######## score_counter ########
score_counter, the metal 1 layer:
Scale bar: 20 um.
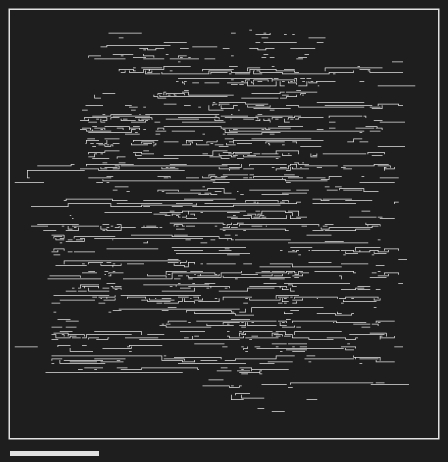

### src/rtl/score_counter.sv
// Packed-BCD game score with a serial one-digit-per-cycle adder and a
// frame-coherent shadow copy (disp_digits) that the renderer reads.
module score_counter #(
    parameter int NUM_DIGITS = 5,
    parameter int ADD_DIGITS = 2
) (
    input  logic                    clk,
    input  logic                    rst_n,
    input  logic                    frame_start,
    input  logic                    clear,
    input  logic                    add_valid,
    input  logic [4*ADD_DIGITS-1:0] add_pts,
    output logic                    add_ready,
    output logic                    busy,
    output logic                    saturated,
    output logic [4*NUM_DIGITS-1:0] disp_digits
);

    localparam int SW    = 4 * NUM_DIGITS;
    localparam int IDX_W = (NUM_DIGITS > 1) ? $clog2(NUM_DIGITS) : 1;
    localparam logic [IDX_W-1:0] LAST_IDX  = IDX_W'(NUM_DIGITS - 1);
    localparam logic [IDX_W-1:0] IDX_ONE   = IDX_W'(1);
    localparam logic [SW-1:0]    ALL_NINES = {NUM_DIGITS{4'h9}};

    typedef enum logic [0:0] {
        IDLE = 1'b0,
        ADD  = 1'b1
    } state_t;

    state_t           state_r, state_nxt_s;
    logic [IDX_W-1:0] idx_r, idx_nxt_s;
    logic             carry_r, carry_nxt_s;
    logic [SW-1:0]    score_r, score_nxt_s;
    logic [SW-1:0]    addend_r, addend_nxt_s;
    logic             sat_r, sat_nxt_s;
    logic [SW-1:0]    disp_r, disp_nxt_s;
    logic             pending_r, pending_nxt_s;

    logic [SW-1:0]    pts_ext_s;
    logic [SW-1:0]    addend_in_s;
    logic [3:0]       cur_digit_s;
    logic [3:0]       add_digit_s;
    logic [4:0]       sum_s;
    logic [4:0]       sum_adj_s;
    logic [3:0]       digit_s;
    logic             carry_out_s;

    // Out-of-range input nibbles are treated as 9 rather than rejected.
    function automatic logic [3:0] clamp_bcd(input logic [3:0] nib);
        logic [3:0] res;
        if (nib > 4'd9) begin
            res = 4'd9;
        end else begin
            res = nib;
        end
        return res;
    endfunction

    assign pts_ext_s = SW'(add_pts);

    // Widen the addend to full score width (upper digits zero) and clamp each nibble.
    always_comb begin
        addend_in_s = '0;
        for (int i = 0; i < NUM_DIGITS; i++) begin
            addend_in_s[i*4 +: 4] = clamp_bcd(pts_ext_s[i*4 +: 4]);
        end
    end

    // Single-digit BCD add for the digit selected by idx_r.
    always_comb begin
        cur_digit_s = score_r[{idx_r, 2'b00} +: 4];
        add_digit_s = addend_r[{idx_r, 2'b00} +: 4];
        sum_s       = {1'b0, cur_digit_s} + {1'b0, add_digit_s} + {4'b0000, carry_r};
        sum_adj_s   = sum_s - 5'd10;
        if (sum_s > 5'd9) begin
            digit_s     = sum_adj_s[3:0];
            carry_out_s = 1'b1;
        end else begin
            digit_s     = sum_s[3:0];
            carry_out_s = 1'b0;
        end
    end

    // Next-state, datapath and publish logic.
    always_comb begin
        state_nxt_s   = state_r;
        idx_nxt_s     = idx_r;
        carry_nxt_s   = carry_r;
        score_nxt_s   = score_r;
        addend_nxt_s  = addend_r;
        sat_nxt_s     = sat_r;
        disp_nxt_s    = disp_r;
        pending_nxt_s = pending_r;

        if (clear) begin
            state_nxt_s = IDLE;
            idx_nxt_s   = '0;
            carry_nxt_s = 1'b0;
            score_nxt_s = '0;
            sat_nxt_s   = 1'b0;
        end else begin
            case (state_r)
                IDLE: begin
                    if (add_valid) begin
                        addend_nxt_s = addend_in_s;
                        state_nxt_s  = ADD;
                        idx_nxt_s    = '0;
                        carry_nxt_s  = 1'b0;
                    end else begin
                        state_nxt_s = IDLE;
                    end
                end
                ADD: begin
                    score_nxt_s[{idx_r, 2'b00} +: 4] = digit_s;
                    carry_nxt_s = carry_out_s;
                    if (idx_r == LAST_IDX) begin
                        state_nxt_s = IDLE;
                        idx_nxt_s   = '0;
                        // A carry out of the top digit clamps instead of wrapping.
                        if (carry_out_s) begin
                            score_nxt_s = ALL_NINES;
                            sat_nxt_s   = 1'b1;
                        end else begin
                            sat_nxt_s   = sat_r;
                        end
                    end else begin
                        idx_nxt_s = idx_r + IDX_ONE;
                    end
                end
                default: begin
                    state_nxt_s = IDLE;
                    idx_nxt_s   = '0;
                    carry_nxt_s = 1'b0;
                end
            endcase
        end

        // The shadow copy only ever sees a settled score.
        if ((state_r == IDLE) && !clear) begin
            if (frame_start || pending_r) begin
                disp_nxt_s    = score_r;
                pending_nxt_s = 1'b0;
            end else begin
                pending_nxt_s = pending_r;
            end
        end else begin
            if (frame_start) begin
                pending_nxt_s = 1'b1;
            end else begin
                pending_nxt_s = pending_r;
            end
        end
    end

    // State and datapath registers.
    always_ff @(posedge clk or negedge rst_n) begin
        if (!rst_n) begin
            state_r   <= IDLE;
            idx_r     <= '0;
            carry_r   <= 1'b0;
            score_r   <= '0;
            addend_r  <= '0;
            sat_r     <= 1'b0;
            disp_r    <= '0;
            pending_r <= 1'b0;
        end else begin
            state_r   <= state_nxt_s;
            idx_r     <= idx_nxt_s;
            carry_r   <= carry_nxt_s;
            score_r   <= score_nxt_s;
            addend_r  <= addend_nxt_s;
            sat_r     <= sat_nxt_s;
            disp_r    <= disp_nxt_s;
            pending_r <= pending_nxt_s;
        end
    end

    assign add_ready   = (state_r == IDLE) & ~clear & rst_n;
    assign busy        = (state_r == ADD);
    assign saturated   = sat_r;
    assign disp_digits = disp_r;

endmodule
### config.mk
export PLATFORM = sky130hd
export DESIGN_NAME = score_counter
export DESIGN_NICKNAME = d
export VERILOG_FILES = /design/src/rtl/score_counter.sv
export SDC_FILE = /design/constraint.sdc
export NUM_CORES = 1
export LEC_CHECK = 0
export ABC_AREA = 1
export CORE_MARGIN = 4
export CORE_UTILIZATION = 39
export CTS_CLUSTER_DIAMETER = 150
export DETAILED_ROUTE_END_ITERATION = 16
export GPL_TIMING_DRIVEN = 1
export PLACE_DENSITY = 0.56
export SYNTH_ARGS = -nofsm -noshare
export SYNTH_HDL_FRONTEND = slang
export SYNTH_SLANG_ARGS = --single-unit
### constraint.sdc
create_clock -name clk -period 3.48 [get_ports clk]
set_clock_uncertainty 0.05 [all_clocks]
set_input_delay 1.044 -clock clk [delete_from_list [all_inputs] [get_ports clk]]
set_output_delay 1.044 -clock clk [all_outputs]
set_load 0.005 [all_outputs]
######## bus_xfer_ctrl ########
## config.mk

```make
export PLATFORM = sky130hd
export DESIGN_NAME = bus_xfer_ctrl
export DESIGN_NICKNAME = d
export VERILOG_FILES = /design/src/rtl/bus_xfer_ctrl.sv
export SDC_FILE = /design/constraint.sdc
export NUM_CORES = 1
export LEC_CHECK = 0
export ABC_AREA = 1
export ABC_CLOCK_PERIOD_IN_PS = 3100
export CORE_MARGIN = 5
export CORE_UTILIZATION = 43
export CTS_CLUSTER_DIAMETER = 200
export CTS_CLUSTER_SIZE = 20
export DETAILED_ROUTE_END_ITERATION = 7
export PLACE_DENSITY = 0.92
export SYNTH_ARGS = -nofsm -noshare
export SYNTH_HDL_FRONTEND = slang
export SYNTH_SLANG_ARGS = --single-unit
```

## constraint.sdc

```tcl
create_clock -name clk -period 3.1 [get_ports clk]
set_input_delay 0.775 -clock clk [delete_from_list [all_inputs] [get_ports clk]]
set_output_delay 0.775 -clock clk [all_outputs]
set_load 0.02 [all_outputs]
```

## src/rtl/bus_xfer_ctrl.sv

```systemverilog
// Register-transfer micro-sequencer: one request at a time, MOVE / ALU (optionally WIDE) sequencing.
// Optional WIDE result transfer enabled by defining XFER_WIDE_RESULT_EN.
module bus_xfer_ctrl #(
    parameter int XFER_W = 32,
    parameter int OP_W   = 4
) (
    input  logic              clk,
    input  logic              clr,
    input  logic              req_valid,
    output logic              req_ready,
    input  logic [1:0]        req_kind,
    input  logic [4:0]        req_src_a,
    input  logic [4:0]        req_src_b,
    input  logic [4:0]        req_dst,
    input  logic [OP_W-1:0]   req_alu_op,
    output logic [XFER_W-1:0] bus_sel,
    output logic [XFER_W-1:0] dst_en,
    output logic              y_in,
    output logic              z_in,
    output logic              alu_go,
    output logic [OP_W-1:0]   alu_op,
    output logic              busy,
    output logic              done,
    output logic              err
);

    localparam logic [2:0] ST_IDLE = 3'd0;
    localparam logic [2:0] ST_T1   = 3'd1;
    localparam logic [2:0] ST_T2   = 3'd2;
    localparam logic [2:0] ST_T3   = 3'd3;
    localparam logic [2:0] ST_ERR  = 3'd5;
`ifdef XFER_WIDE_RESULT_EN
    localparam logic [2:0] ST_T4   = 3'd4;
    localparam logic [1:0] K_WIDE  = 2'd2;
    localparam logic [4:0] CODE_HI  = 5'd16;
    localparam logic [4:0] CODE_LO  = 5'd17;
    localparam logic [4:0] CODE_ZHI = 5'd18;
`endif
    localparam logic [1:0] K_MOVE  = 2'd0;
    localparam logic [1:0] K_ALU   = 2'd1;
    localparam logic [4:0] CODE_ZLO = 5'd19;

    logic [2:0]      state;
    logic [1:0]      kind_q;
    logic [4:0]      src_a_q;
    logic [4:0]      src_b_q;
    logic [4:0]      dst_q;
    logic [OP_W-1:0] op_q;
    logic            req_legal;

    function automatic logic src_ok(input logic [4:0] code);
        return code < 5'd24;
    endfunction

    function automatic logic dst_ok(input logic [4:0] code);
        return (code <= 5'd17) || (code == 5'd20) || (code == 5'd24) || (code == 5'd25);
    endfunction

    function automatic logic [XFER_W-1:0] onehot(input logic [4:0] code);
        logic [XFER_W-1:0] v;
        v = '0;
        v[code] = 1'b1;
        return v;
    endfunction

    assign req_ready = (state == ST_IDLE) && !clr;

    always_comb begin
        req_legal = 1'b0;
        case (req_kind)
            K_MOVE:  req_legal = src_ok(req_src_a) && dst_ok(req_dst);
            K_ALU:   req_legal = src_ok(req_src_a) && src_ok(req_src_b) && dst_ok(req_dst);
`ifdef XFER_WIDE_RESULT_EN
            K_WIDE:  req_legal = src_ok(req_src_a) && src_ok(req_src_b);
`endif
            default: req_legal = 1'b0;
        endcase
    end

    always_ff @(posedge clk) begin
        if (clr) begin
            state   <= ST_IDLE;
            kind_q  <= '0;
            src_a_q <= '0;
            src_b_q <= '0;
            dst_q   <= '0;
            op_q    <= '0;
        end else begin
            case (state)
                ST_IDLE: begin
                    if (req_valid) begin
                        kind_q  <= req_kind;
                        src_a_q <= req_src_a;
                        src_b_q <= req_src_b;
                        dst_q   <= req_dst;
                        op_q    <= req_alu_op;
                        state   <= req_legal ? ST_T1 : ST_ERR;
                    end
                end
                ST_T1:   state <= (kind_q == K_MOVE) ? ST_IDLE : ST_T2;
                ST_T2:   state <= ST_T3;
`ifdef XFER_WIDE_RESULT_EN
                ST_T3:   state <= (kind_q == K_WIDE) ? ST_T4 : ST_IDLE;
                ST_T4:   state <= ST_IDLE;
`else
                ST_T3:   state <= ST_IDLE;
`endif
                default: state <= ST_IDLE;
            endcase
        end
    end

    // All outputs come from state and captured fields only.
    always_comb begin
        bus_sel = '0;
        dst_en  = '0;
        y_in    = 1'b0;
        z_in    = 1'b0;
        alu_go  = 1'b0;
        alu_op  = '0;
        done    = 1'b0;
        err     = 1'b0;
        busy    = (state != ST_IDLE);
        case (state)
            ST_T1: begin
                bus_sel = onehot(src_a_q);
                alu_op  = op_q;
                if (kind_q == K_MOVE) begin
                    dst_en = onehot(dst_q);
                    done   = 1'b1;
                end else begin
                    y_in = 1'b1;
                end
            end
            ST_T2: begin
                bus_sel = onehot(src_b_q);
                alu_op  = op_q;
                z_in    = 1'b1;
                alu_go  = 1'b1;
            end
            ST_T3: begin
                bus_sel = onehot(CODE_ZLO);
                alu_op  = op_q;
`ifdef XFER_WIDE_RESULT_EN
                if (kind_q == K_WIDE) begin
                    dst_en = onehot(CODE_LO);
                end else begin
                    dst_en = onehot(dst_q);
                    done   = 1'b1;
                end
`else
                dst_en = onehot(dst_q);
                done   = 1'b1;
`endif
            end
`ifdef XFER_WIDE_RESULT_EN
            ST_T4: begin
                bus_sel = onehot(CODE_ZHI);
                dst_en  = onehot(CODE_HI);
                alu_op  = op_q;
                done    = 1'b1;
            end
`endif
            ST_ERR: begin
                err  = 1'b1;
                done = 1'b1;
            end
            default: ;
        endcase
    end

endmodule

```

bus_xfer_ctrl, the metal 1 layer:
Scale bar: 20 um.
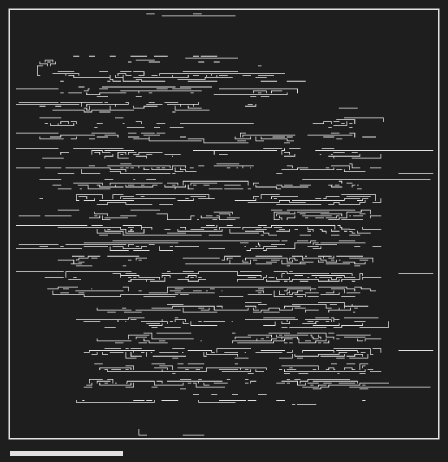
wire length on this layer	2620 um
share of all routed wire	40%
nets with wire on the layer	408
main direction	horizontal

==> qor.txt, bus_xfer_ctrl <==
outcome: complete, no violations
Comb area share: 0.393
drt first-iter violations: 139
row cnt: 23
min Tclk post-route: 2970 ps
CTS Hold Bufs: 0
asr flop ratio synth: 0
XOR Share, Synth: 0
Late-Pin Clk Latency: 270 ps
number of diodes: 0
Worst Setup SP: state[0]
Cell Type Count: 19
most frequent logic cells in the routed design: 95 x clkdlybuf4s50_1, 90 x nor2_1, 75 x nand2_1
setup TNS: 0 ps
DP Wirelength: 5280 um
worst reg-to-reg setup slack: 1670 ps
crit-path cells: nand2_1 -> nor2_4 -> nand3_1 -> o21ai_0 -> clkdlybuf4s50_1
Syn Area/Cell: 5.55 um2
## bus_xfer_ctrl: worst reg2reg max path: stages (launching register included)
cell     delay [ps]
dfxtp_1         370
nor2_2          190
nand3_2         220
buf_4           300
nand2_1         100
nand2_1          50
nor2_1          140
## bus_xfer_ctrl: layer usage
metal  wire [um]  vias up
met4         106        0
li1            -     1248
met3         498       10
met2        3360      101
met5           0        -
met1        2620     1101
## bus_xfer_ctrl: power breakdown
group / switching, uW / internal (uW)
clock network: 103 / 173
registers: 35.6 / 340
logic: 189 / 111
score_counter, congestion heat map:
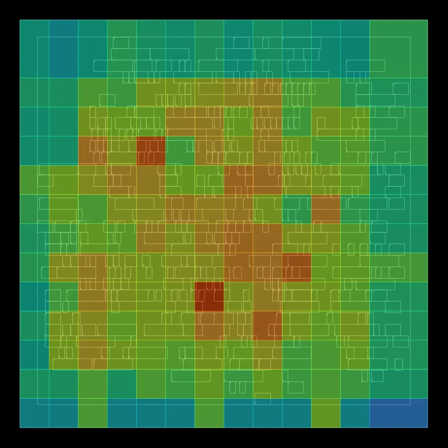
Tot GR Track Use: 0.169
Final Util: 0.479

About 'the metal 1 layer' of score_counter:
longest straight run	30.8 um
wire length on this layer	3470 um
main direction	horizontal

==> qor.txt, score_counter <==
Yosys top cell by area: dfrtp_1
biggest area cells: dfrtp_1 45%, nand2_1 13%, inv_1 5.8%
combinational power share: 0.315
largest net degree at the start of global routing: 56
Hold Crit Depth: 2
top-count cell post-synth: nand2_1
Seq Cell Count: 55
Routed Wire Length: 7240 um
Clock group: 499 uW
Tool Warnings: 29
outcome: complete, no violations
Cell Type Count: 35
ys flops: 55
Rel. slew slack: 0.242
Setup Viol. Count Final: 0
Pwr top: sequential cells
CP delay by family, top: buffers and inverters
clock power share: 0.284
CP Buf/Inv Count: 3
Non-clk bufs: 44
post-synthesis simple-gate area fraction: 0.254
drt first-iter violations: 121
row cnt: 32
Post-Place Setup Slack: 78.9 ps
top layer in use: met4
score_counter: path summary, 6_finish.rpt:
| path | startpoint | to |
|---|---|---|
| hold / removal | score_r[9] | score_r[9] |
| setup / recovery | clear | add_ready |
| max in group asynchronous | rst_n | disp_digits[5] |
| setup reg to reg | idx_r[0] | score_r[4] |
| min in group asynchronous | rst_n | disp_digits[15] |
| hold reg to reg | score_r[9] | score_r[9] |

==> notes/layouts.md <==
Pictures saved along the way, in no particular order.

Signal metal coverage by tile.
(a)
Scale bar: 20 um. 19 x 19 tiles, from black (low) to pale yellow (high), scaled to the fullest tile. Values are wire area over tile area, all layers added.
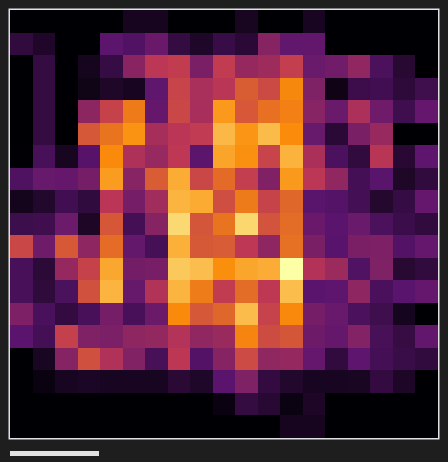
(b)
Scale bar: 20 um. 15 x 15 tiles, from black (low) to pale yellow (high), scaled to the fullest tile. Values are wire area over tile area, all layers added.
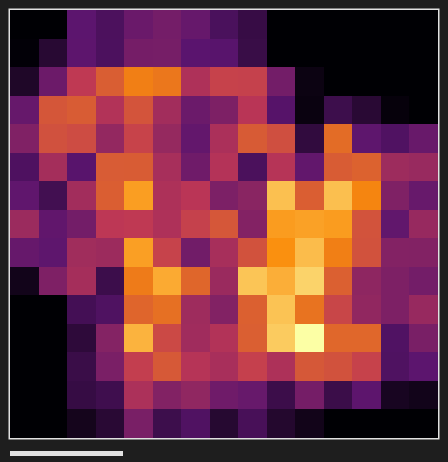
Of these, largest die: (a)
(a) comes from score_counter.
(b) comes from bus_xfer_ctrl.

Key to (a):
tiles over half the peak	23%
nearly empty tiles	19%
emptiest ninth of the die	lower right
mean over tiles	0.12


######## keypad_scan16 ########
keypad_scan16, cell area per tile:
Scale bar: 20 um. 6 x 12 tiles, from black (low) to pale yellow (high), 0 to 100% covered.
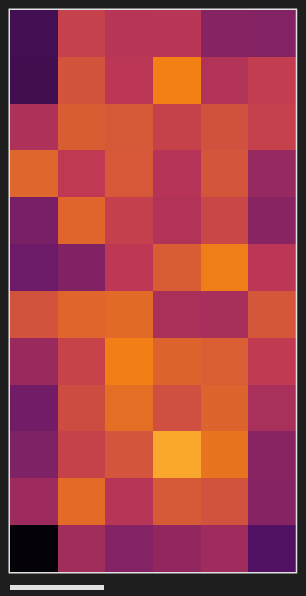

**src/rtl/keypad_pkg.sv**
```systemverilog
// Shared types for the 4x4 keypad scanner: FSM states, frame-result kinds, matrix size.
package keypad_pkg;
  localparam int ROWS = 4;
  localparam int COLS = 4;

  typedef enum logic {
    IDLE,
    HELD
  } state_e;

  typedef enum logic [1:0] {
    NONE,
    SINGLE,
    MULTI
  } res_kind_e;
endpackage

```
**src/rtl/sync_2ff.sv**
```systemverilog
// Generic two-flop synchronizer for asynchronous board inputs; resets to zero.
module sync_2ff #(
  parameter int W = 4
) (
  input  logic         clk,
  input  logic         rst_n,
  input  logic [W-1:0] d,
  output logic [W-1:0] q
);
  logic [W-1:0] meta_q;
  logic [W-1:0] sync_q;

  always_ff @(posedge clk or negedge rst_n) begin
    if (!rst_n) begin
      meta_q <= '0;
      sync_q <= '0;
    end else begin
      meta_q <= d;
      sync_q <= meta_q;
    end
  end

  assign q = sync_q;
endmodule

```
**src/rtl/keypad_scan16.sv**
```systemverilog
// 4x4 hex keypad scanner: row strobe, frame-level debounce, one pulse per press,
// and a 16-bit shift register of the last four accepted codes.
module keypad_scan16
  import keypad_pkg::*;
#(
  parameter int SCAN_DIV = 1000,
  parameter int DEBOUNCE = 4
) (
  input  logic        clk,
  input  logic        rst_n,
  output logic [3:0]  row,
  input  logic [3:0]  col,
  input  logic        clr,
  output logic        key_valid,
  output logic [3:0]  key_code,
  output logic [15:0] data
);
  localparam int DW = (SCAN_DIV > 1) ? $clog2(SCAN_DIV) : 1;
  localparam int SW = (DEBOUNCE > 0) ? $clog2(DEBOUNCE + 1) : 1;
  localparam logic [DW-1:0] DWELL_LAST = DW'(SCAN_DIV - 1);
  localparam logic [SW-1:0] STABLE_MAX = SW'(DEBOUNCE);

  logic [3:0]    col_s;
  logic [DW-1:0] dwell_q, dwell_d;
  logic [1:0]    row_idx_q, row_idx_d;
  logic [4:0]    ones_q, ones_d;
  logic [3:0]    acc_code_q, acc_code_d;
  res_kind_e     prev_kind_q, prev_kind_d;
  logic [3:0]    prev_code_q, prev_code_d;
  logic [SW-1:0] stable_cnt_q, stable_cnt_d;
  state_e        state_q, state_d;
  logic          key_valid_q, key_valid_d;
  logic [3:0]    key_code_q, key_code_d;
  logic [15:0]   data_q, data_d;

  logic [2:0]    row_ones;
  logic [1:0]    col_idx;
  logic [4:0]    frame_ones;
  logic [3:0]    frame_code;
  res_kind_e     frame_kind;
  logic          same_result;

  sync_2ff #(.W(COLS)) u_col_sync (
    .clk   (clk),
    .rst_n (rst_n),
    .d     (col),
    .q     (col_s)
  );

  // Running frame result including the row currently being sampled.
  always_comb begin
    row_ones = '0;
    col_idx  = '0;
    for (int j = 0; j < COLS; j++) begin
      row_ones = row_ones + {2'b00, col_s[j]};
      if (col_s[j]) col_idx = 2'(j);
    end
    frame_ones = ones_q + {2'b00, row_ones};
    frame_code = (row_ones == 3'd1) ? {row_idx_q, col_idx} : acc_code_q;
    if (frame_ones == 5'd0)      frame_kind = NONE;
    else if (frame_ones == 5'd1) frame_kind = SINGLE;
    else                         frame_kind = MULTI;
    same_result = (frame_kind == prev_kind_q) &&
                  ((frame_kind != SINGLE) || (frame_code == prev_code_q));
  end

  always_comb begin
    dwell_d      = dwell_q + DW'(1);
    row_idx_d    = row_idx_q;
    ones_d       = ones_q;
    acc_code_d   = acc_code_q;
    prev_kind_d  = prev_kind_q;
    prev_code_d  = prev_code_q;
    stable_cnt_d = stable_cnt_q;
    state_d      = state_q;
    key_valid_d  = 1'b0;
    key_code_d   = key_code_q;
    data_d       = data_q;

    if (dwell_q == DWELL_LAST) begin
      dwell_d   = '0;
      row_idx_d = row_idx_q + 2'd1;
      if (row_idx_q == 2'(ROWS - 1)) begin
        ones_d     = '0;
        acc_code_d = '0;
        if (same_result) begin
          if (stable_cnt_q != STABLE_MAX) stable_cnt_d = stable_cnt_q + SW'(1);
        end else begin
          stable_cnt_d = SW'(1);
          prev_kind_d  = frame_kind;
          prev_code_d  = frame_code;
        end
        if (stable_cnt_d == STABLE_MAX) begin
          case (state_q)
            IDLE: if (frame_kind == SINGLE) begin
              state_d     = HELD;
              key_valid_d = 1'b1;
              key_code_d  = frame_code;
              data_d      = {data_q[11:0], frame_code};
            end
            HELD: if (frame_kind == NONE) state_d = IDLE;
            default: state_d = IDLE;
          endcase
        end
      end else begin
        ones_d     = frame_ones;
        acc_code_d = frame_code;
      end
    end

    // Clear wins over a same-cycle shift but leaves the pulse and code alone.
    if (clr) data_d = '0;
  end

  always_ff @(posedge clk or negedge rst_n) begin
    if (!rst_n) begin
      dwell_q      <= '0;
      row_idx_q    <= '0;
      ones_q       <= '0;
      acc_code_q   <= '0;
      prev_kind_q  <= NONE;
      prev_code_q  <= '0;
      stable_cnt_q <= '0;
      state_q      <= IDLE;
      key_valid_q  <= 1'b0;
      key_code_q   <= '0;
      data_q       <= '0;
    end else begin
      dwell_q      <= dwell_d;
      row_idx_q    <= row_idx_d;
      ones_q       <= ones_d;
      acc_code_q   <= acc_code_d;
      prev_kind_q  <= prev_kind_d;
      prev_code_q  <= prev_code_d;
      stable_cnt_q <= stable_cnt_d;
      state_q      <= state_d;
      key_valid_q  <= key_valid_d;
      key_code_q   <= key_code_d;
      data_q       <= data_d;
    end
  end

  assign row       = 4'b0001 << row_idx_q;
  assign key_valid = key_valid_q;
  assign key_code  = key_code_q;
  assign data      = data_q;
endmodule

```
**config.mk**
```make
export PLATFORM = sky130hd
export DESIGN_NAME = keypad_scan16
export DESIGN_NICKNAME = d
export VERILOG_FILES = /design/src/rtl/keypad_pkg.sv /design/src/rtl/sync_2ff.sv /design/src/rtl/keypad_scan16.sv
export SDC_FILE = /design/constraint.sdc
export NUM_CORES = 1
export LEC_CHECK = 0
export ABC_AREA = 1
export CELL_PAD_IN_SITES_DETAIL_PLACEMENT = 1
export CELL_PAD_IN_SITES_GLOBAL_PLACEMENT = 1
export CORE_ASPECT_RATIO = 2
export CORE_UTILIZATION = 45
export CTS_BUF_LIST = sky130_fd_sc_hd__clkbuf_4 sky130_fd_sc_hd__clkbuf_8
export CTS_CLUSTER_SIZE = 30
export DETAILED_ROUTE_END_ITERATION = 7
export PLACE_DENSITY_LB_ADDON = 0.1
export SETUP_SLACK_MARGIN = 0.3
export SYNTH_ARGS = -nofsm -noshare
export SYNTH_HDL_FRONTEND = slang
export SYNTH_SLANG_ARGS = --single-unit
```
**constraint.sdc**
```tcl
create_clock -name clk -period 4.7 [get_ports clk]
set_input_delay 0.47 -clock clk [delete_from_list [all_inputs] [get_ports clk]]
set_output_delay 0.47 -clock clk [all_outputs]
set_load 0.02 [all_outputs]
```
######## tdm_demux_1_4_flat ########
--- config.mk ---
export PLATFORM = sky130hd
export DESIGN_NAME = tdm_demux_1_4_flat
export DESIGN_NICKNAME = d
export VERILOG_FILES = /design/src/rtl/tdm_pkg.sv /design/src/rtl/tdm_demux_1_4_if.sv /design/src/rtl/tdm_demux_1_4_slot_cnt.sv /design/src/rtl/tdm_demux_1_4.sv /design/src/flat_wrapper.sv
export SDC_FILE = /design/constraint.sdc
export NUM_CORES = 1
export LEC_CHECK = 0
export CAP_MARGIN = 10
export CORE_AREA = 2 2 39 41
export CTS_BUF_LIST = sky130_fd_sc_hd__clkbuf_16
export CTS_CLUSTER_SIZE = 8
export DETAILED_ROUTE_END_ITERATION = 16
export DIE_AREA = 0 0 41 43
export PLACE_DENSITY = 0.67
export SYNTH_ARGS = -nofsm -noshare
export SYNTH_HDL_FRONTEND = slang
export SYNTH_SLANG_ARGS = --single-unit
--- constraint.sdc ---
create_clock -name clk -period 1.3 [get_ports clk]
set_clock_uncertainty 0.2 [all_clocks]
set_input_delay 0.26 -clock clk [delete_from_list [all_inputs] [get_ports clk]]
set_output_delay 0.26 -clock clk [all_outputs]
set_load 0.02 [all_outputs]
--- src/rtl/tdm_pkg.sv ---
// tdm_pkg: shared types and frame constants for the 1-to-4 TDM demultiplexer
package tdm_pkg;
    localparam int SLOTS = 4;
    localparam int SLOT_W = $clog2(SLOTS);
    localparam logic [SLOT_W-1:0] LAST_SLOT = SLOT_W'(SLOTS - 1);
    typedef enum logic {HUNT, LOCKED} state_t;
endpackage

--- src/rtl/tdm_demux_1_4_if.sv ---
// tdm_demux_1_4_if: serial TDM input and demultiplexed frame outputs
interface tdm_demux_1_4_if;
    logic din, in_valid, sync;
    logic a, b, c, d, s1, s0, out_valid, locked, sync_err;
    modport master (output din, in_valid, sync,
                    input a, b, c, d, s1, s0, out_valid, locked, sync_err);
    modport slave (input din, in_valid, sync,
                   output a, b, c, d, s1, s0, out_valid, locked, sync_err);
endinterface

--- src/rtl/tdm_demux_1_4_slot_cnt.sv ---
// tdm_slot_cnt: modulo-4 slot index with increment, load-to-1 and clear
module tdm_slot_cnt
    import tdm_pkg::*;
(
    input  logic              clk,
    input  logic              rst,
    input  logic              load1_i,
    input  logic              inc_i,
    output logic [SLOT_W-1:0] cnt_o
);
    logic [SLOT_W-1:0] cnt_q, cnt_d;
    always_comb cnt_d = load1_i ? SLOT_W'(1) : inc_i ? cnt_q + 1'b1 : cnt_q;
    always_ff @(posedge clk)
        cnt_q <= rst ? '0 : cnt_d;
    assign cnt_o = cnt_q;
endmodule

--- src/rtl/tdm_demux_1_4.sv ---
// tdm_demux_1_4: locks on the sync marker and demultiplexes 4-slot serial frames
module tdm_demux_1_4
    import tdm_pkg::*;
(
    input logic clk,
    input logic rst,
    tdm_demux_1_4_if.slave bus
);
    state_t state_q, state_d;
    logic [SLOTS-2:0] buf_q, buf_d;
    logic [SLOTS-1:0] frame_q, frame_d;
    logic out_valid_q, out_valid_d, sync_err_q, sync_err_d;
    logic load1, inc;
    logic [SLOT_W-1:0] slot;
    tdm_slot_cnt u_cnt (.clk(clk), .rst(rst), .load1_i(load1), .inc_i(inc), .cnt_o(slot));
    always_comb begin
        state_d = state_q;
        buf_d = buf_q;
        frame_d = frame_q;
        out_valid_d = 1'b0;
        sync_err_d = 1'b0;
        load1 = 1'b0;
        inc = 1'b0;
        if (bus.in_valid) begin
            if (bus.sync) begin
                buf_d[0] = bus.din;
                load1 = 1'b1;
                state_d = LOCKED;
                sync_err_d = (state_q == LOCKED) && (slot != '0);
            end else if (state_q == LOCKED) begin
                inc = 1'b1;
                // slot 3 arrives directly into the frame; slots 0..2 wait in buf
                if (slot == LAST_SLOT) begin
                    frame_d = {bus.din, buf_q};
                    out_valid_d = 1'b1;
                end else begin
                    buf_d[slot] = bus.din;
                end
            end
        end
    end
    always_ff @(posedge clk) begin
        if (rst) begin
            state_q <= HUNT;
            buf_q <= '0;
            frame_q <= '0;
            out_valid_q <= 1'b0;
            sync_err_q <= 1'b0;
        end else begin
            state_q <= state_d;
            buf_q <= buf_d;
            frame_q <= frame_d;
            out_valid_q <= out_valid_d;
            sync_err_q <= sync_err_d;
        end
    end
    assign bus.a = frame_q[0];
    assign bus.b = frame_q[1];
    assign bus.c = frame_q[2];
    assign bus.d = frame_q[3];
    assign bus.s1 = slot[1];
    assign bus.s0 = slot[0];
    assign bus.out_valid = out_valid_q;
    assign bus.sync_err = sync_err_q;
    assign bus.locked = (state_q == LOCKED);
endmodule

--- src/flat_wrapper.sv ---
// flat-port wrapper written by rule: the top's interface ports become plain ports
module tdm_demux_1_4_flat import tdm_pkg::*;
  (clk, rst, bus_din, bus_in_valid, bus_sync, bus_a, bus_b, bus_c, bus_d, bus_s1, bus_s0, bus_out_valid, bus_locked, bus_sync_err);
  tdm_demux_1_4_if bus_i ();
  input logic clk;
  input logic rst;
  input wire logic [$bits(bus_i.din)-1:0] bus_din;
  input wire logic [$bits(bus_i.in_valid)-1:0] bus_in_valid;
  input wire logic [$bits(bus_i.sync)-1:0] bus_sync;
  output wire logic [$bits(bus_i.a)-1:0] bus_a;
  output wire logic [$bits(bus_i.b)-1:0] bus_b;
  output wire logic [$bits(bus_i.c)-1:0] bus_c;
  output wire logic [$bits(bus_i.d)-1:0] bus_d;
  output wire logic [$bits(bus_i.s1)-1:0] bus_s1;
  output wire logic [$bits(bus_i.s0)-1:0] bus_s0;
  output wire logic [$bits(bus_i.out_valid)-1:0] bus_out_valid;
  output wire logic [$bits(bus_i.locked)-1:0] bus_locked;
  output wire logic [$bits(bus_i.sync_err)-1:0] bus_sync_err;
  assign bus_i.din = bus_din;
  assign bus_i.in_valid = bus_in_valid;
  assign bus_i.sync = bus_sync;
  assign bus_a = bus_i.a;
  assign bus_b = bus_i.b;
  assign bus_c = bus_i.c;
  assign bus_d = bus_i.d;
  assign bus_s1 = bus_i.s1;
  assign bus_s0 = bus_i.s0;
  assign bus_out_valid = bus_i.out_valid;
  assign bus_locked = bus_i.locked;
  assign bus_sync_err = bus_i.sync_err;
  tdm_demux_1_4 u_core (.clk(clk), .rst(rst), .bus(bus_i));
endmodule
######## dnpcie_aurora_tx_arbiter ########
File: config.mk
export PLATFORM = sky130hd
export DESIGN_NAME = dnpcie_aurora_tx_arbiter
export DESIGN_NICKNAME = d
export VERILOG_FILES = /design/src/rtl/dnpcie_aurora_pkg.sv /design/src/rtl/dnpcie_aurora_rr_picker.sv /design/src/rtl/dnpcie_aurora_tx_arbiter.sv
export SDC_FILE = /design/constraint.sdc
export NUM_CORES = 1
export LEC_CHECK = 0
export ABC_AREA = 1
export CORE_ASPECT_RATIO = 0.9
export CORE_MARGIN = 2
export CORE_UTILIZATION = 39
export DETAILED_ROUTE_END_ITERATION = 8
export PLACE_DENSITY = 0.88
export SETUP_SLACK_MARGIN = 0.05
export SLEW_MARGIN = 25
export SYNTH_ARGS = -nofsm -noshare
export SYNTH_HDL_FRONTEND = slang
export SYNTH_SLANG_ARGS = --single-unit
File: constraint.sdc
create_clock -name user_clk -period 2.8 [get_ports user_clk]
set_clock_uncertainty 0.05 [all_clocks]
set_input_delay 0.56 -clock user_clk [delete_from_list [all_inputs] [get_ports user_clk]]
set_output_delay 0.56 -clock user_clk [all_outputs]
set_load 0.03 [all_outputs]
File: src/rtl/dnpcie_aurora_pkg.sv
// Shared constants for the Aurora TX arbiter: state encoding and stream widths.
package dnpcie_aurora_pkg;

   // Width of one Aurora user-interface word and its keep field.
   localparam int WORD_W = 16;
   localparam int KEEP_W = 2;

   // Arbiter state encoding.
   typedef enum logic [1:0] {
      IDLE  = 2'd0,
      SEND  = 2'd1,
      FLUSH = 2'd2
   } state_t;

   // Index width needed to name one of n sources (at least 1 bit).
   function automatic int idx_width(input int n);
      return (n <= 2) ? 1 : $clog2(n);
   endfunction

endpackage

File: src/rtl/dnpcie_aurora_rr_picker.sv
// Combinational round-robin picker: scans requests starting one past the
// previous winner and returns the first requester as one-hot plus index.
module dnpcie_aurora_rr_picker
   import dnpcie_aurora_pkg::*;
#(
   parameter int NUM_SRC = 4,
   parameter int IW      = idx_width(NUM_SRC)
) (
   input  logic [NUM_SRC-1:0] i_req,
   input  logic [IW-1:0]      i_last_idx,
   output logic [NUM_SRC-1:0] o_onehot,
   output logic [IW-1:0]      o_idx,
   output logic               o_any
);

   logic [IW:0]   w_sum;
   logic [IW-1:0] w_cand;

   // Walk last_idx+1 .. last_idx+NUM_SRC modulo NUM_SRC; first hit wins.
   always_comb begin
      o_onehot = '0;
      o_idx    = '0;
      o_any    = 1'b0;
      w_sum    = '0;
      w_cand   = '0;
      for (int k = 1; k <= NUM_SRC; k++) begin
         w_sum = {1'b0, i_last_idx} + (IW+1)'(k);
         if (w_sum >= (IW+1)'(NUM_SRC)) begin
            w_sum = w_sum - (IW+1)'(NUM_SRC);
         end
         w_cand = w_sum[IW-1:0];
         if (!o_any && i_req[w_cand]) begin
            o_any            = 1'b1;
            o_idx            = w_cand;
            o_onehot[w_cand] = 1'b1;
         end
      end
   end

endmodule

File: src/rtl/dnpcie_aurora_tx_arbiter.sv
// Packet-level round-robin arbiter in front of the 16-bit Aurora TX port.
// Holds a grant from first beat to tlast, truncates oversize packets, and
// drains the granted source when the channel drops mid-packet.
//
// Handshake: a beat on any stream is a cycle where tvalid and tready are both
// high at the rising edge of user_clk; data is zero-latency pass-through from
// the granted source, and tvalid never depends on tready.
module dnpcie_aurora_tx_arbiter
   import dnpcie_aurora_pkg::*;
#(
   parameter int NUM_SRC       = 4,
   parameter int MAX_PKT_WORDS = 512
) (
   input  logic                      user_clk,
   input  logic                      ur_ch_reset,
   input  logic                      channel_up,
   input  logic [WORD_W*NUM_SRC-1:0] s_axis_tdata,
   input  logic [KEEP_W*NUM_SRC-1:0] s_axis_tkeep,
   input  logic [NUM_SRC-1:0]        s_axis_tlast,
   input  logic [NUM_SRC-1:0]        s_axis_tvalid,
   output logic [NUM_SRC-1:0]        s_axis_tready,
   output logic [0:WORD_W-1]         m_axi_tx_tdata,
   output logic [0:KEEP_W-1]         m_axi_tx_tkeep,
   output logic                      m_axi_tx_tvalid,
   input  logic                      m_axi_tx_tready,
   output logic                      m_axi_tx_tlast,
   output logic [NUM_SRC-1:0]        grant,
   output logic                      trunc_err,
   output logic                      flush_err,
   output state_t                    dbg_state
);

   localparam int          IW        = idx_width(NUM_SRC);
   localparam logic [15:0] LAST_WORD = 16'(MAX_PKT_WORDS - 1);

   state_t               r_state;
   logic [NUM_SRC-1:0]   r_grant;
   logic [IW-1:0]        r_last_idx;
   logic [15:0]          r_wcnt;
   logic                 r_trunc_err;
   logic                 r_flush_err;

   logic [NUM_SRC-1:0]   w_pick_onehot;
   logic [IW-1:0]        w_pick_idx;
   logic                 w_pick_any;
   logic                 w_src_valid;
   logic                 w_src_last;
   logic                 w_at_limit;
   logic                 w_beat;

   dnpcie_aurora_rr_picker #(
      .NUM_SRC (NUM_SRC),
      .IW      (IW)
   ) u_picker (
      .i_req      (s_axis_tvalid),
      .i_last_idx (r_last_idx),
      .o_onehot   (w_pick_onehot),
      .o_idx      (w_pick_idx),
      .o_any      (w_pick_any)
   );

   // While a grant is held, last_idx is the granted source index.
   assign w_src_valid = s_axis_tvalid[r_last_idx];
   assign w_src_last  = s_axis_tlast[r_last_idx];
   assign w_at_limit  = (r_wcnt == LAST_WORD);
   assign w_beat      = (r_state == SEND) && w_src_valid && m_axi_tx_tready;

   assign grant     = r_grant;
   assign trunc_err = r_trunc_err;
   assign flush_err = r_flush_err;
   assign dbg_state = r_state;

   // Pass-through datapath and per-state handshake steering.
   always_comb begin
      m_axi_tx_tdata  = s_axis_tdata[WORD_W*r_last_idx +: WORD_W];
      m_axi_tx_tkeep  = s_axis_tkeep[KEEP_W*r_last_idx +: KEEP_W];
      m_axi_tx_tvalid = 1'b0;
      m_axi_tx_tlast  = 1'b0;
      s_axis_tready   = '0;
      case (r_state)
         SEND: begin
            m_axi_tx_tvalid             = w_src_valid;
            // The beat that reaches the length limit closes the packet.
            m_axi_tx_tlast              = w_src_last | w_at_limit;
            s_axis_tready[r_last_idx]   = m_axi_tx_tready;
         end
         FLUSH: begin
            // Discard the rest of the source packet so it cannot stall.
            s_axis_tready[r_last_idx]   = 1'b1;
         end
         default: begin
         end
      endcase
   end

   // Arbitration state machine with registered error pulses.
   always_ff @(posedge user_clk) begin
      if (ur_ch_reset) begin
         r_state     <= IDLE;
         r_grant     <= '0;
         r_last_idx  <= IW'(NUM_SRC - 1);
         r_wcnt      <= '0;
         r_trunc_err <= 1'b0;
         r_flush_err <= 1'b0;
      end else begin
         r_trunc_err <= 1'b0;
         r_flush_err <= 1'b0;
         case (r_state)
            IDLE: begin
               if (channel_up && w_pick_any) begin
                  r_grant    <= w_pick_onehot;
                  r_last_idx <= w_pick_idx;
                  r_wcnt     <= '0;
                  r_state    <= SEND;
               end
            end
            SEND: begin
               if (!channel_up) begin
                  // Link loss outranks any beat in the same cycle.
                  r_flush_err <= 1'b1;
                  r_state     <= FLUSH;
               end else if (w_beat) begin
                  if (r_wcnt != 16'hFFFF) begin
                     r_wcnt <= r_wcnt + 16'd1;
                  end
                  if (w_src_last) begin
                     r_grant <= '0;
                     r_state <= IDLE;
                  end else if (w_at_limit) begin
                     r_trunc_err <= 1'b1;
                     r_state     <= FLUSH;
                  end
               end
            end
            FLUSH: begin
               if (w_src_valid && w_src_last) begin
                  r_grant <= '0;
                  r_state <= IDLE;
               end
            end
            default: begin
               r_grant <= '0;
               r_state <= IDLE;
            end
         endcase
      end
   end

endmodule

keypad_scan16, the metal 1 layer:
Scale bar: 20 um.
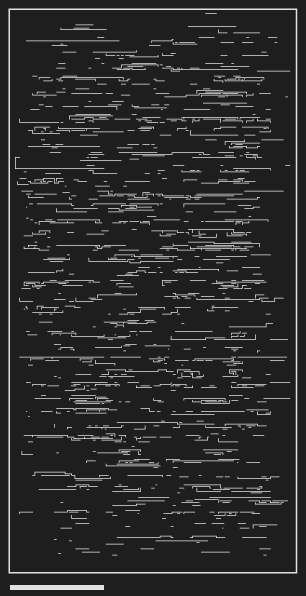
main direction	horizontal
wire length on this layer	2630 um
longest straight run	19.8 um
nets with wire on the layer	368
share of all routed wire	35%

## Picture notes: 'cell area per tile' of keypad_scan16
nearly empty tiles	1.4%
fullest tile	81%
mean over tiles	50%
tiles over 75% full	1.4%
emptiest ninth of the die	lower left

==> qor.txt, keypad_scan16 <==
outcome: complete, no violations
Power, Total: 1220 uW
Peak VDD IR: 303 uV
final hold slack: 297 ps
Slew Viols, Final: 0
design area: 0.00374 mm2
dominant logic cell type in the layout: nand2_1
Num CTS Buffers: 9
Setup Viol. Count Final: 0
CP Data Required Time: 4920 ps
Rel. slew slack: 0.402
fillers: 836
Lkg Pwr: 0.00184 uW
Core Area: 0.00667 mm2
DP Wirelength: 5620 um
seq pwr: 522 uW
die height: 120 um
Non-clk bufs: 33
area occupied by multi-input gates: 0.00135 mm2
post_cts resized: 0
combinational power share: 0.090
first-pass GRT wire length: 12900 um
drt pass-1 iters: 4
n_taps: 88
initial antenna violation count: 0
DR WL/cell: 15.5 um
f_max: 0.258 GHz
R2R Path Start: u_col_sync.q[1]
==> keypad_scan16: per-layer routing <==
metal | track usage | wire [um] | vias to the layer above
met5 | 0 | 0 | -
met4 | 0.131 | 322 | 0
met3 | 0.0485 | 195 | 24
met2 | 0.451 | 4380 | 47
met1 | 0.230 | 2630 | 1238
li1 | - | - | 1230
==> keypad_scan16: cells by family after synthesis <==
kind of cell               synth area share
buffers and inverters                0.0844
and+or+nand+nor                       0.300
xor gates and xnor gates             0.0145
DFF                                   0.482
adders and majority gates            0.0611
AOI/OAI and AO/OA                    0.0575
dnpcie_aurora_tx_arbiter, the metal 1 layer:
Scale bar: 20 um.
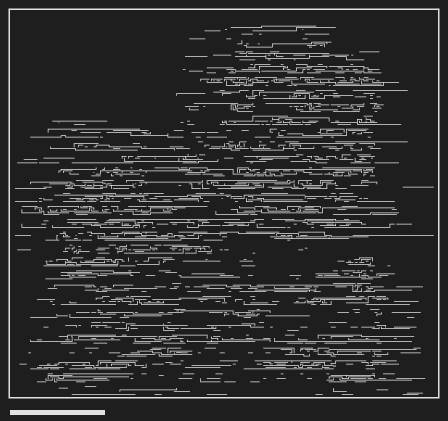
main direction	horizontal
longest straight run	29.0 um
share of all routed wire	44%
nets with wire on the layer	586
wire length on this layer	3950 um
Routed Wire Length: 9050 um
total number of vias: 3330
met1 usage: 0.311

==> qor.txt, dnpcie_aurora_tx_arbiter <==
outcome: complete, no violations
asr flop ratio synth: 0
design area: 0.00393 mm2
fillers: 631
Post-Syn Instances: 435
Dominant cell area share: 0.199
WL met3: 496 um
Tool Warnings: 36
Core Area: 0.00655 mm2
crit-path cells: inv_6 -> ha_1 -> nand2_1 -> nor2_1 -> clkdlybuf4s50_1
Longest Clk Path Bufs: 2
Peak VDD IR: 548 uV
Synth Seq Share: 0.199
Cell Type Count: 34
Pint: 1540 uW
Pre-Place Util: 0.400
I/O Pins: 116
CTS Hold Bufs: 0
dominant logic cell type in the layout: clkdlybuf4s50_1
vias in the first global route: 3230
[dnpcie_aurora_tx_arbiter: through the flow]
step	setup WS [ps]	total power, uW
global route	27.0	3790
finish	145	3500
CTS	63.0	3480
global placement	24.6	3210
floorplan	209	2380
detailed placement	-8.69	3260
[dnpcie_aurora_tx_arbiter: cell type report]
cell class                 count  share of cell area
sequential                    26               0.133
timing repair buffer         130               0.321
multi-input combinational    355               0.474
clock buffer                   3              0.0105
inverter                      32              0.0325
tap                           90              0.0287
tdm_demux_1_4_flat, cell area per tile:
Scale bar: 10 um. 8 x 9 tiles, from black (low) to pale yellow (high), 0 to 100% covered.
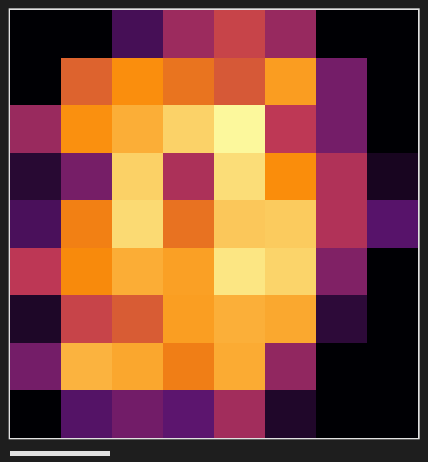
fullest tile	99%
nearly empty tiles	19%
emptiest ninth of the die	lower right
tiles over 75% full	31%
Pre-Place Util: 0.359
Core Area: 0.00138 mm2
Final Util: 0.599

==> qor.txt, tdm_demux_1_4_flat <==
outcome: complete, no violations
Die Wd: 41 um
drt first-iter violations: 5
Data buffer area share: 0.211
grt ovf: 0
Hold Path Class: flop to flop
grt met2 use: 0.213
Comb area share: 0.356
Lkg Pwr: 0.000375 uW
Mapped Area: 497 um2
IO Port Bufs: 13
endpoints failing hold: 0
area grow syn2layout: 66.8%
Clock Tree Root: clkbuf_16
largest net degree at the start of global routing: 9
CTS Hold Bufs: 0
sw power: 208 uW
-- tdm_demux_1_4_flat: through the flow --
stage	cells	hold WS [ps]	setup slack [ps]
after CTS	96	258	-0.592
after global routing	96	270	-84.1
final	96	255	8.08
after floorplan	52	123	-10.6
after global placement	91	250	-357
after detailed placement	91	247	-400
-- tdm_demux_1_4_flat: worst max-delay path: stages (launching register included) --
cell and delay (ps):
dfxtp_4 360, ha_4 170, and4bb_1 270, nand2_1 70
mux2i_1 110

######## datamem_mmio ########
datamem_mmio, the metal 1 layer:
Scale bar: 100 um.
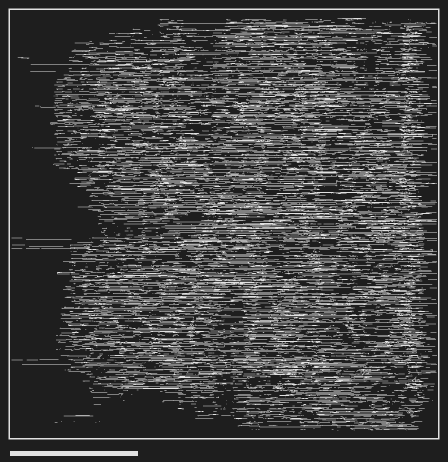

## src/rtl/datamem_mmio.sv

```systemverilog
`default_nettype none
// ============================================================================
// Module      : datamem_mmio
// Description : Byte-enabled data RAM plus memory-mapped IO block. Address bit
//               IO_BIT selects the IO window: N_IN input ports, N_OUT output
//               ports with readback, and a change-status word that clears on
//               read. Reads have one cycle of latency and are read-first.
//               Optional macro DATAMEM_MMIO_INSYNC_EN adds a two-flop
//               synchronizer on every input port.
// Revision    : 1.0 - initial release
// ============================================================================
module datamem_mmio #(
  parameter int DEPTH_LOG2 = 5,
  parameter int N_IN       = 2,
  parameter int N_OUT      = 3,
  parameter int IO_BIT     = 7
) (
  input  logic                  clock,
  input  logic                  reset,
  input  logic [31:0]           addr,
  input  logic [31:0]           datain,
  input  logic [3:0]            be,
  input  logic                  we,
  input  logic                  re,
  input  logic [32*N_IN-1:0]    in_ports,
  output logic [32*N_OUT-1:0]   out_ports,
  output logic [31:0]           dataout,
  output logic                  rd_valid,
  output logic                  in_change
);

  localparam int c_DEPTH = 2 ** DEPTH_LOG2;

  logic [31:0]           r_mem [c_DEPTH];
  logic [31:0]           r_out [N_OUT];
  logic [32*N_IN-1:0]    r_prev;
  logic [N_IN-1:0]       r_chg;
  logic [31:0]           r_dataout;
  logic                  r_rd_valid;
  logic                  r_in_change;

  logic                  w_is_io;
  logic [4:0]            w_k;
  logic [DEPTH_LOG2-1:0] w_ram_idx;
  logic [32*N_IN-1:0]    w_post;
  logic [N_IN-1:0]       w_chg_now;
  logic [N_IN-1:0]       w_chg_next;
  logic                  w_stat_clr;
  logic [31:0]           w_status;
  logic [31:0]           w_rd_data;
  logic                  w_unused_addr;

  assign w_is_io       = addr[IO_BIT];
  assign w_k           = addr[6:2];
  assign w_ram_idx     = addr[DEPTH_LOG2+1:2];
  // Not every address bit participates in decode; fold them away quietly.
  assign w_unused_addr = ^addr;

`ifdef DATAMEM_MMIO_INSYNC_EN
  logic [32*N_IN-1:0] r_sync1;
  logic [32*N_IN-1:0] r_sync2;

  // Two-flop synchronizer on every input port bit.
  always_ff @(posedge clock) begin
    if (reset) begin
      r_sync1 <= '0;
      r_sync2 <= '0;
    end else begin
      r_sync1 <= in_ports;
      r_sync2 <= r_sync1;
    end
  end
  assign w_post = r_sync2;
`else
  assign w_post = in_ports;
`endif

  // Per-port change detect against the previous cycle's post-sync value.
  generate
    for (genvar p = 0; p < N_IN; p++) begin : g_chg
      assign w_chg_now[p] = (w_post[32*p +: 32] != r_prev[32*p +: 32]);
    end
  endgenerate

  // Status read clears all bits, but a change seen in the same cycle wins.
  assign w_stat_clr = re && w_is_io && (w_k == 5'd31);
  assign w_chg_next = (w_stat_clr ? '0 : r_chg) | w_chg_now;

  // Status word: change bits in the low positions, zero above.
  always_comb begin
    w_status           = '0;
    w_status[N_IN-1:0] = r_chg;
  end

  // Read mux: RAM word or IO register selected by index k.
  always_comb begin
    w_rd_data = '0;
    if (!w_is_io) begin
      w_rd_data = r_mem[w_ram_idx];
    end else begin
      if (w_k == 5'd31) w_rd_data = w_status;
      for (int p = 0; p < N_IN; p++) begin
        if (w_k == 5'(p)) w_rd_data = w_post[32*p +: 32];
      end
      for (int p = 0; p < N_OUT; p++) begin
        if (w_k == 5'(p + 16)) w_rd_data = r_out[p];
      end
    end
  end

  // RAM byte-lane writes; contents survive reset, but reset blocks writes.
  always_ff @(posedge clock) begin
    if (!reset && we && !w_is_io) begin
      for (int b = 0; b < 4; b++) begin
        if (be[b]) r_mem[w_ram_idx][8*b +: 8] <= datain[8*b +: 8];
      end
    end
  end

  // Output port registers with byte-lane writes; out-of-range k is dropped.
  always_ff @(posedge clock) begin
    if (reset) begin
      for (int p = 0; p < N_OUT; p++) r_out[p] <= '0;
    end else if (we && w_is_io) begin
      for (int p = 0; p < N_OUT; p++) begin
        for (int b = 0; b < 4; b++) begin
          if (w_k == 5'(p) && be[b]) r_out[p][8*b +: 8] <= datain[8*b +: 8];
        end
      end
    end
  end

  // Change tracking state and the registered summary flag.
  always_ff @(posedge clock) begin
    if (reset) begin
      r_prev      <= '0;
      r_chg       <= '0;
      r_in_change <= 1'b0;
    end else begin
      r_prev      <= w_post;
      r_chg       <= w_chg_next;
      r_in_change <= |w_chg_next;
    end
  end

  // One-cycle read pipeline; dataout holds between reads.
  always_ff @(posedge clock) begin
    if (reset) begin
      r_dataout  <= '0;
      r_rd_valid <= 1'b0;
    end else begin
      r_rd_valid <= re;
      if (re) r_dataout <= w_rd_data;
    end
  end

  generate
    for (genvar p = 0; p < N_OUT; p++) begin : g_out
      assign out_ports[32*p +: 32] = r_out[p];
    end
  endgenerate

  assign dataout   = r_dataout;
  assign rd_valid  = r_rd_valid;
  assign in_change = r_in_change;

endmodule
`default_nettype wire

```

## config.mk

```make
export PLATFORM = sky130hd
export DESIGN_NAME = datamem_mmio
export DESIGN_NICKNAME = d
export VERILOG_FILES = /design/src/rtl/datamem_mmio.sv
export SDC_FILE = /design/constraint.sdc
export NUM_CORES = 1
export LEC_CHECK = 0
export CAP_MARGIN = 25
export CORE_MARGIN = 4
export CORE_UTILIZATION = 45
export DETAILED_ROUTE_END_ITERATION = 16
export SLEW_MARGIN = 5
export SYNTH_ARGS = -nofsm -noshare
export SYNTH_HDL_FRONTEND = slang
export SYNTH_SLANG_ARGS = --single-unit
```

## constraint.sdc

```tcl
create_clock -name clock -period 3.05 [get_ports clock]
set_input_delay 0.7625 -clock clock [delete_from_list [all_inputs] [get_ports clock]]
set_output_delay 0.7625 -clock clock [all_outputs]
set_load 0.01 [all_outputs]
```

######## traffic_phase_scheduler ########
<file path="config.mk">
export PLATFORM = sky130hd
export DESIGN_NAME = traffic_phase_scheduler
export DESIGN_NICKNAME = d
export VERILOG_FILES = /design/src/rtl/traffic_phase_scheduler.sv
export SDC_FILE = /design/constraint.sdc
export NUM_CORES = 1
export LEC_CHECK = 0
export ABC_AREA = 1
export ABC_CLOCK_PERIOD_IN_PS = 3950
export CAP_MARGIN = 10
export CELL_PAD_IN_SITES_DETAIL_PLACEMENT = 1
export CELL_PAD_IN_SITES_GLOBAL_PLACEMENT = 1
export CORE_ASPECT_RATIO = 0.6
export CORE_MARGIN = 4
export CORE_UTILIZATION = 44
export DETAILED_ROUTE_END_ITERATION = 7
export GPL_TIMING_DRIVEN = 1
export PLACE_DENSITY = 0.82
export SYNTH_ARGS = -nofsm -noshare
export SYNTH_HDL_FRONTEND = slang
export SYNTH_SLANG_ARGS = --single-unit
</file>
<file path="constraint.sdc">
create_clock -name clk -period 3.95 [get_ports clk]
set_clock_uncertainty 0.05 [all_clocks]
set_input_delay 0.5925 -clock clk [delete_from_list [all_inputs] [get_ports clk]]
set_output_delay 0.5925 -clock clk [all_outputs]
set_load 0.1 [all_outputs]
</file>
<file path="src/rtl/traffic_phase_scheduler.sv">
`default_nettype none
// ==========================================================================
// traffic_phase_scheduler : two-road light sequencer with shared walk phase
// Revision: 1.0
// ==========================================================================
module traffic_phase_scheduler #(
    parameter int TICK_DIV  = 1000000,
    parameter int RG_TIME   = 10,
    parameter int RY_TIME   = 3,
    parameter int GR_TIME   = 15,
    parameter int YR_TIME   = 3,
    parameter int WALK_TIME = 8,
    parameter int TEST_TIME = 2
) (
    input  logic       clk,
    input  logic       rst_n,
    input  logic       standby,
    input  logic       test,
    input  logic [1:0] ped_req,
    output logic [1:0] ped_ack,
    output logic [2:0] state,
    output logic [2:0] lamp1,
    output logic [2:0] lamp2,
    output logic       walk,
    output logic [4:0] remaining,
    output logic       tick,
    output logic       phase_start
);

    localparam int DIV_W = $clog2(TICK_DIV);

    typedef enum logic [2:0] {
        S_YY = 3'b000,
        S_RY = 3'b001,
        S_GR = 3'b010,
        S_YR = 3'b011,
        S_RG = 3'b100,
        S_WK = 3'b101
    } state_t;

    state_t           state_q, state_d;
    state_t           resume_q, resume_d;
    logic [DIV_W-1:0] div_cnt_q, div_cnt_d;
    logic [4:0]       elapsed_q, elapsed_d;
    logic [4:0]       dur_q, dur_d;
    logic [1:0]       pend_q, pend_d;
    logic [1:0]       ped_ack_q, ped_ack_d;
    logic [2:0]       lamp1_q, lamp1_d;
    logic [2:0]       lamp2_q, lamp2_d;
    logic             walk_q, walk_d;
    logic             phase_start_q, phase_start_d;
    logic             w_tick;
    logic             w_phase_end;
    logic             w_enter;

    function automatic logic [4:0] phase_time(input state_t s);
        case (s)
            S_RY:    return 5'(RY_TIME);
            S_GR:    return 5'(GR_TIME);
            S_YR:    return 5'(YR_TIME);
            S_RG:    return 5'(RG_TIME);
            S_WK:    return 5'(WALK_TIME);
            default: return 5'd0;
        endcase
    endfunction

    // Lamp bits are {R,Y,G}; returns {lamp1, lamp2}.
    function automatic logic [5:0] lamps_for(input state_t s);
        case (s)
            S_RY:    return {3'b100, 3'b010};
            S_GR:    return {3'b001, 3'b100};
            S_YR:    return {3'b010, 3'b100};
            S_RG:    return {3'b100, 3'b001};
            S_WK:    return {3'b100, 3'b100};
            default: return {3'b010, 3'b010};
        endcase
    endfunction

    always_comb begin
        w_tick      = (div_cnt_q == DIV_W'(TICK_DIV - 1));
        div_cnt_d   = w_tick ? '0 : div_cnt_q + DIV_W'(1);
        w_phase_end = w_tick && (elapsed_q == dur_q - 5'd1);

        state_d  = state_q;
        resume_d = resume_q;
        case (state_q)
            S_YY: if (w_tick) state_d = S_RY;
            S_RY: begin
                if (w_phase_end) begin
                    if (pend_q != 2'b00) begin
                        state_d  = S_WK;
                        resume_d = S_GR;
                    end else begin
                        state_d  = S_GR;
                    end
                end
            end
            S_GR: if (w_phase_end) state_d = S_YR;
            S_YR: begin
                if (w_phase_end) begin
                    if (pend_q != 2'b00) begin
                        state_d  = S_WK;
                        resume_d = S_RG;
                    end else begin
                        state_d  = S_RG;
                    end
                end
            end
            S_RG: if (w_phase_end) state_d = S_RY;
            S_WK: if (w_phase_end) state_d = resume_q;
            default: state_d = S_YY;
        endcase
        if (standby) state_d = S_YY;

        w_enter = (state_d != state_q);

        if (standby || w_enter)
            elapsed_d = 5'd0;
        else if (w_tick && state_q != S_YY)
            elapsed_d = elapsed_q + 5'd1;
        else
            elapsed_d = elapsed_q;

        if (state_d == S_YY)
            dur_d = 5'd0;
        else if (w_enter)
            dur_d = (state_d == S_WK) ? 5'(WALK_TIME) :
                    (test ? 5'(TEST_TIME) : phase_time(state_d));
        else
            dur_d = dur_q;

        // A request arriving on the walk-entry cycle is kept for the next walk.
        ped_ack_d = 2'b00;
        if (standby) begin
            pend_d = 2'b00;
        end else if (w_enter && state_d == S_WK) begin
            ped_ack_d = pend_q;
            pend_d    = ped_req & ~pend_q;
        end else if (state_q == S_WK) begin
            pend_d = pend_q;
        end else begin
            pend_d = pend_q | ped_req;
        end

        phase_start_d      = w_enter && (state_d != S_YY);
        {lamp1_d, lamp2_d} = lamps_for(state_d);
        walk_d             = (state_d == S_WK);
    end

    always_ff @(posedge clk) begin
        if (!rst_n) begin
            state_q       <= S_YY;
            resume_q      <= S_RG;
            div_cnt_q     <= '0;
            elapsed_q     <= 5'd0;
            dur_q         <= 5'd0;
            pend_q        <= 2'b00;
            ped_ack_q     <= 2'b00;
            lamp1_q       <= 3'b010;
            lamp2_q       <= 3'b010;
            walk_q        <= 1'b0;
            phase_start_q <= 1'b0;
        end else begin
            state_q       <= state_d;
            resume_q      <= resume_d;
            div_cnt_q     <= div_cnt_d;
            elapsed_q     <= elapsed_d;
            dur_q         <= dur_d;
            pend_q        <= pend_d;
            ped_ack_q     <= ped_ack_d;
            lamp1_q       <= lamp1_d;
            lamp2_q       <= lamp2_d;
            walk_q        <= walk_d;
            phase_start_q <= phase_start_d;
        end
    end

    assign state       = state_q;
    assign lamp1       = lamp1_q;
    assign lamp2       = lamp2_q;
    assign walk        = walk_q;
    assign ped_ack     = ped_ack_q;
    assign phase_start = phase_start_q;
    assign tick        = w_tick;
    assign remaining   = (state_q == S_YY) ? 5'd0 : dur_q - elapsed_q;

endmodule
`default_nettype wire

</file>
######## jt6295_rom_arb_flat ########
--- src/rtl/jt6295_rom_pkg.sv ---
// Shared types for the jt6295 sample-ROM arbiter: FSM states and counter sizing.
package jt6295_rom_pkg;

  typedef enum logic [0:0] {
    StIdle,
    StWait
  } state_e;

  // Width of the rom_ok settle counter; never narrower than one bit.
  function automatic int unsigned cnt_width(int unsigned okdly);
    return (okdly == 0) ? 1 : $clog2(okdly + 1);
  endfunction

endpackage

--- src/rtl/jt6295_rom_arb_if.sv ---
// Slot-side and ROM-side signals of the jt6295 sample-ROM arbiter.
// master: voice engines plus ROM controller; slave: the arbiter itself.
interface jt6295_rom_arb_if #(
  parameter int unsigned SLOTS = 4,
  parameter int unsigned AW    = 18,
  parameter int unsigned DW    = 8
) ();

  logic [SLOTS-1:0]    slot_cs;
  logic [SLOTS*AW-1:0] slot_addr;
  logic [SLOTS*DW-1:0] slot_dout;
  logic [SLOTS-1:0]    slot_ok;
  logic [AW-1:0]       rom_addr;
  logic                rom_cs;
  logic [DW-1:0]       rom_data;
  logic                rom_ok;

  modport master (
    output slot_cs, slot_addr, rom_data, rom_ok,
    input  slot_dout, slot_ok, rom_addr, rom_cs
  );

  modport slave (
    input  slot_cs, slot_addr, rom_data, rom_ok,
    output slot_dout, slot_ok, rom_addr, rom_cs
  );

endinterface

--- src/rtl/jt6295_rom_pick.sv ---
// Combinational grant selection over the pending slots.
// JT6295_ROM_RR_EN selects round-robin from rr_i; otherwise the lowest index wins.
module jt6295_rom_pick #(
  parameter int unsigned SLOTS = 4
) (
  input  logic [SLOTS-1:0]         pend_i,
`ifdef JT6295_ROM_RR_EN
  input  logic [$clog2(SLOTS)-1:0] rr_i,
`endif
  output logic [SLOTS-1:0]         gnt_o,
  output logic [$clog2(SLOTS)-1:0] idx_o
);

  localparam int unsigned IdxW = $clog2(SLOTS);

`ifdef JT6295_ROM_RR_EN
  logic [IdxW-1:0] j;

  always_comb begin
    gnt_o = '0;
    idx_o = '0;
    j     = '0;
    for (int unsigned k = 0; k < SLOTS; k++) begin
      j = IdxW'((32'(rr_i) + k) % SLOTS);
      if (gnt_o == '0 && pend_i[j]) begin
        gnt_o[j] = 1'b1;
        idx_o    = j;
      end
    end
  end
`else
  always_comb begin
    gnt_o = '0;
    idx_o = '0;
    // Scan downward so the lowest pending index is the last one written.
    for (int unsigned k = SLOTS; k > 0; k--) begin
      if (pend_i[k-1]) begin
        gnt_o      = '0;
        gnt_o[k-1] = 1'b1;
        idx_o      = IdxW'(k - 1);
      end
    end
  end
`endif

endmodule

--- src/rtl/jt6295_rom_arb.sv ---
// N-slot arbiter onto one shared sample ROM, with a one-entry hit cache per slot.
// Optional macro JT6295_ROM_RR_EN: round-robin arbitration instead of fixed priority.
module jt6295_rom_arb
  import jt6295_rom_pkg::*;
#(
  parameter int unsigned SLOTS = 4,
  parameter int unsigned AW    = 18,
  parameter int unsigned DW    = 8,
  parameter int unsigned OKDLY = 3
) (
  input logic             clk,
  input logic             rst,
  jt6295_rom_arb_if.slave bus_io
);

  localparam int unsigned     IdxW   = $clog2(SLOTS);
  localparam int unsigned     CntW   = cnt_width(OKDLY);
  localparam logic [CntW-1:0] CntMax = CntW'(OKDLY);

  state_e          state_q, state_d;
  logic [CntW-1:0] cnt_q, cnt_d;
  logic [AW-1:0]   req_addr_q, req_addr_d;
  logic [IdxW-1:0] req_slot_q, req_slot_d;
  logic [AW-1:0]   rom_addr_q, rom_addr_d;
  logic            rom_cs_q, rom_cs_d;
  logic            rom_good;

  logic [SLOTS-1:0] hit, pend, gnt;
  logic [IdxW-1:0]  win_idx;
  logic [AW-1:0]    addr [SLOTS];

`ifdef JT6295_ROM_RR_EN
  logic [IdxW-1:0] rr_q, rr_d;
`endif

  for (genvar i = 0; i < SLOTS; i++) begin : g_slot
    logic [AW-1:0] last_addr_q;
    logic [DW-1:0] dout_q;
    logic          valid_q;
    logic          ok_q, ok_d;
    logic          fill;

    assign addr[i] = bus_io.slot_addr[i*AW +: AW];
    assign hit[i]  = valid_q && (last_addr_q == addr[i]);
    assign pend[i] = bus_io.slot_cs[i] && !hit[i];
    assign fill    = rom_good && (req_slot_q == IdxW'(i));
    // Fetched data is always cached, but only reported if the slot still wants that address.
    assign ok_d    = hit[i] || (fill && (addr[i] == req_addr_q));

    always_ff @(posedge clk or posedge rst) begin
      if (rst) begin
        last_addr_q <= '0;
        dout_q      <= '0;
        valid_q     <= 1'b0;
        ok_q        <= 1'b0;
      end else begin
        ok_q <= ok_d;
        if (fill) begin
          last_addr_q <= req_addr_q;
          dout_q      <= bus_io.rom_data;
          valid_q     <= 1'b1;
        end
      end
    end

    assign bus_io.slot_dout[i*DW +: DW] = dout_q;
    assign bus_io.slot_ok[i]            = ok_q;
  end

  jt6295_rom_pick #(
    .SLOTS(SLOTS)
  ) u_pick (
    .pend_i(pend),
`ifdef JT6295_ROM_RR_EN
    .rr_i  (rr_q),
`endif
    .gnt_o (gnt),
    .idx_o (win_idx)
  );

  always_comb begin
    state_d    = state_q;
    cnt_d      = cnt_q;
    req_addr_d = req_addr_q;
    req_slot_d = req_slot_q;
    rom_addr_d = rom_addr_q;
    rom_cs_d   = rom_cs_q;
    rom_good   = 1'b0;
`ifdef JT6295_ROM_RR_EN
    rr_d       = rr_q;
`endif
    unique case (state_q)
      StIdle: begin
        if (|gnt) begin
          req_addr_d = addr[win_idx];
          req_slot_d = win_idx;
          rom_addr_d = addr[win_idx];
          rom_cs_d   = 1'b1;
          cnt_d      = '0;
          state_d    = StWait;
`ifdef JT6295_ROM_RR_EN
          rr_d       = (win_idx == IdxW'(SLOTS - 1)) ? '0 : win_idx + IdxW'(1);
`endif
        end
      end
      StWait: begin
        // Data is trusted only after OKDLY+1 back-to-back rom_ok samples.
        if (bus_io.rom_ok) begin
          if (cnt_q == CntMax) begin
            rom_good = 1'b1;
          end else begin
            cnt_d = cnt_q + CntW'(1);
          end
        end else begin
          cnt_d = '0;
        end
        if (rom_good) begin
          rom_cs_d = 1'b0;
          state_d  = StIdle;
        end
      end
      default: state_d = StIdle;
    endcase
  end

  always_ff @(posedge clk or posedge rst) begin
    if (rst) begin
      state_q    <= StIdle;
      cnt_q      <= '0;
      req_addr_q <= '0;
      req_slot_q <= '0;
      rom_addr_q <= '0;
      rom_cs_q   <= 1'b0;
    end else begin
      state_q    <= state_d;
      cnt_q      <= cnt_d;
      req_addr_q <= req_addr_d;
      req_slot_q <= req_slot_d;
      rom_addr_q <= rom_addr_d;
      rom_cs_q   <= rom_cs_d;
    end
  end

`ifdef JT6295_ROM_RR_EN
  always_ff @(posedge clk or posedge rst) begin
    if (rst) begin
      rr_q <= '0;
    end else begin
      rr_q <= rr_d;
    end
  end
`endif

  assign bus_io.rom_addr = rom_addr_q;
  assign bus_io.rom_cs   = rom_cs_q;

endmodule

--- src/flat_wrapper.sv ---
// flat-port wrapper written by rule: the top's interface ports become plain ports
module jt6295_rom_arb_flat import jt6295_rom_pkg::*;
#(
  parameter int unsigned SLOTS = 4,
  parameter int unsigned AW    = 18,
  parameter int unsigned DW    = 8,
  parameter int unsigned OKDLY = 3
)
  (clk, rst, bus_io_slot_cs, bus_io_slot_addr, bus_io_rom_data, bus_io_rom_ok, bus_io_slot_dout, bus_io_slot_ok, bus_io_rom_addr, bus_io_rom_cs);
  jt6295_rom_arb_if #(.SLOTS(SLOTS), .AW(AW), .DW(DW)) bus_io_i ();
  input logic clk;
  input logic rst;
  input wire logic [$bits(bus_io_i.slot_cs)-1:0] bus_io_slot_cs;
  input wire logic [$bits(bus_io_i.slot_addr)-1:0] bus_io_slot_addr;
  input wire logic [$bits(bus_io_i.rom_data)-1:0] bus_io_rom_data;
  input wire logic [$bits(bus_io_i.rom_ok)-1:0] bus_io_rom_ok;
  output wire logic [$bits(bus_io_i.slot_dout)-1:0] bus_io_slot_dout;
  output wire logic [$bits(bus_io_i.slot_ok)-1:0] bus_io_slot_ok;
  output wire logic [$bits(bus_io_i.rom_addr)-1:0] bus_io_rom_addr;
  output wire logic [$bits(bus_io_i.rom_cs)-1:0] bus_io_rom_cs;
  assign bus_io_i.slot_cs = bus_io_slot_cs;
  assign bus_io_i.slot_addr = bus_io_slot_addr;
  assign bus_io_i.rom_data = bus_io_rom_data;
  assign bus_io_i.rom_ok = bus_io_rom_ok;
  assign bus_io_slot_dout = bus_io_i.slot_dout;
  assign bus_io_slot_ok = bus_io_i.slot_ok;
  assign bus_io_rom_addr = bus_io_i.rom_addr;
  assign bus_io_rom_cs = bus_io_i.rom_cs;
  jt6295_rom_arb #(.SLOTS(SLOTS), .AW(AW), .DW(DW), .OKDLY(OKDLY)) u_core (.clk(clk), .rst(rst), .bus_io(bus_io_i));
endmodule
--- config.mk ---
export PLATFORM = sky130hd
export DESIGN_NAME = jt6295_rom_arb_flat
export DESIGN_NICKNAME = d
export VERILOG_FILES = /design/src/rtl/jt6295_rom_pkg.sv /design/src/rtl/jt6295_rom_arb_if.sv /design/src/rtl/jt6295_rom_pick.sv /design/src/rtl/jt6295_rom_arb.sv /design/src/flat_wrapper.sv
export SDC_FILE = /design/constraint.sdc
export NUM_CORES = 1
export LEC_CHECK = 0
export CAP_MARGIN = 25
export CORE_MARGIN = 2
export CORE_UTILIZATION = 40
export DETAILED_ROUTE_END_ITERATION = 16
export PLACE_DENSITY = 0.61
export SETUP_SLACK_MARGIN = 0.15
export SLEW_MARGIN = 5
export SYNTH_ARGS = -nofsm -noshare
export SYNTH_HDL_FRONTEND = slang
export SYNTH_HIERARCHICAL = 1
export SYNTH_SLANG_ARGS = --single-unit
--- constraint.sdc ---
create_clock -name clk -period 13.4 [get_ports clk]
set_clock_uncertainty 0.05 [all_clocks]
set_input_delay 4.02 -clock clk [delete_from_list [all_inputs] [get_ports clk]]
set_output_delay 4.02 -clock clk [all_outputs]
set_load 0.01 [all_outputs]
######## blackjack_uart_tx ########
$ cat src/rtl/blackjack_pkg.sv
// blackjack_pkg: event byte encodings emitted by the blackjack core and the
// serial transmitter state type. Optional macro BLACKJACK_UART_PARITY_EN adds
// an even-parity bit state (8E1 framing).
package blackjack_pkg;

    // Card events carry the rank (1-13) in the low nibble.
    localparam logic [7:0] EV_CARD_PLAYER  = 8'h10;
    localparam logic [7:0] EV_CARD_DEALER  = 8'h20;
    localparam logic [7:0] EV_TOTAL_PLAYER = 8'h30;
    localparam logic [7:0] EV_TOTAL_DEALER = 8'h31;
    localparam logic [7:0] EV_WIN          = 8'h40;
    localparam logic [7:0] EV_LOSE         = 8'h41;
    localparam logic [7:0] EV_PUSH         = 8'h42;
    localparam logic [7:0] EV_BLACKJACK    = 8'h43;

    // Build a card event byte from the receiving side and the card rank.
    function automatic logic [7:0] ev_card(input logic dealer, input logic [3:0] rank);
        return (dealer ? EV_CARD_DEALER : EV_CARD_PLAYER) | {4'h0, rank};
    endfunction

    typedef enum logic [2:0] {
        ST_IDLE,
        ST_START,
        ST_DATA,
`ifdef BLACKJACK_UART_PARITY_EN
        ST_PARITY,
`endif
        ST_STOP
    } tx_state_e;

endpackage

$ cat src/rtl/blackjack_tx_fifo.sv
// blackjack_tx_fifo: small circular byte buffer between the core's event
// interface and the serializer. Pointers carry one extra wrap bit so full and
// empty are distinguishable; full is registered so it can drive ready directly.
module blackjack_tx_fifo #(
    parameter int WIDTH = 8,
    parameter int DEPTH = 4
) (
    input  logic             clk,
    input  logic             rst_n,
    input  logic             push_i,
    input  logic [WIDTH-1:0] din_i,
    input  logic             pop_i,
    output logic [WIDTH-1:0] head_o,
    output logic             full_o,
    output logic             empty_o
);
    localparam int AW = $clog2(DEPTH);

    if (DEPTH < 2 || (DEPTH & (DEPTH - 1)) != 0) begin : g_bad_depth
        $error("blackjack_tx_fifo: DEPTH must be a power of 2 and >= 2");
    end

    logic [AW:0]                 wptr_q, wptr_d, rptr_q, rptr_d;
    logic                        full_q, full_d;
    logic [DEPTH-1:0][WIDTH-1:0] mem_q;

    // Next pointers; push and pop on the same edge both take effect.
    always_comb begin
        wptr_d = wptr_q + (AW+1)'(push_i);
        rptr_d = rptr_q + (AW+1)'(pop_i);
        full_d = (wptr_d[AW] != rptr_d[AW]) && (wptr_d[AW-1:0] == rptr_d[AW-1:0]);
    end

    // Pointer and full-flag registers.
    always_ff @(posedge clk or negedge rst_n) begin
        if (!rst_n) begin
            wptr_q <= '0;
            rptr_q <= '0;
            full_q <= 1'b0;
        end else begin
            wptr_q <= wptr_d;
            rptr_q <= rptr_d;
            full_q <= full_d;
        end
    end

    // Storage needs no reset; the pointers decide what is valid.
    always_ff @(posedge clk) begin
        if (push_i) mem_q[wptr_q[AW-1:0]] <= din_i;
    end

    assign head_o  = mem_q[rptr_q[AW-1:0]];
    assign full_o  = full_q;
    assign empty_o = (wptr_q == rptr_q);

endmodule

$ cat src/rtl/blackjack_uart_tx.sv
// blackjack_uart_tx: buffers blackjack event bytes and serializes them as
// UART 8N1 (8E1 when BLACKJACK_UART_PARITY_EN is defined), LSB first, with
// back-to-back frames whenever the buffer still holds data at a stop bit end.
module blackjack_uart_tx
    import blackjack_pkg::*;
#(
    parameter int CLK_HZ     = 50000000,
    parameter int BAUD       = 115200,
    parameter int FIFO_DEPTH = 4
) (
    input  logic       clk,
    input  logic       rst_n,
    input  logic       ev_valid,
    input  logic [7:0] ev_data,
    output logic       ev_ready,
    output logic       tx,
    output logic       busy
);
    localparam int CLKS_PER_BIT = CLK_HZ / BAUD;
    localparam int CW           = (CLKS_PER_BIT < 2) ? 1 : $clog2(CLKS_PER_BIT);
    localparam logic [CW-1:0] BAUD_MAX = CW'(CLKS_PER_BIT - 1);

    if (CLKS_PER_BIT < 2) begin : g_bad_baud
        $error("blackjack_uart_tx: CLK_HZ/BAUD must be >= 2");
    end

    tx_state_e       state_q, state_d;
    logic [CW-1:0]   baud_q, baud_d;
    logic [2:0]      bit_q, bit_d;
    logic [7:0]      shift_q, shift_d;
    logic            tx_q, tx_d;
    logic            push, pop, empty, full, wrap;
    logic [7:0]      head;

    assign push = ev_valid && !full;
    assign wrap = (baud_q == BAUD_MAX);

    blackjack_tx_fifo #(.WIDTH(8), .DEPTH(FIFO_DEPTH)) u_fifo (
        .clk     (clk),
        .rst_n   (rst_n),
        .push_i  (push),
        .din_i   (ev_data),
        .pop_i   (pop),
        .head_o  (head),
        .full_o  (full),
        .empty_o (empty)
    );

`ifdef BLACKJACK_UART_PARITY_EN
    logic par_q;

    // Even parity of the byte being sent, captured when it leaves the FIFO.
    always_ff @(posedge clk or negedge rst_n) begin
        if (!rst_n)   par_q <= 1'b0;
        else if (pop) par_q <= ^head;
    end
`endif

    // Frame sequencing; tx_d is the line level for the state being entered.
    always_comb begin
        state_d = state_q;
        baud_d  = wrap ? '0 : baud_q + CW'(1);
        bit_d   = bit_q;
        shift_d = shift_q;
        tx_d    = tx_q;
        pop     = 1'b0;
        case (state_q)
            ST_IDLE: begin
                baud_d = '0;
                bit_d  = '0;
                tx_d   = 1'b1;
                if (!empty) begin
                    pop     = 1'b1;
                    shift_d = head;
                    state_d = ST_START;
                    tx_d    = 1'b0;
                end
            end
            ST_START: if (wrap) begin
                state_d = ST_DATA;
                tx_d    = shift_q[0];
            end
            ST_DATA: if (wrap) begin
                if (bit_q == 3'd7) begin
`ifdef BLACKJACK_UART_PARITY_EN
                    state_d = ST_PARITY;
                    tx_d    = par_q;
`else
                    state_d = ST_STOP;
                    tx_d    = 1'b1;
`endif
                end else begin
                    bit_d   = bit_q + 3'd1;
                    shift_d = {1'b0, shift_q[7:1]};
                    tx_d    = shift_q[1];
                end
            end
`ifdef BLACKJACK_UART_PARITY_EN
            ST_PARITY: if (wrap) begin
                state_d = ST_STOP;
                tx_d    = 1'b1;
            end
`endif
            ST_STOP: if (wrap) begin
                bit_d = '0;
                if (!empty) begin
                    pop     = 1'b1;
                    shift_d = head;
                    state_d = ST_START;
                    tx_d    = 1'b0;
                end else begin
                    state_d = ST_IDLE;
                    tx_d    = 1'b1;
                end
            end
            default: begin
                state_d = ST_IDLE;
                tx_d    = 1'b1;
            end
        endcase
    end

    // State, counters, shifter and the registered line driver.
    always_ff @(posedge clk or negedge rst_n) begin
        if (!rst_n) begin
            state_q <= ST_IDLE;
            baud_q  <= '0;
            bit_q   <= '0;
            shift_q <= '0;
            tx_q    <= 1'b1;
        end else begin
            state_q <= state_d;
            baud_q  <= baud_d;
            bit_q   <= bit_d;
            shift_q <= shift_d;
            tx_q    <= tx_d;
        end
    end

    assign tx       = tx_q;
    assign ev_ready = !full;
    // Drops during the final stop-bit cycle when nothing else is queued.
    assign busy     = !empty || ((state_q != ST_IDLE) && !((state_q == ST_STOP) && wrap));

endmodule

$ cat config.mk
export PLATFORM = sky130hd
export DESIGN_NAME = blackjack_uart_tx
export DESIGN_NICKNAME = d
export VERILOG_FILES = /design/src/rtl/blackjack_pkg.sv /design/src/rtl/blackjack_tx_fifo.sv /design/src/rtl/blackjack_uart_tx.sv
export SDC_FILE = /design/constraint.sdc
export NUM_CORES = 1
export LEC_CHECK = 0
export CAP_MARGIN = 20
export CORE_AREA = 2 2 74 94
export DETAILED_ROUTE_END_ITERATION = 16
export DIE_AREA = 0 0 76 96
export GPL_ROUTABILITY_DRIVEN = 0
export GPL_TIMING_DRIVEN = 0
export PLACE_DENSITY_LB_ADDON = 0.3
export REMOVE_ABC_BUFFERS = 1
export SLEW_MARGIN = 20
export SYNTH_ARGS = -nofsm -noshare
export SYNTH_HDL_FRONTEND = slang
export SYNTH_SLANG_ARGS = --single-unit
$ cat constraint.sdc
create_clock -name clk -period 2.1 [get_ports clk]
set_input_delay 0.42 -clock clk [delete_from_list [all_inputs] [get_ports clk]]
set_output_delay 0.42 -clock clk [all_outputs]
set_load 0.005 [all_outputs]
traffic_phase_scheduler, cell area per tile:
Scale bar: 20 um. 11 x 7 tiles, from black (low) to pale yellow (high), 0 to 100% covered.
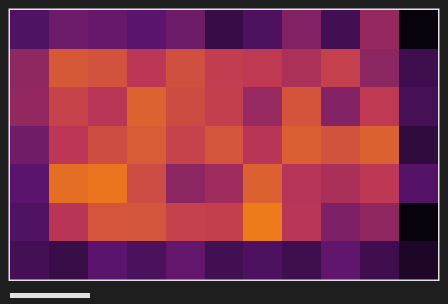
mean over tiles	40%
nearly empty tiles	1.3%
fullest tile	70%
emptiest ninth of the die	lower right

==> qor.txt, traffic_phase_scheduler <==
CP Data Required Time: 3310 ps
outcome: complete, no violations
dominant logic cell type in the layout: nand2_1
design area: 0.00298 mm2
top cell category: combinational gates
drt first-iter violations: 109
Placed Area: 0.00290 mm2
met1 WL: 3970 um
final hold slack: 416 ps
Non-clk bufs: 24
Late-Pin Clk Latency: 300 ps
endpoints failing hold: 0
Final Util: 0.530
sequential cell area: 921 um2
Met2 Routed Length: 2790 um
## traffic_phase_scheduler: critical path: stages, from the launching register on
cell	delay (ps)
dfxtp_1	400
nor3_1	580
nor2_1	90
clkdlybuf4s50_1	990
## traffic_phase_scheduler: state kept, by name, summed over array words and instances, names as in the netlist
signal and count:
lamp1 3, div_cnt_q 20, walk 1, elapsed_q 5, resume_q 2, pend_q 2
state 3, lamp2 3, ped_ack 2, dur_q 4, phase_start 1
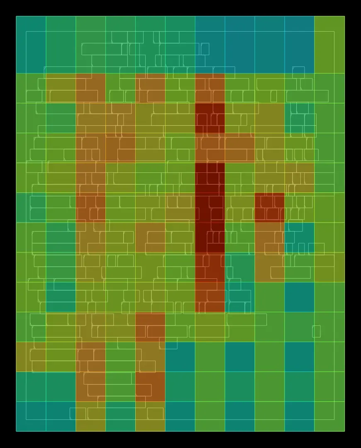
blackjack_uart_tx: congestion heat map
grt met2 use: 0.281
met3 usage: 0.0488
met1 usage: 0.159
busiest layer in global routing: met2

==> qor.txt, blackjack_uart_tx <==
outcome: complete, but fails checks
failing checks: setup timing
final cell count without fillers: 325
clock-pin slew on the worst setup and hold paths: 70 ps
Setup Viol. Count Final: 7
Post-Place Cells: 295
Post-Syn Instances: 202
Remaining DRCs: 0
skew final: 10.3 ps
worst setup slack after layout: -20.8 ps
design area: 0.00347 mm2
CP Class: flop to flop
Rel. slew slack: 0.447
sw frac: 0.332
Crit. path cell count: 5
CP Data Required Time: 2320 ps
XOR Share, Synth: 0.0397
Synthesis Warnings: 0
sequential cell area share: 0.495
post_cts resized: 25
Worst Setup SP: state_q[1]
Critical Path Start Type: flop
met1 WL: 2050 um
DP Wirelength: 3120 um
Peak VDD IR: 725 uV
-- blackjack_uart_tx: synth_stat cells (all sizes together) --
library cell / count
edfxtp: 32
dfrtp: 29
mux2: 16
ha: 12
nor2: 12
nor3: 12
nand2: 10
inv: 9
mux2i: 9
a221o: 8
xor2: 7
buf: 5
xnor2: 5
a21oi: 4
nor3b: 3
o21ai: 3
a21o: 2
and3: 2
clkbuf: 2
nand2b: 2
nand3: 2
nor2b: 2
or3: 2
a2111oi: 1
a211o: 1
a22o: 1
a22oi: 1
a2bb2oi: 1
and3b: 1
and4: 1
dfstp: 1
mux4: 1
nor4: 1
nor4b: 1
or2: 1
jt6295_rom_arb_flat, the metal 2 layer:
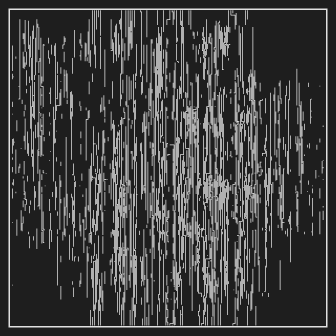
longest straight run	59.2 um
share of all routed wire	47%
main direction	vertical
wire length on this layer	10000 um
grt met2 use: 0.360
Routed Wire Length: 21300 um
total number of vias: 4990

==> qor.txt, jt6295_rom_arb_flat <==
fillers: 1516
design area: 0.00954 mm2
ys flops: 136
outcome: complete, no violations
Tot GR Track Use: 0.228
Longest Clk Path Bufs: 2
crit-path cells: clkdlybuf4s50_1 -> xnor2_1 -> nand4_1 -> or4_1 -> o21a_1 -> nor3_2 -> buf_4 -> mux4_2 -> mux2_2
area grow syn2layout: 31.6%
DR WL/cell: 23.1 um
die height: 139 um
Late-Pin Clk Latency: 420 ps
row cnt: 49
DP Wirelength: 15600 um
Worst Hold Endpoint: u_core/g_slot[0].valid_q
grt ovf: 0
post_cts resized: 0
post-layout period usage: 0.565
I/O Pins: 142
Mapped Area: 0.00724 mm2
layout cells sized above 1: 0.282
top layer in use: met4
Post-Place Cells: 889
jt6295_rom_arb_flat: cell families after synthesis:
family	after synthesis	synth area share
flip-flops	136	0.470
XOR/XNOR	144	0.174
buffers and inverters	40	0.0285
multiplexers	142	0.249
adder cells (fa/ha/maj)	1	0.00173
AND-OR/OR-AND	13	0.0121
AND/OR/NAND/NOR	74	0.0650
jt6295_rom_arb_flat: final cells by class:
cell class | instances | share of cell area
clock buffers | 17 | 0.0446
clock inverters | 15 | 0.0223
inverters | 3 | 0.00171
multi-input cells | 374 | 0.383
flip-flops and latches | 136 | 0.357
well taps | 229 | 0.0300
repair buffers | 150 | 0.161
datamem_mmio, congestion heat map:
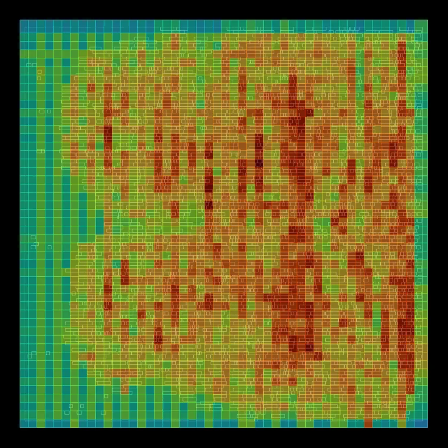
busiest layer in global routing: met2
DR WL/cell: 30.1 um
Final Util: 0.559

About 'the metal 1 layer' of datamem_mmio:
longest straight run	89.2 um
share of all routed wire	40%
main direction	horizontal
nets with wire on the layer	3386

==> qor.txt, datamem_mmio <==
CTS Hold Bufs: 0
Data buffer area share: 0.106
clock buffers: 138
Yosys top cell by area: edfxtp_1
Max Cap Viol: 0
Pwr top: sequential cells
Clock Tree Root: clkbuf_16
Arr. time, crit path: 1830 ps
initial antenna violation count: 11
CP Class: flop to output pin
min Tclk post-route: 2600 ps
most frequent logic cells in the routed design: 1120 x edfxtp_1, 411 x buf_4, 280 x mux2i_1
row cnt: 119
fillers: 8237
CP Data Required Time: 2290 ps
number of diodes: 2
Critical Path Start Type: flop
largest net degree at the start of global routing: 101
outcome: complete, no violations
hold path startpoint: reset
Post-synth top cells: 1120 x edfxtp_1, 280 x mux2i_1, 217 x nor2_1
drt first-iter violations: 3354
Post-Place Setup Slack: -172 ps
datamem_mmio: registers in the layout, indices dropped and copies added, names as in the netlist:
signal / flops
r_mem: 1024
r_out: 96
r_prev: 64
dataout: 32
r_chg: 2
in_change: 1
rd_valid: 1
datamem_mmio: how the worst max path moves through the flow:
stage / from / to / slack [ps]
6_report: dataout[14] / dataout[14] / 450
5_1_grt: dataout[14] / dataout[14] / 410
4_1_cts: dataout[14] / dataout[14] / 440
3_5_place_dp: addr[7] / dataout[15] / -170
3_3_place_gp: addr[7] / dataout[15] / -200
2_1_floorplan: addr[6] / r_mem[21][24] / 340

######## mem_access ########
mem_access, cell area per tile:
Scale bar: 50 um. 14 x 14 tiles, from black (low) to pale yellow (high), 0 to 100% covered.
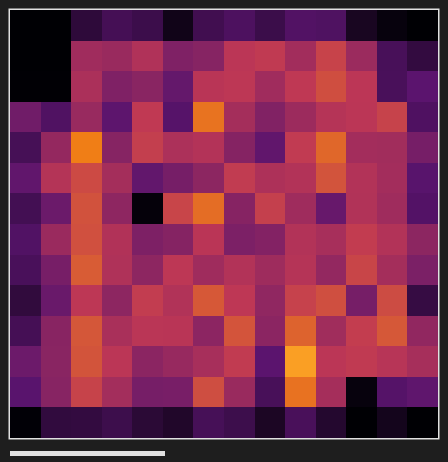

===== config.mk =====
export PLATFORM = sky130hd
export DESIGN_NAME = mem_access
export DESIGN_NICKNAME = d
export VERILOG_FILES = /design/src/rtl/mem_access_pkg.sv /design/src/rtl/mem_load_ext.sv /design/src/rtl/mem_access.sv
export SDC_FILE = /design/constraint.sdc
export NUM_CORES = 1
export LEC_CHECK = 0
export CELL_PAD_IN_SITES_DETAIL_PLACEMENT = 2
export CELL_PAD_IN_SITES_GLOBAL_PLACEMENT = 2
export CORE_MARGIN = 3
export CORE_UTILIZATION = 20
export CTS_BUF_LIST = sky130_fd_sc_hd__clkbuf_8 sky130_fd_sc_hd__clkbuf_16
export DETAILED_ROUTE_END_ITERATION = 16
export GPL_ROUTABILITY_DRIVEN = 0
export PLACE_DENSITY_LB_ADDON = 0.08
export SETUP_SLACK_MARGIN = 0.5
export SLEW_MARGIN = 15
export SYNTH_ARGS = -nofsm -noshare
export SYNTH_HDL_FRONTEND = slang
export SYNTH_SLANG_ARGS = --single-unit

===== constraint.sdc =====
create_clock -name clk -period 4.4 [get_ports clk]
set_input_delay 1.32 -clock clk [delete_from_list [all_inputs] [get_ports clk]]
set_output_delay 1.32 -clock clk [all_outputs]
set_load 0.01 [all_outputs]

===== src/rtl/mem_access_pkg.sv =====
// mem_access_pkg: memory-op codes, FSM state encodings and op decode helpers
// shared by the MEM stage and its load extender.
package mem_access_pkg;

  localparam logic [3:0] MEM_NONE = 4'd0;
  localparam logic [3:0] MEM_LB   = 4'd1;
  localparam logic [3:0] MEM_LH   = 4'd2;
  localparam logic [3:0] MEM_LW   = 4'd3;
  localparam logic [3:0] MEM_LBU  = 4'd4;
  localparam logic [3:0] MEM_LHU  = 4'd5;
  localparam logic [3:0] MEM_SB   = 4'd6;
  localparam logic [3:0] MEM_SH   = 4'd7;
  localparam logic [3:0] MEM_SW   = 4'd8;

  localparam logic [1:0] S_IDLE = 2'd0;
  localparam logic [1:0] S_XFER = 2'd1;
  localparam logic [1:0] S_DONE = 2'd2;

  function automatic logic is_mem(input logic [3:0] op);
    return op inside {MEM_LB, MEM_LH, MEM_LW, MEM_LBU, MEM_LHU, MEM_SB, MEM_SH, MEM_SW};
  endfunction

  function automatic logic is_store(input logic [3:0] op);
    return op inside {MEM_SB, MEM_SH, MEM_SW};
  endfunction

  // Index of the final byte of an access: N-1.
  function automatic logic [1:0] last_idx(input logic [3:0] op);
    return (op inside {MEM_LB, MEM_LBU, MEM_SB}) ? 2'd0 :
           (op inside {MEM_LH, MEM_LHU, MEM_SH}) ? 2'd1 : 2'd3;
  endfunction

endpackage


===== src/rtl/mem_load_ext.sv =====
// mem_load_ext: sign/zero-extends the assembled load buffer according to the
// load width and signedness of the op.
module mem_load_ext
  import mem_access_pkg::*;
(
  input  logic [31:0] buf_i,
  input  logic [3:0]  op_i,
  output logic [31:0] res_o
);

  always_comb begin
    res_o = (op_i == MEM_LB)  ? {{24{buf_i[7]}},  buf_i[7:0]}  :
            (op_i == MEM_LH)  ? {{16{buf_i[15]}}, buf_i[15:0]} :
            (op_i == MEM_LBU) ? {24'd0, buf_i[7:0]}            :
            (op_i == MEM_LHU) ? {16'd0, buf_i[15:0]}           : buf_i;
  end

endmodule


===== src/rtl/mem_access.sv =====
// mem_access: MEM pipeline stage; serialises loads/stores into byte handshakes
// with the memory controller and stalls the pipeline while they are in flight.
module mem_access
  import mem_access_pkg::*;
#(
  parameter int XLEN    = 32,
  parameter int RADDR_W = 5
) (
  input  logic               clk,
  input  logic               rst,
  input  logic [XLEN-1:0]    rd_data_i,
  input  logic [RADDR_W-1:0] rd_addr_i,
  input  logic               rd_enable_i,
  input  logic [3:0]         mem_op_i,
  input  logic [XLEN-1:0]    mem_addr_i,
  input  logic [XLEN-1:0]    mem_wdata_i,
  output logic               mem_req_o,
  output logic               mem_we_o,
  output logic [XLEN-1:0]    mem_a_o,
  output logic [7:0]         mem_dout_o,
  input  logic [7:0]         mem_din_i,
  input  logic               mem_ack_i,
  output logic [XLEN-1:0]    rd_data_o,
  output logic [RADDR_W-1:0] rd_addr_o,
  output logic               rd_enable_o,
  output logic               stall_req_o
);

  logic [1:0]  state_q, state_d;
  logic [1:0]  cnt_q, cnt_d;
  logic [31:0] ld_buf_q, ld_buf_d;
  logic [31:0] ld_ext;
  logic        mem_op, store, idle, xfer, done, wb_pass, wb_done;

  assign mem_op = is_mem(mem_op_i);
  assign store  = is_store(mem_op_i);
  assign idle   = state_q == S_IDLE;
  assign xfer   = state_q == S_XFER;
  assign done   = state_q == S_DONE;

  mem_load_ext u_ext (
    .buf_i (ld_buf_q),
    .op_i  (mem_op_i),
    .res_o (ld_ext)
  );

  always_comb begin
    state_d  = state_q;
    cnt_d    = cnt_q;
    ld_buf_d = ld_buf_q;
    if (idle && mem_op) begin
      state_d  = S_XFER;
      cnt_d    = 2'd0;
      ld_buf_d = 32'd0;
    end else if (xfer && mem_ack_i) begin
      if (!store) ld_buf_d[{cnt_q, 3'b000} +: 8] = mem_din_i;
      state_d = (cnt_q == last_idx(mem_op_i)) ? S_DONE : S_XFER;
      cnt_d   = (cnt_q == last_idx(mem_op_i)) ? 2'd0 : cnt_q + 2'd1;
    end else if (!idle && !xfer) begin
      state_d = S_IDLE;
      cnt_d   = 2'd0;
    end
  end

  always_ff @(posedge clk or negedge rst) begin
    if (!rst) begin
      state_q  <= S_IDLE;
      cnt_q    <= 2'd0;
      ld_buf_q <= 32'd0;
    end else begin
      state_q  <= state_d;
      cnt_q    <= cnt_d;
      ld_buf_q <= ld_buf_d;
    end
  end

  // Every output is gated by rst so nothing leaks out while reset is held.
  assign wb_pass     = rst && idle && !mem_op;
  assign wb_done     = rst && done;
  assign mem_req_o   = rst && xfer;
  assign mem_we_o    = rst && xfer && store;
  assign mem_a_o     = (rst && xfer) ? mem_addr_i + XLEN'(cnt_q) : '0;
  assign mem_dout_o  = (rst && xfer) ? mem_wdata_i[{cnt_q, 3'b000} +: 8] : 8'd0;
  assign stall_req_o = rst && ((idle && mem_op) || xfer);
  assign rd_enable_o = (wb_pass || wb_done) && rd_enable_i;
  assign rd_addr_o   = (wb_pass || wb_done) ? rd_addr_i : '0;
  assign rd_data_o   = (wb_pass || (wb_done && (store || !mem_op))) ? rd_data_i :
                       wb_done ? XLEN'(ld_ext) : '0;

endmodule


######## lcd_frame_sequencer ########
### config.mk
export PLATFORM = sky130hd
export DESIGN_NAME = lcd_frame_sequencer
export DESIGN_NICKNAME = d
export VERILOG_FILES = /design/src/rtl/lcd_pkg.sv /design/src/rtl/lcd_frame_buf.sv /design/src/rtl/lcd_frame_sequencer.sv
export SDC_FILE = /design/constraint.sdc
export NUM_CORES = 1
export LEC_CHECK = 0
export CAP_MARGIN = 25
export CORE_ASPECT_RATIO = 1.2
export CORE_UTILIZATION = 30
export DETAILED_ROUTE_END_ITERATION = 8
export PLACE_DENSITY = 0.56
export SYNTH_ARGS = -nofsm -noshare
export SYNTH_HDL_FRONTEND = slang
export SYNTH_SLANG_ARGS = --single-unit
export TNS_END_PERCENT = 30
### constraint.sdc
create_clock -name clk -period 2.9 [get_ports clk]
set_input_delay 0.29 -clock clk [delete_from_list [all_inputs] [get_ports clk]]
set_output_delay 0.29 -clock clk [all_outputs]
set_load 0.005 [all_outputs]
### src/rtl/lcd_pkg.sv
// Shared constants, state encoding and helpers for the LCD frame sequencer.
// The LCD_FRAME_DIRTY_EN build macro is consumed by the files that import this package.
package lcd_pkg;

   localparam logic [7:0] LCD_LINE0_ADDR  = 8'h80;
   localparam logic [7:0] LCD_LINE1_ADDR  = 8'hC0;
   localparam logic [7:0] LCD_CHAR_SPACE  = 8'h20;
   localparam int         LCD_COLS        = 16;
   localparam int         LCD_LINES       = 2;
   localparam int         LCD_CELLS       = LCD_COLS * LCD_LINES;
   localparam int         LCD_GAP_US      = 50;
   localparam int         LCD_ACK_TIMEOUT = 16;
   localparam int         LCD_CNT_W       = 16;

   typedef enum logic [2:0] {
      ST_IDLE,
      ST_LINE_CMD,
      ST_CHAR,
      ST_ISSUE,
      ST_WAIT_ACK,
      ST_WAIT_DONE,
      ST_GAP,
      ST_FINISH
   } lcd_state_e;

   function automatic logic [7:0] lcd_line_addr(input logic line);
      return line ? LCD_LINE1_ADDR : LCD_LINE0_ADDR;
   endfunction

endpackage

### src/rtl/lcd_frame_buf.sv
// 2x16 character frame buffer: synchronous write, asynchronous read.
// With LCD_FRAME_DIRTY_EN defined it also keeps one dirty bit per line.
module lcd_frame_buf
   import lcd_pkg::*;
(
   input  logic                 clk,
   input  logic                 rst,
   input  logic                 wr_en,
   input  logic [4:0]           wr_addr,
   input  logic [7:0]           wr_data,
   input  logic [4:0]           rd_addr,
   output logic [7:0]           rd_data
`ifdef LCD_FRAME_DIRTY_EN
   ,
   input  logic                 dirty_clr,
   input  logic                 dirty_clr_line,
   output logic [LCD_LINES-1:0] dirty
`endif
);

   logic [7:0] mem [LCD_CELLS];

   always_ff @(posedge clk) begin
      if (rst) begin
         for (int i = 0; i < LCD_CELLS; i++) mem[i] <= LCD_CHAR_SPACE;
      end else if (wr_en) begin
         mem[wr_addr] <= wr_data;
      end
   end

   assign rd_data = mem[rd_addr];

`ifdef LCD_FRAME_DIRTY_EN
   // A write landing on the same edge as the clear wins, so the line is re-sent later.
   always_ff @(posedge clk) begin
      if (rst) begin
         dirty <= '1;
      end else begin
         if (dirty_clr) dirty[dirty_clr_line] <= 1'b0;
         if (wr_en)     dirty[wr_addr[4]]     <= 1'b1;
      end
   end
`endif

endmodule

### src/rtl/lcd_frame_sequencer.sv
// Streams the 2x16 frame buffer to the HD44780 byte driver with a settle gap per byte.
// Build macro LCD_FRAME_DIRTY_EN: send only lines written since they were last sent.
//
// state     | meaning
// IDLE      | waiting for refresh or pending refresh
// LINE_CMD  | stage DDRAM address command for current line
// CHAR      | stage buffer char at (line, col)
// ISSUE     | wait driver idle, pulse lcd_start with staged byte
// WAIT_ACK  | wait driver busy rise; time out and re-issue same byte
// WAIT_DONE | wait driver busy fall
// GAP       | settle delay, then pick next byte
// FINISH    | pulse done, drop frame_busy
module lcd_frame_sequencer
   import lcd_pkg::*;
#(
   parameter int CLK_HZ      = 12_000_000,
   parameter int GAP_CYCLES  = (CLK_HZ / 1_000_000) * LCD_GAP_US,
   parameter int ACK_TIMEOUT = LCD_ACK_TIMEOUT
) (
   input  logic       clk,
   input  logic       rst,
   input  logic       wr_en,
   input  logic [4:0] wr_addr,
   input  logic [7:0] wr_data,
   input  logic       refresh,
   output logic       frame_busy,
   output logic       done,
   output logic       lcd_start,
   output logic       lcd_rs,
   output logic [7:0] lcd_data,
   input  logic       lcd_busy
);

   localparam logic [3:0] LAST_COL = 4'(LCD_COLS - 1);

   lcd_state_e           state;
   logic                 line;
   logic [3:0]           col;
   logic                 stage_cmd;
   logic [7:0]           stage_data;
   logic [LCD_CNT_W-1:0] cnt;
   logic                 pending;
   logic [7:0]           rd_data;

`ifdef LCD_FRAME_DIRTY_EN
   logic [LCD_LINES-1:0] dirty;
   logic                 dirty_clr;

   // Clearing on the LINE_CMD cycle lets a write in that same cycle re-mark the line.
   assign dirty_clr = (state == ST_LINE_CMD);
`endif

   lcd_frame_buf u_buf (
      .clk            (clk),
      .rst            (rst),
      .wr_en          (wr_en),
      .wr_addr        (wr_addr),
      .wr_data        (wr_data),
      .rd_addr        ({line, col}),
      .rd_data        (rd_data)
`ifdef LCD_FRAME_DIRTY_EN
      ,
      .dirty_clr      (dirty_clr),
      .dirty_clr_line (line),
      .dirty          (dirty)
`endif
   );

   always_ff @(posedge clk) begin
      if (rst) begin
         state      <= ST_IDLE;
         line       <= 1'b0;
         col        <= '0;
         stage_cmd  <= 1'b0;
         stage_data <= '0;
         cnt        <= '0;
         pending    <= 1'b0;
         frame_busy <= 1'b0;
         done       <= 1'b0;
         lcd_start  <= 1'b0;
         lcd_rs     <= 1'b0;
         lcd_data   <= '0;
      end else begin
         done      <= 1'b0;
         lcd_start <= 1'b0;
         if (refresh && state != ST_IDLE) pending <= 1'b1;

         case (state)
            ST_IDLE: begin
               if (refresh || pending) begin
                  pending <= 1'b0;
`ifdef LCD_FRAME_DIRTY_EN
                  if (dirty == '0) begin
                     done <= 1'b1;
                  end else begin
                     frame_busy <= 1'b1;
                     line       <= ~dirty[0];
                     col        <= '0;
                     state      <= ST_LINE_CMD;
                  end
`else
                  frame_busy <= 1'b1;
                  line       <= 1'b0;
                  col        <= '0;
                  state      <= ST_LINE_CMD;
`endif
               end
            end
            ST_LINE_CMD: begin
               stage_cmd  <= 1'b1;
               stage_data <= lcd_line_addr(line);
               state      <= ST_ISSUE;
            end
            ST_CHAR: begin
               stage_cmd  <= 1'b0;
               stage_data <= rd_data;
               state      <= ST_ISSUE;
            end
            ST_ISSUE: begin
               if (!lcd_busy) begin
                  lcd_start <= 1'b1;
                  lcd_rs    <= ~stage_cmd;
                  lcd_data  <= stage_data;
                  cnt       <= LCD_CNT_W'(ACK_TIMEOUT - 1);
                  state     <= ST_WAIT_ACK;
               end
            end
            ST_WAIT_ACK: begin
               if (lcd_busy)        state <= ST_WAIT_DONE;
               else if (cnt == '0)  state <= ST_ISSUE;
               else                 cnt   <= cnt - 1'b1;
            end
            ST_WAIT_DONE: begin
               if (!lcd_busy) begin
                  cnt   <= LCD_CNT_W'(GAP_CYCLES - 1);
                  state <= ST_GAP;
               end
            end
            ST_GAP: begin
               if (cnt != '0) begin
                  cnt <= cnt - 1'b1;
               end else if (stage_cmd) begin
                  state <= ST_CHAR;
               end else if (col != LAST_COL) begin
                  col   <= col + 4'd1;
                  state <= ST_CHAR;
               end else if (!line) begin
`ifdef LCD_FRAME_DIRTY_EN
                  if (dirty[1]) begin
                     line  <= 1'b1;
                     col   <= '0;
                     state <= ST_LINE_CMD;
                  end else begin
                     state <= ST_FINISH;
                  end
`else
                  line  <= 1'b1;
                  col   <= '0;
                  state <= ST_LINE_CMD;
`endif
               end else begin
                  state <= ST_FINISH;
               end
            end
            ST_FINISH: begin
               done       <= 1'b1;
               frame_busy <= 1'b0;
               state      <= ST_IDLE;
            end
            default: state <= ST_IDLE;
         endcase
      end
   end

endmodule

######## cpu_ctrl ########
**src/rtl/ctrl_pkg.sv**
```systemverilog
// Shared types and encodings for the instruction controller.
package ctrl_pkg;

    typedef enum logic [2:0] {
        ST_WAIT, ST_DECODE, ST_GETA, ST_GETB, ST_ALU, ST_WREG, ST_WIMM, ST_HALT
    } state_t;

    typedef enum logic [2:0] {
        CL_NOP, CL_MOV_IMM, CL_MOV_REG, CL_ALU, CL_HALT
    } iclass_t;

    localparam logic [2:0] OP_MOV  = 3'b110;
    localparam logic [2:0] OP_ALU  = 3'b101;
    localparam logic [2:0] OP_HALT = 3'b111;

    localparam logic [1:0] MOV_IMM = 2'b10;
    localparam logic [1:0] MOV_REG = 2'b00;

    localparam logic [1:0] ALU_ADD = 2'b00;
    localparam logic [1:0] ALU_CMP = 2'b01;
    localparam logic [1:0] ALU_AND = 2'b10;
    localparam logic [1:0] ALU_MVN = 2'b11;

    function automatic logic [15:0] sext8(input logic [7:0] v);
        return {{8{v[7]}}, v};
    endfunction

endpackage

```
**src/rtl/cpu_ctrl_instr_dec.sv**
```systemverilog
// Splits the instruction register into fields and classifies the instruction.
module instr_dec
    import ctrl_pkg::*;
(
    input  logic [15:0] ir,
    output logic [1:0]  op2,
    output logic [2:0]  rn,
    output logic [2:0]  rd,
    output logic [1:0]  sh,
    output logic [2:0]  rm,
    output logic [15:0] imm,
    output iclass_t     iclass
);

    logic [2:0] op3;

    assign op3 = ir[15:13];
    assign op2 = ir[12:11];
    assign rn  = ir[10:8];
    assign rd  = ir[7:5];
    assign sh  = ir[4:3];
    assign rm  = ir[2:0];
    assign imm = sext8(ir[7:0]);

    always_comb begin
        iclass = CL_NOP;
        case (op3)
            OP_MOV: begin
                if (op2 == MOV_IMM)
                    iclass = CL_MOV_IMM;
                else if (op2 == MOV_REG)
                    iclass = CL_MOV_REG;
            end
            OP_ALU:  iclass = CL_ALU;
            OP_HALT: iclass = CL_HALT;
            default: iclass = CL_NOP;
        endcase
    end

endmodule

```
**src/rtl/cpu_ctrl.sv**
```systemverilog
// Instruction register and multi-cycle control FSM driving the regfile/ALU datapath.
//   state  | meaning
//   WAIT   | idle, w=1, IR may load
//   DECODE | choose path from instruction class
//   GETA   | read Rn into A
//   GETB   | read Rm into B
//   ALU    | latch result into C (and status for CMP)
//   WREG   | write C to Rd
//   WIMM   | write immediate to Rn
//   HALT   | stopped until reset
module cpu_ctrl
    import ctrl_pkg::*;
(
    input  logic        clk,
    input  logic        rst_n,
    input  logic [15:0] in,
    input  logic        load,
    input  logic        s,
    output logic        w,
    output logic [15:0] datapath_in,
    output logic        asel,
    output logic        bsel,
    output logic        vsel,
    output logic        loada,
    output logic        loadb,
    output logic        loadc,
    output logic        loads,
    output logic        write,
    output logic [2:0]  readnum,
    output logic [2:0]  writenum,
    output logic [1:0]  shift,
    output logic [1:0]  ALUop
);

    state_t     state, state_next;
    logic [15:0] ir;
    logic [1:0]  op2;
    logic [2:0]  rn, rd, rm;
    logic [1:0]  sh;
    iclass_t     iclass;

    instr_dec u_dec (
        .ir     (ir),
        .op2    (op2),
        .rn     (rn),
        .rd     (rd),
        .sh     (sh),
        .rm     (rm),
        .imm    (datapath_in),
        .iclass (iclass)
    );

    always_ff @(posedge clk or negedge rst_n) begin
        if (!rst_n)
            ir <= '0;
        else if (w && load)
            ir <= in;
    end

    always_ff @(posedge clk or negedge rst_n) begin
        if (!rst_n)
            state <= ST_WAIT;
        else
            state <= state_next;
    end

    always_comb begin
        state_next = state;
        w          = 1'b0;
        asel       = 1'b0;
        bsel       = 1'b0;
        vsel       = 1'b0;
        loada      = 1'b0;
        loadb      = 1'b0;
        loadc      = 1'b0;
        loads      = 1'b0;
        write      = 1'b0;
        readnum    = 3'd0;
        writenum   = 3'd0;
        ALUop      = 2'b00;
        shift      = sh;
        case (state)
            ST_WAIT: begin
                w = 1'b1;
                if (s)
                    state_next = ST_DECODE;
            end
            ST_DECODE: begin
                case (iclass)
                    CL_MOV_IMM: state_next = ST_WIMM;
                    CL_MOV_REG: state_next = ST_GETB;
                    CL_ALU:     state_next = (op2 == ALU_MVN) ? ST_GETB : ST_GETA;
                    CL_HALT:    state_next = ST_HALT;
                    default:    state_next = ST_WAIT;
                endcase
            end
            ST_GETA: begin
                readnum    = rn;
                loada      = 1'b1;
                state_next = ST_GETB;
            end
            ST_GETB: begin
                readnum    = rm;
                loadb      = 1'b1;
                state_next = ST_ALU;
            end
            ST_ALU: begin
                loadc = 1'b1;
                // MOV reg and MVN force A to zero so B passes straight through
                if (iclass == CL_ALU) begin
                    ALUop      = op2;
                    loads      = (op2 == ALU_CMP);
                    asel       = (op2 == ALU_MVN);
                    state_next = (op2 == ALU_CMP) ? ST_WAIT : ST_WREG;
                end else begin
                    asel       = 1'b1;
                    state_next = ST_WREG;
                end
            end
            ST_WREG: begin
                writenum   = rd;
                write      = 1'b1;
                state_next = ST_WAIT;
            end
            ST_WIMM: begin
                writenum   = rn;
                vsel       = 1'b1;
                write      = 1'b1;
                state_next = ST_WAIT;
            end
            ST_HALT: state_next = ST_HALT;
            default: state_next = ST_WAIT;
        endcase
    end

endmodule

```
**config.mk**
```make
export PLATFORM = sky130hd
export DESIGN_NAME = cpu_ctrl
export DESIGN_NICKNAME = d
export VERILOG_FILES = /design/src/rtl/ctrl_pkg.sv /design/src/rtl/cpu_ctrl_instr_dec.sv /design/src/rtl/cpu_ctrl.sv
export SDC_FILE = /design/constraint.sdc
export NUM_CORES = 1
export LEC_CHECK = 0
export ABC_CLOCK_PERIOD_IN_PS = 2550
export CORE_MARGIN = 4
export CORE_UTILIZATION = 42
export DETAILED_ROUTE_END_ITERATION = 10
export PLACE_DENSITY = 0.79
export SLEW_MARGIN = 20
export SYNTH_ARGS = -nofsm -noshare
export SYNTH_HDL_FRONTEND = slang
export SYNTH_HIERARCHICAL = 1
export SYNTH_SLANG_ARGS = --single-unit
```
**constraint.sdc**
```tcl
create_clock -name clk -period 2.55 [get_ports clk]
set_clock_uncertainty 0.2 [all_clocks]
set_input_delay 0.255 -clock clk [delete_from_list [all_inputs] [get_ports clk]]
set_output_delay 0.255 -clock clk [all_outputs]
set_load 0.02 [all_outputs]
```
lcd_frame_sequencer, the metal 2 layer:
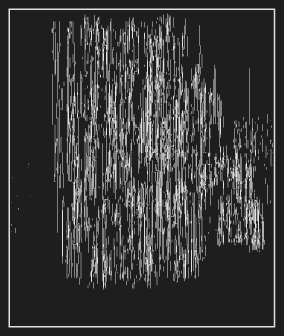
main direction	vertical
nets with wire on the layer	934

==> qor.txt, lcd_frame_sequencer <==
worst setup slack after layout: 311 ps
H-Tree Depth: 2
grt met2 use: 0.258
Pre-Place Util: 0.304
Yosys top cell by area: edfxtp_1
I/O Pins: 30
initial antenna violation count: 0
Post-synth top cells: 256 x edfxtp_1, 225 x and2_1, 65 x nor2_1
CP Class: flop to flop
Seq Cell Count: 302
Peak VDD IR: 312 uV
Tot GR Track Use: 0.154
n_taps: 623
Rel. slew slack: 0.345
Final clock-cell share: 0.0619
Met2 Routed Length: 17900 um
setup TNS: 0 ps
Slew Viols, Final: 0
outcome: complete, no violations
Synthesis Warnings: 0
lcd_frame_sequencer: power breakdown:
| part | internal [uW] | leakage, uW | total [uW] | switching, uW |
|---|---|---|---|---|
| clock network | 2310 | 0.000499 | 4060 | 1750 |
| logic | 269 | 0.00213 | 708 | 439 |
| registers | 4930 | 0.00283 | 5050 | 123 |
lcd_frame_sequencer: cells by family (layout without fill, tap and decap cells):
kind of cell,after synthesis,in the layout,share of synthesized area
fa+ha+maj,3,3,0.00263
mux,86,86,0.110
simple gates,424,424,0.173
xor+xnor,1,1,0.000614
buf+inv,96,168,0.0314
compound gates,174,174,0.0797
flops,302,302,0.603
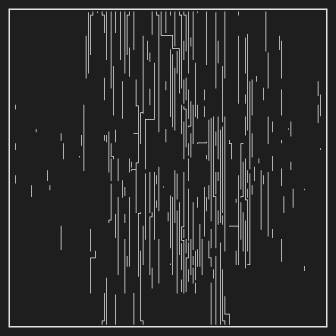
cpu_ctrl: the metal 2 layer
share of all routed wire	52%
main direction	vertical
longest straight run	27.2 um

==> qor.txt, cpu_ctrl <==
post-synthesis simple-gate area fraction: 0.149
CTS Hold Bufs: 0
Hold Path Class: input pin to asynchronous set/reset pin
largest net degree at the start of global routing: 20
final cell count without fillers: 199
Pwr top: combinational cells
Die Wd: 63.9 um
highest-delay cell along the critical path: clkdlybuf4s50_1
drt first-iter violations: 24
ys flops: 19
Late-Pin Clk Latency: 300 ps
Clock group: 160 uW
busiest layer in global routing: met2
DR WL/cell: 14.4 um
Post-Place Setup Slack: 36.6 ps
drt pass-1 iters: 4
mux contribution to synthesized area: 0.166
outcome: complete, no violations
Setup Viol. Count Final: 0
cpu_ctrl: worst max-delay path by stage:
stage	startpoint	end	slack (ps)	cells past startpoint
4_1_cts	ir[13]	loads	5	6
3_5_place_dp	ir[13]	ALUop[1]	40	6
3_3_place_gp	ir[13]	ALUop[0]	90	6
2_1_floorplan	ir[13]	state[0]	320	6
5_1_grt	state[1]	writenum[2]	1	5
6_report	state[1]	writenum[2]	90	5
cpu_ctrl: state kept, by name (all words and copies together) (netlist names):
name   cells
ir        16
state      3
mem_access, congestion heat map:
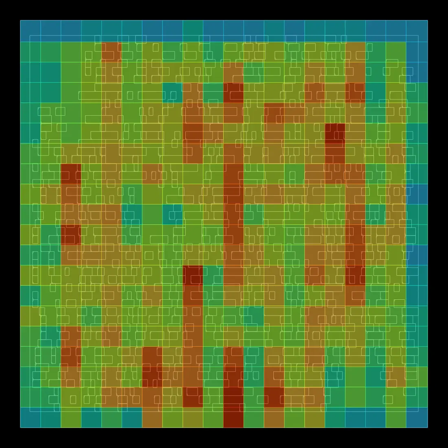
Tot GR Track Use: 0.195
DR WL/cell: 20.0 um
busiest layer in global routing: met2
grt met2 use: 0.370

mem_access, the metal 2 layer:
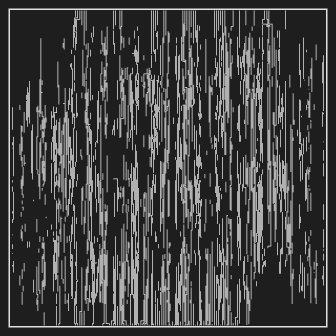
share of all routed wire	55%
nets with wire on the layer	825

## Picture notes: 'cell area per tile' of mem_access
tiles over 75% full	0.50%
mean over tiles	36%
nearly empty tiles	5.6%

==> qor.txt, mem_access <==
die area: 0.0192 mm2
invs w/o clock: 6
area grow syn2layout: 106%
most flop-heavy register: ld_buf_q
Data buffer area share: 0.405
top layer in use: met4
Routed Wire Length: 19800 um
Longest Clk Path Bufs: 2
outcome: complete, no violations
fillers: 1831
Late-Pin Clk Latency: 280 ps
Synth Seq Share: 0.257
die height: 138 um
Core Area: 0.0169 mm2
final hold slack: 530 ps
seq pwr: 413 uW
WL met3: 802 um
met1 WL: 7960 um
Syn Area/Cell: 7.57 um2
post-layout period usage: 0.967
CP Data Required Time: 3080 ps
Peak VDD IR: 179 uV
==> mem_access: timing repair <==
item / CTS / global route
hold endpoints to repair: 0 / 0
buffers inserted: 36 / 15
cloned: 6 / 1
pin swaps: 65 / 70
setup endpoints to repair: 81 / 78
resized: 442 / 142
==> mem_access: through the flow <==
step           cell area [um2]  std cells  utilization  setup WS (ps)  TNS [ps]
3_3_place_gp              6240        928        0.369           -586    -30940
2_1_floorplan             3510        463            -            496         0
3_5_place_dp              6240        928        0.369           -635    -34440
5_1_grt                   7230        993        0.428           43.0         0
4_1_cts                   6790        977        0.402            200         0
6_report                  7230        993        0.428            145         0


==> layout pictures side by side <==
The metal 1 layer.
image #1
Scale bar: 10 um.
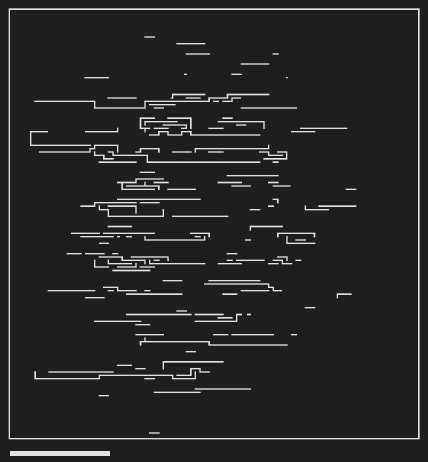
image #2
Scale bar: 20 um.
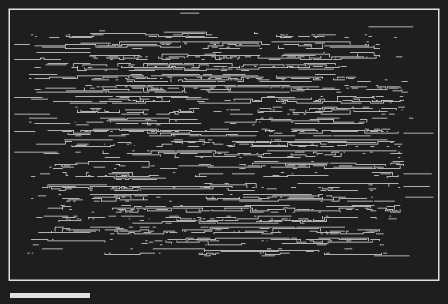
image #3
Scale bar: 50 um.
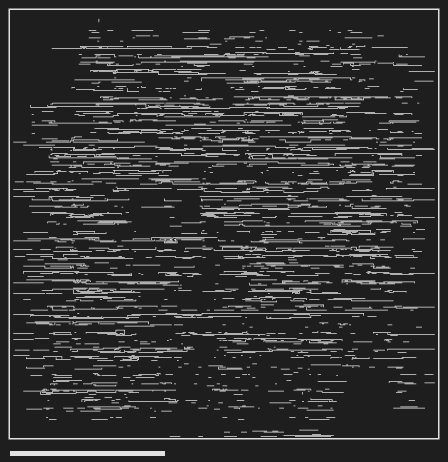
image #4
Scale bar: 20 um.
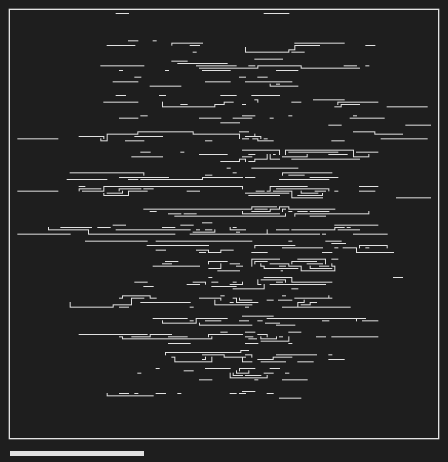
image #5
Scale bar: 20 um.
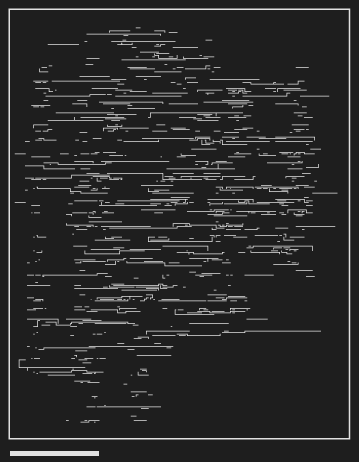
image #6
Scale bar: 50 um.
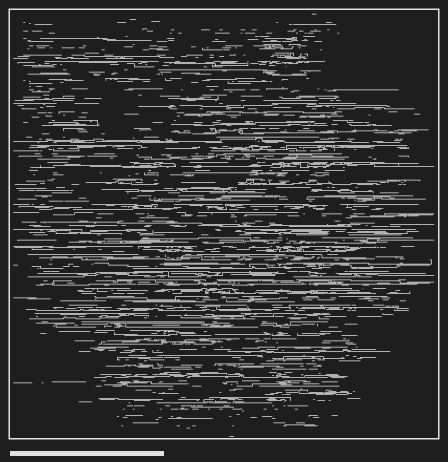
image #4: cpu_ctrl
image #2: traffic_phase_scheduler
image #6: jt6295_rom_arb_flat
image #5: blackjack_uart_tx
image #1: tdm_demux_1_4_flat
image #3: mem_access
- smallest die: image #1


## Gallery

The metal 2 layer.
shot_01.png
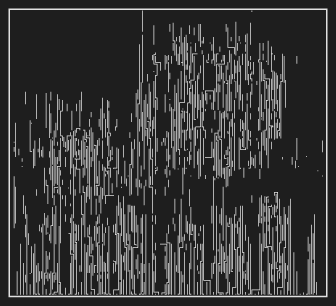
shot_02.png
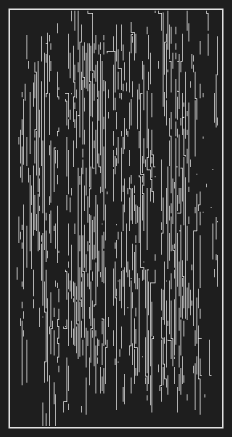
shot_03.png
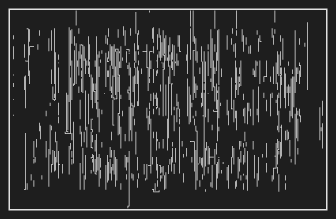
shot_04.png
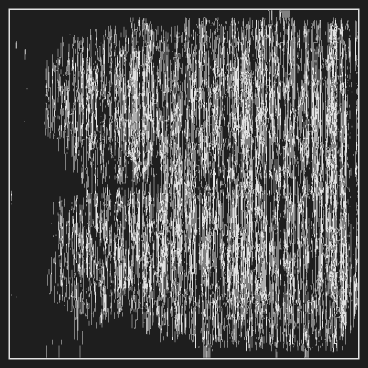
shot_05.png
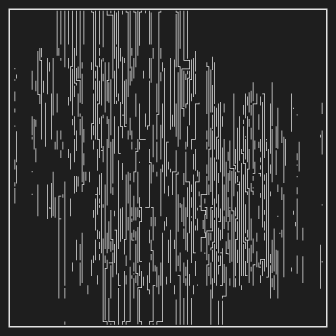
shot_06.png
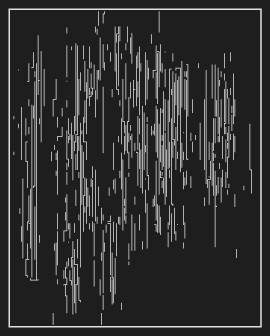
shot_01.png is dnpcie_aurora_tx_arbiter.
shot_05.png is bus_xfer_ctrl.
shot_06.png is blackjack_uart_tx.
shot_02.png is keypad_scan16.
shot_04.png is datamem_mmio.
shot_03.png is traffic_phase_scheduler.

Key to shot_02.png:
wire length on this layer	4380 um
share of all routed wire	58%

Power figures rest on the tool's default switching activity, not on a simulated workload.
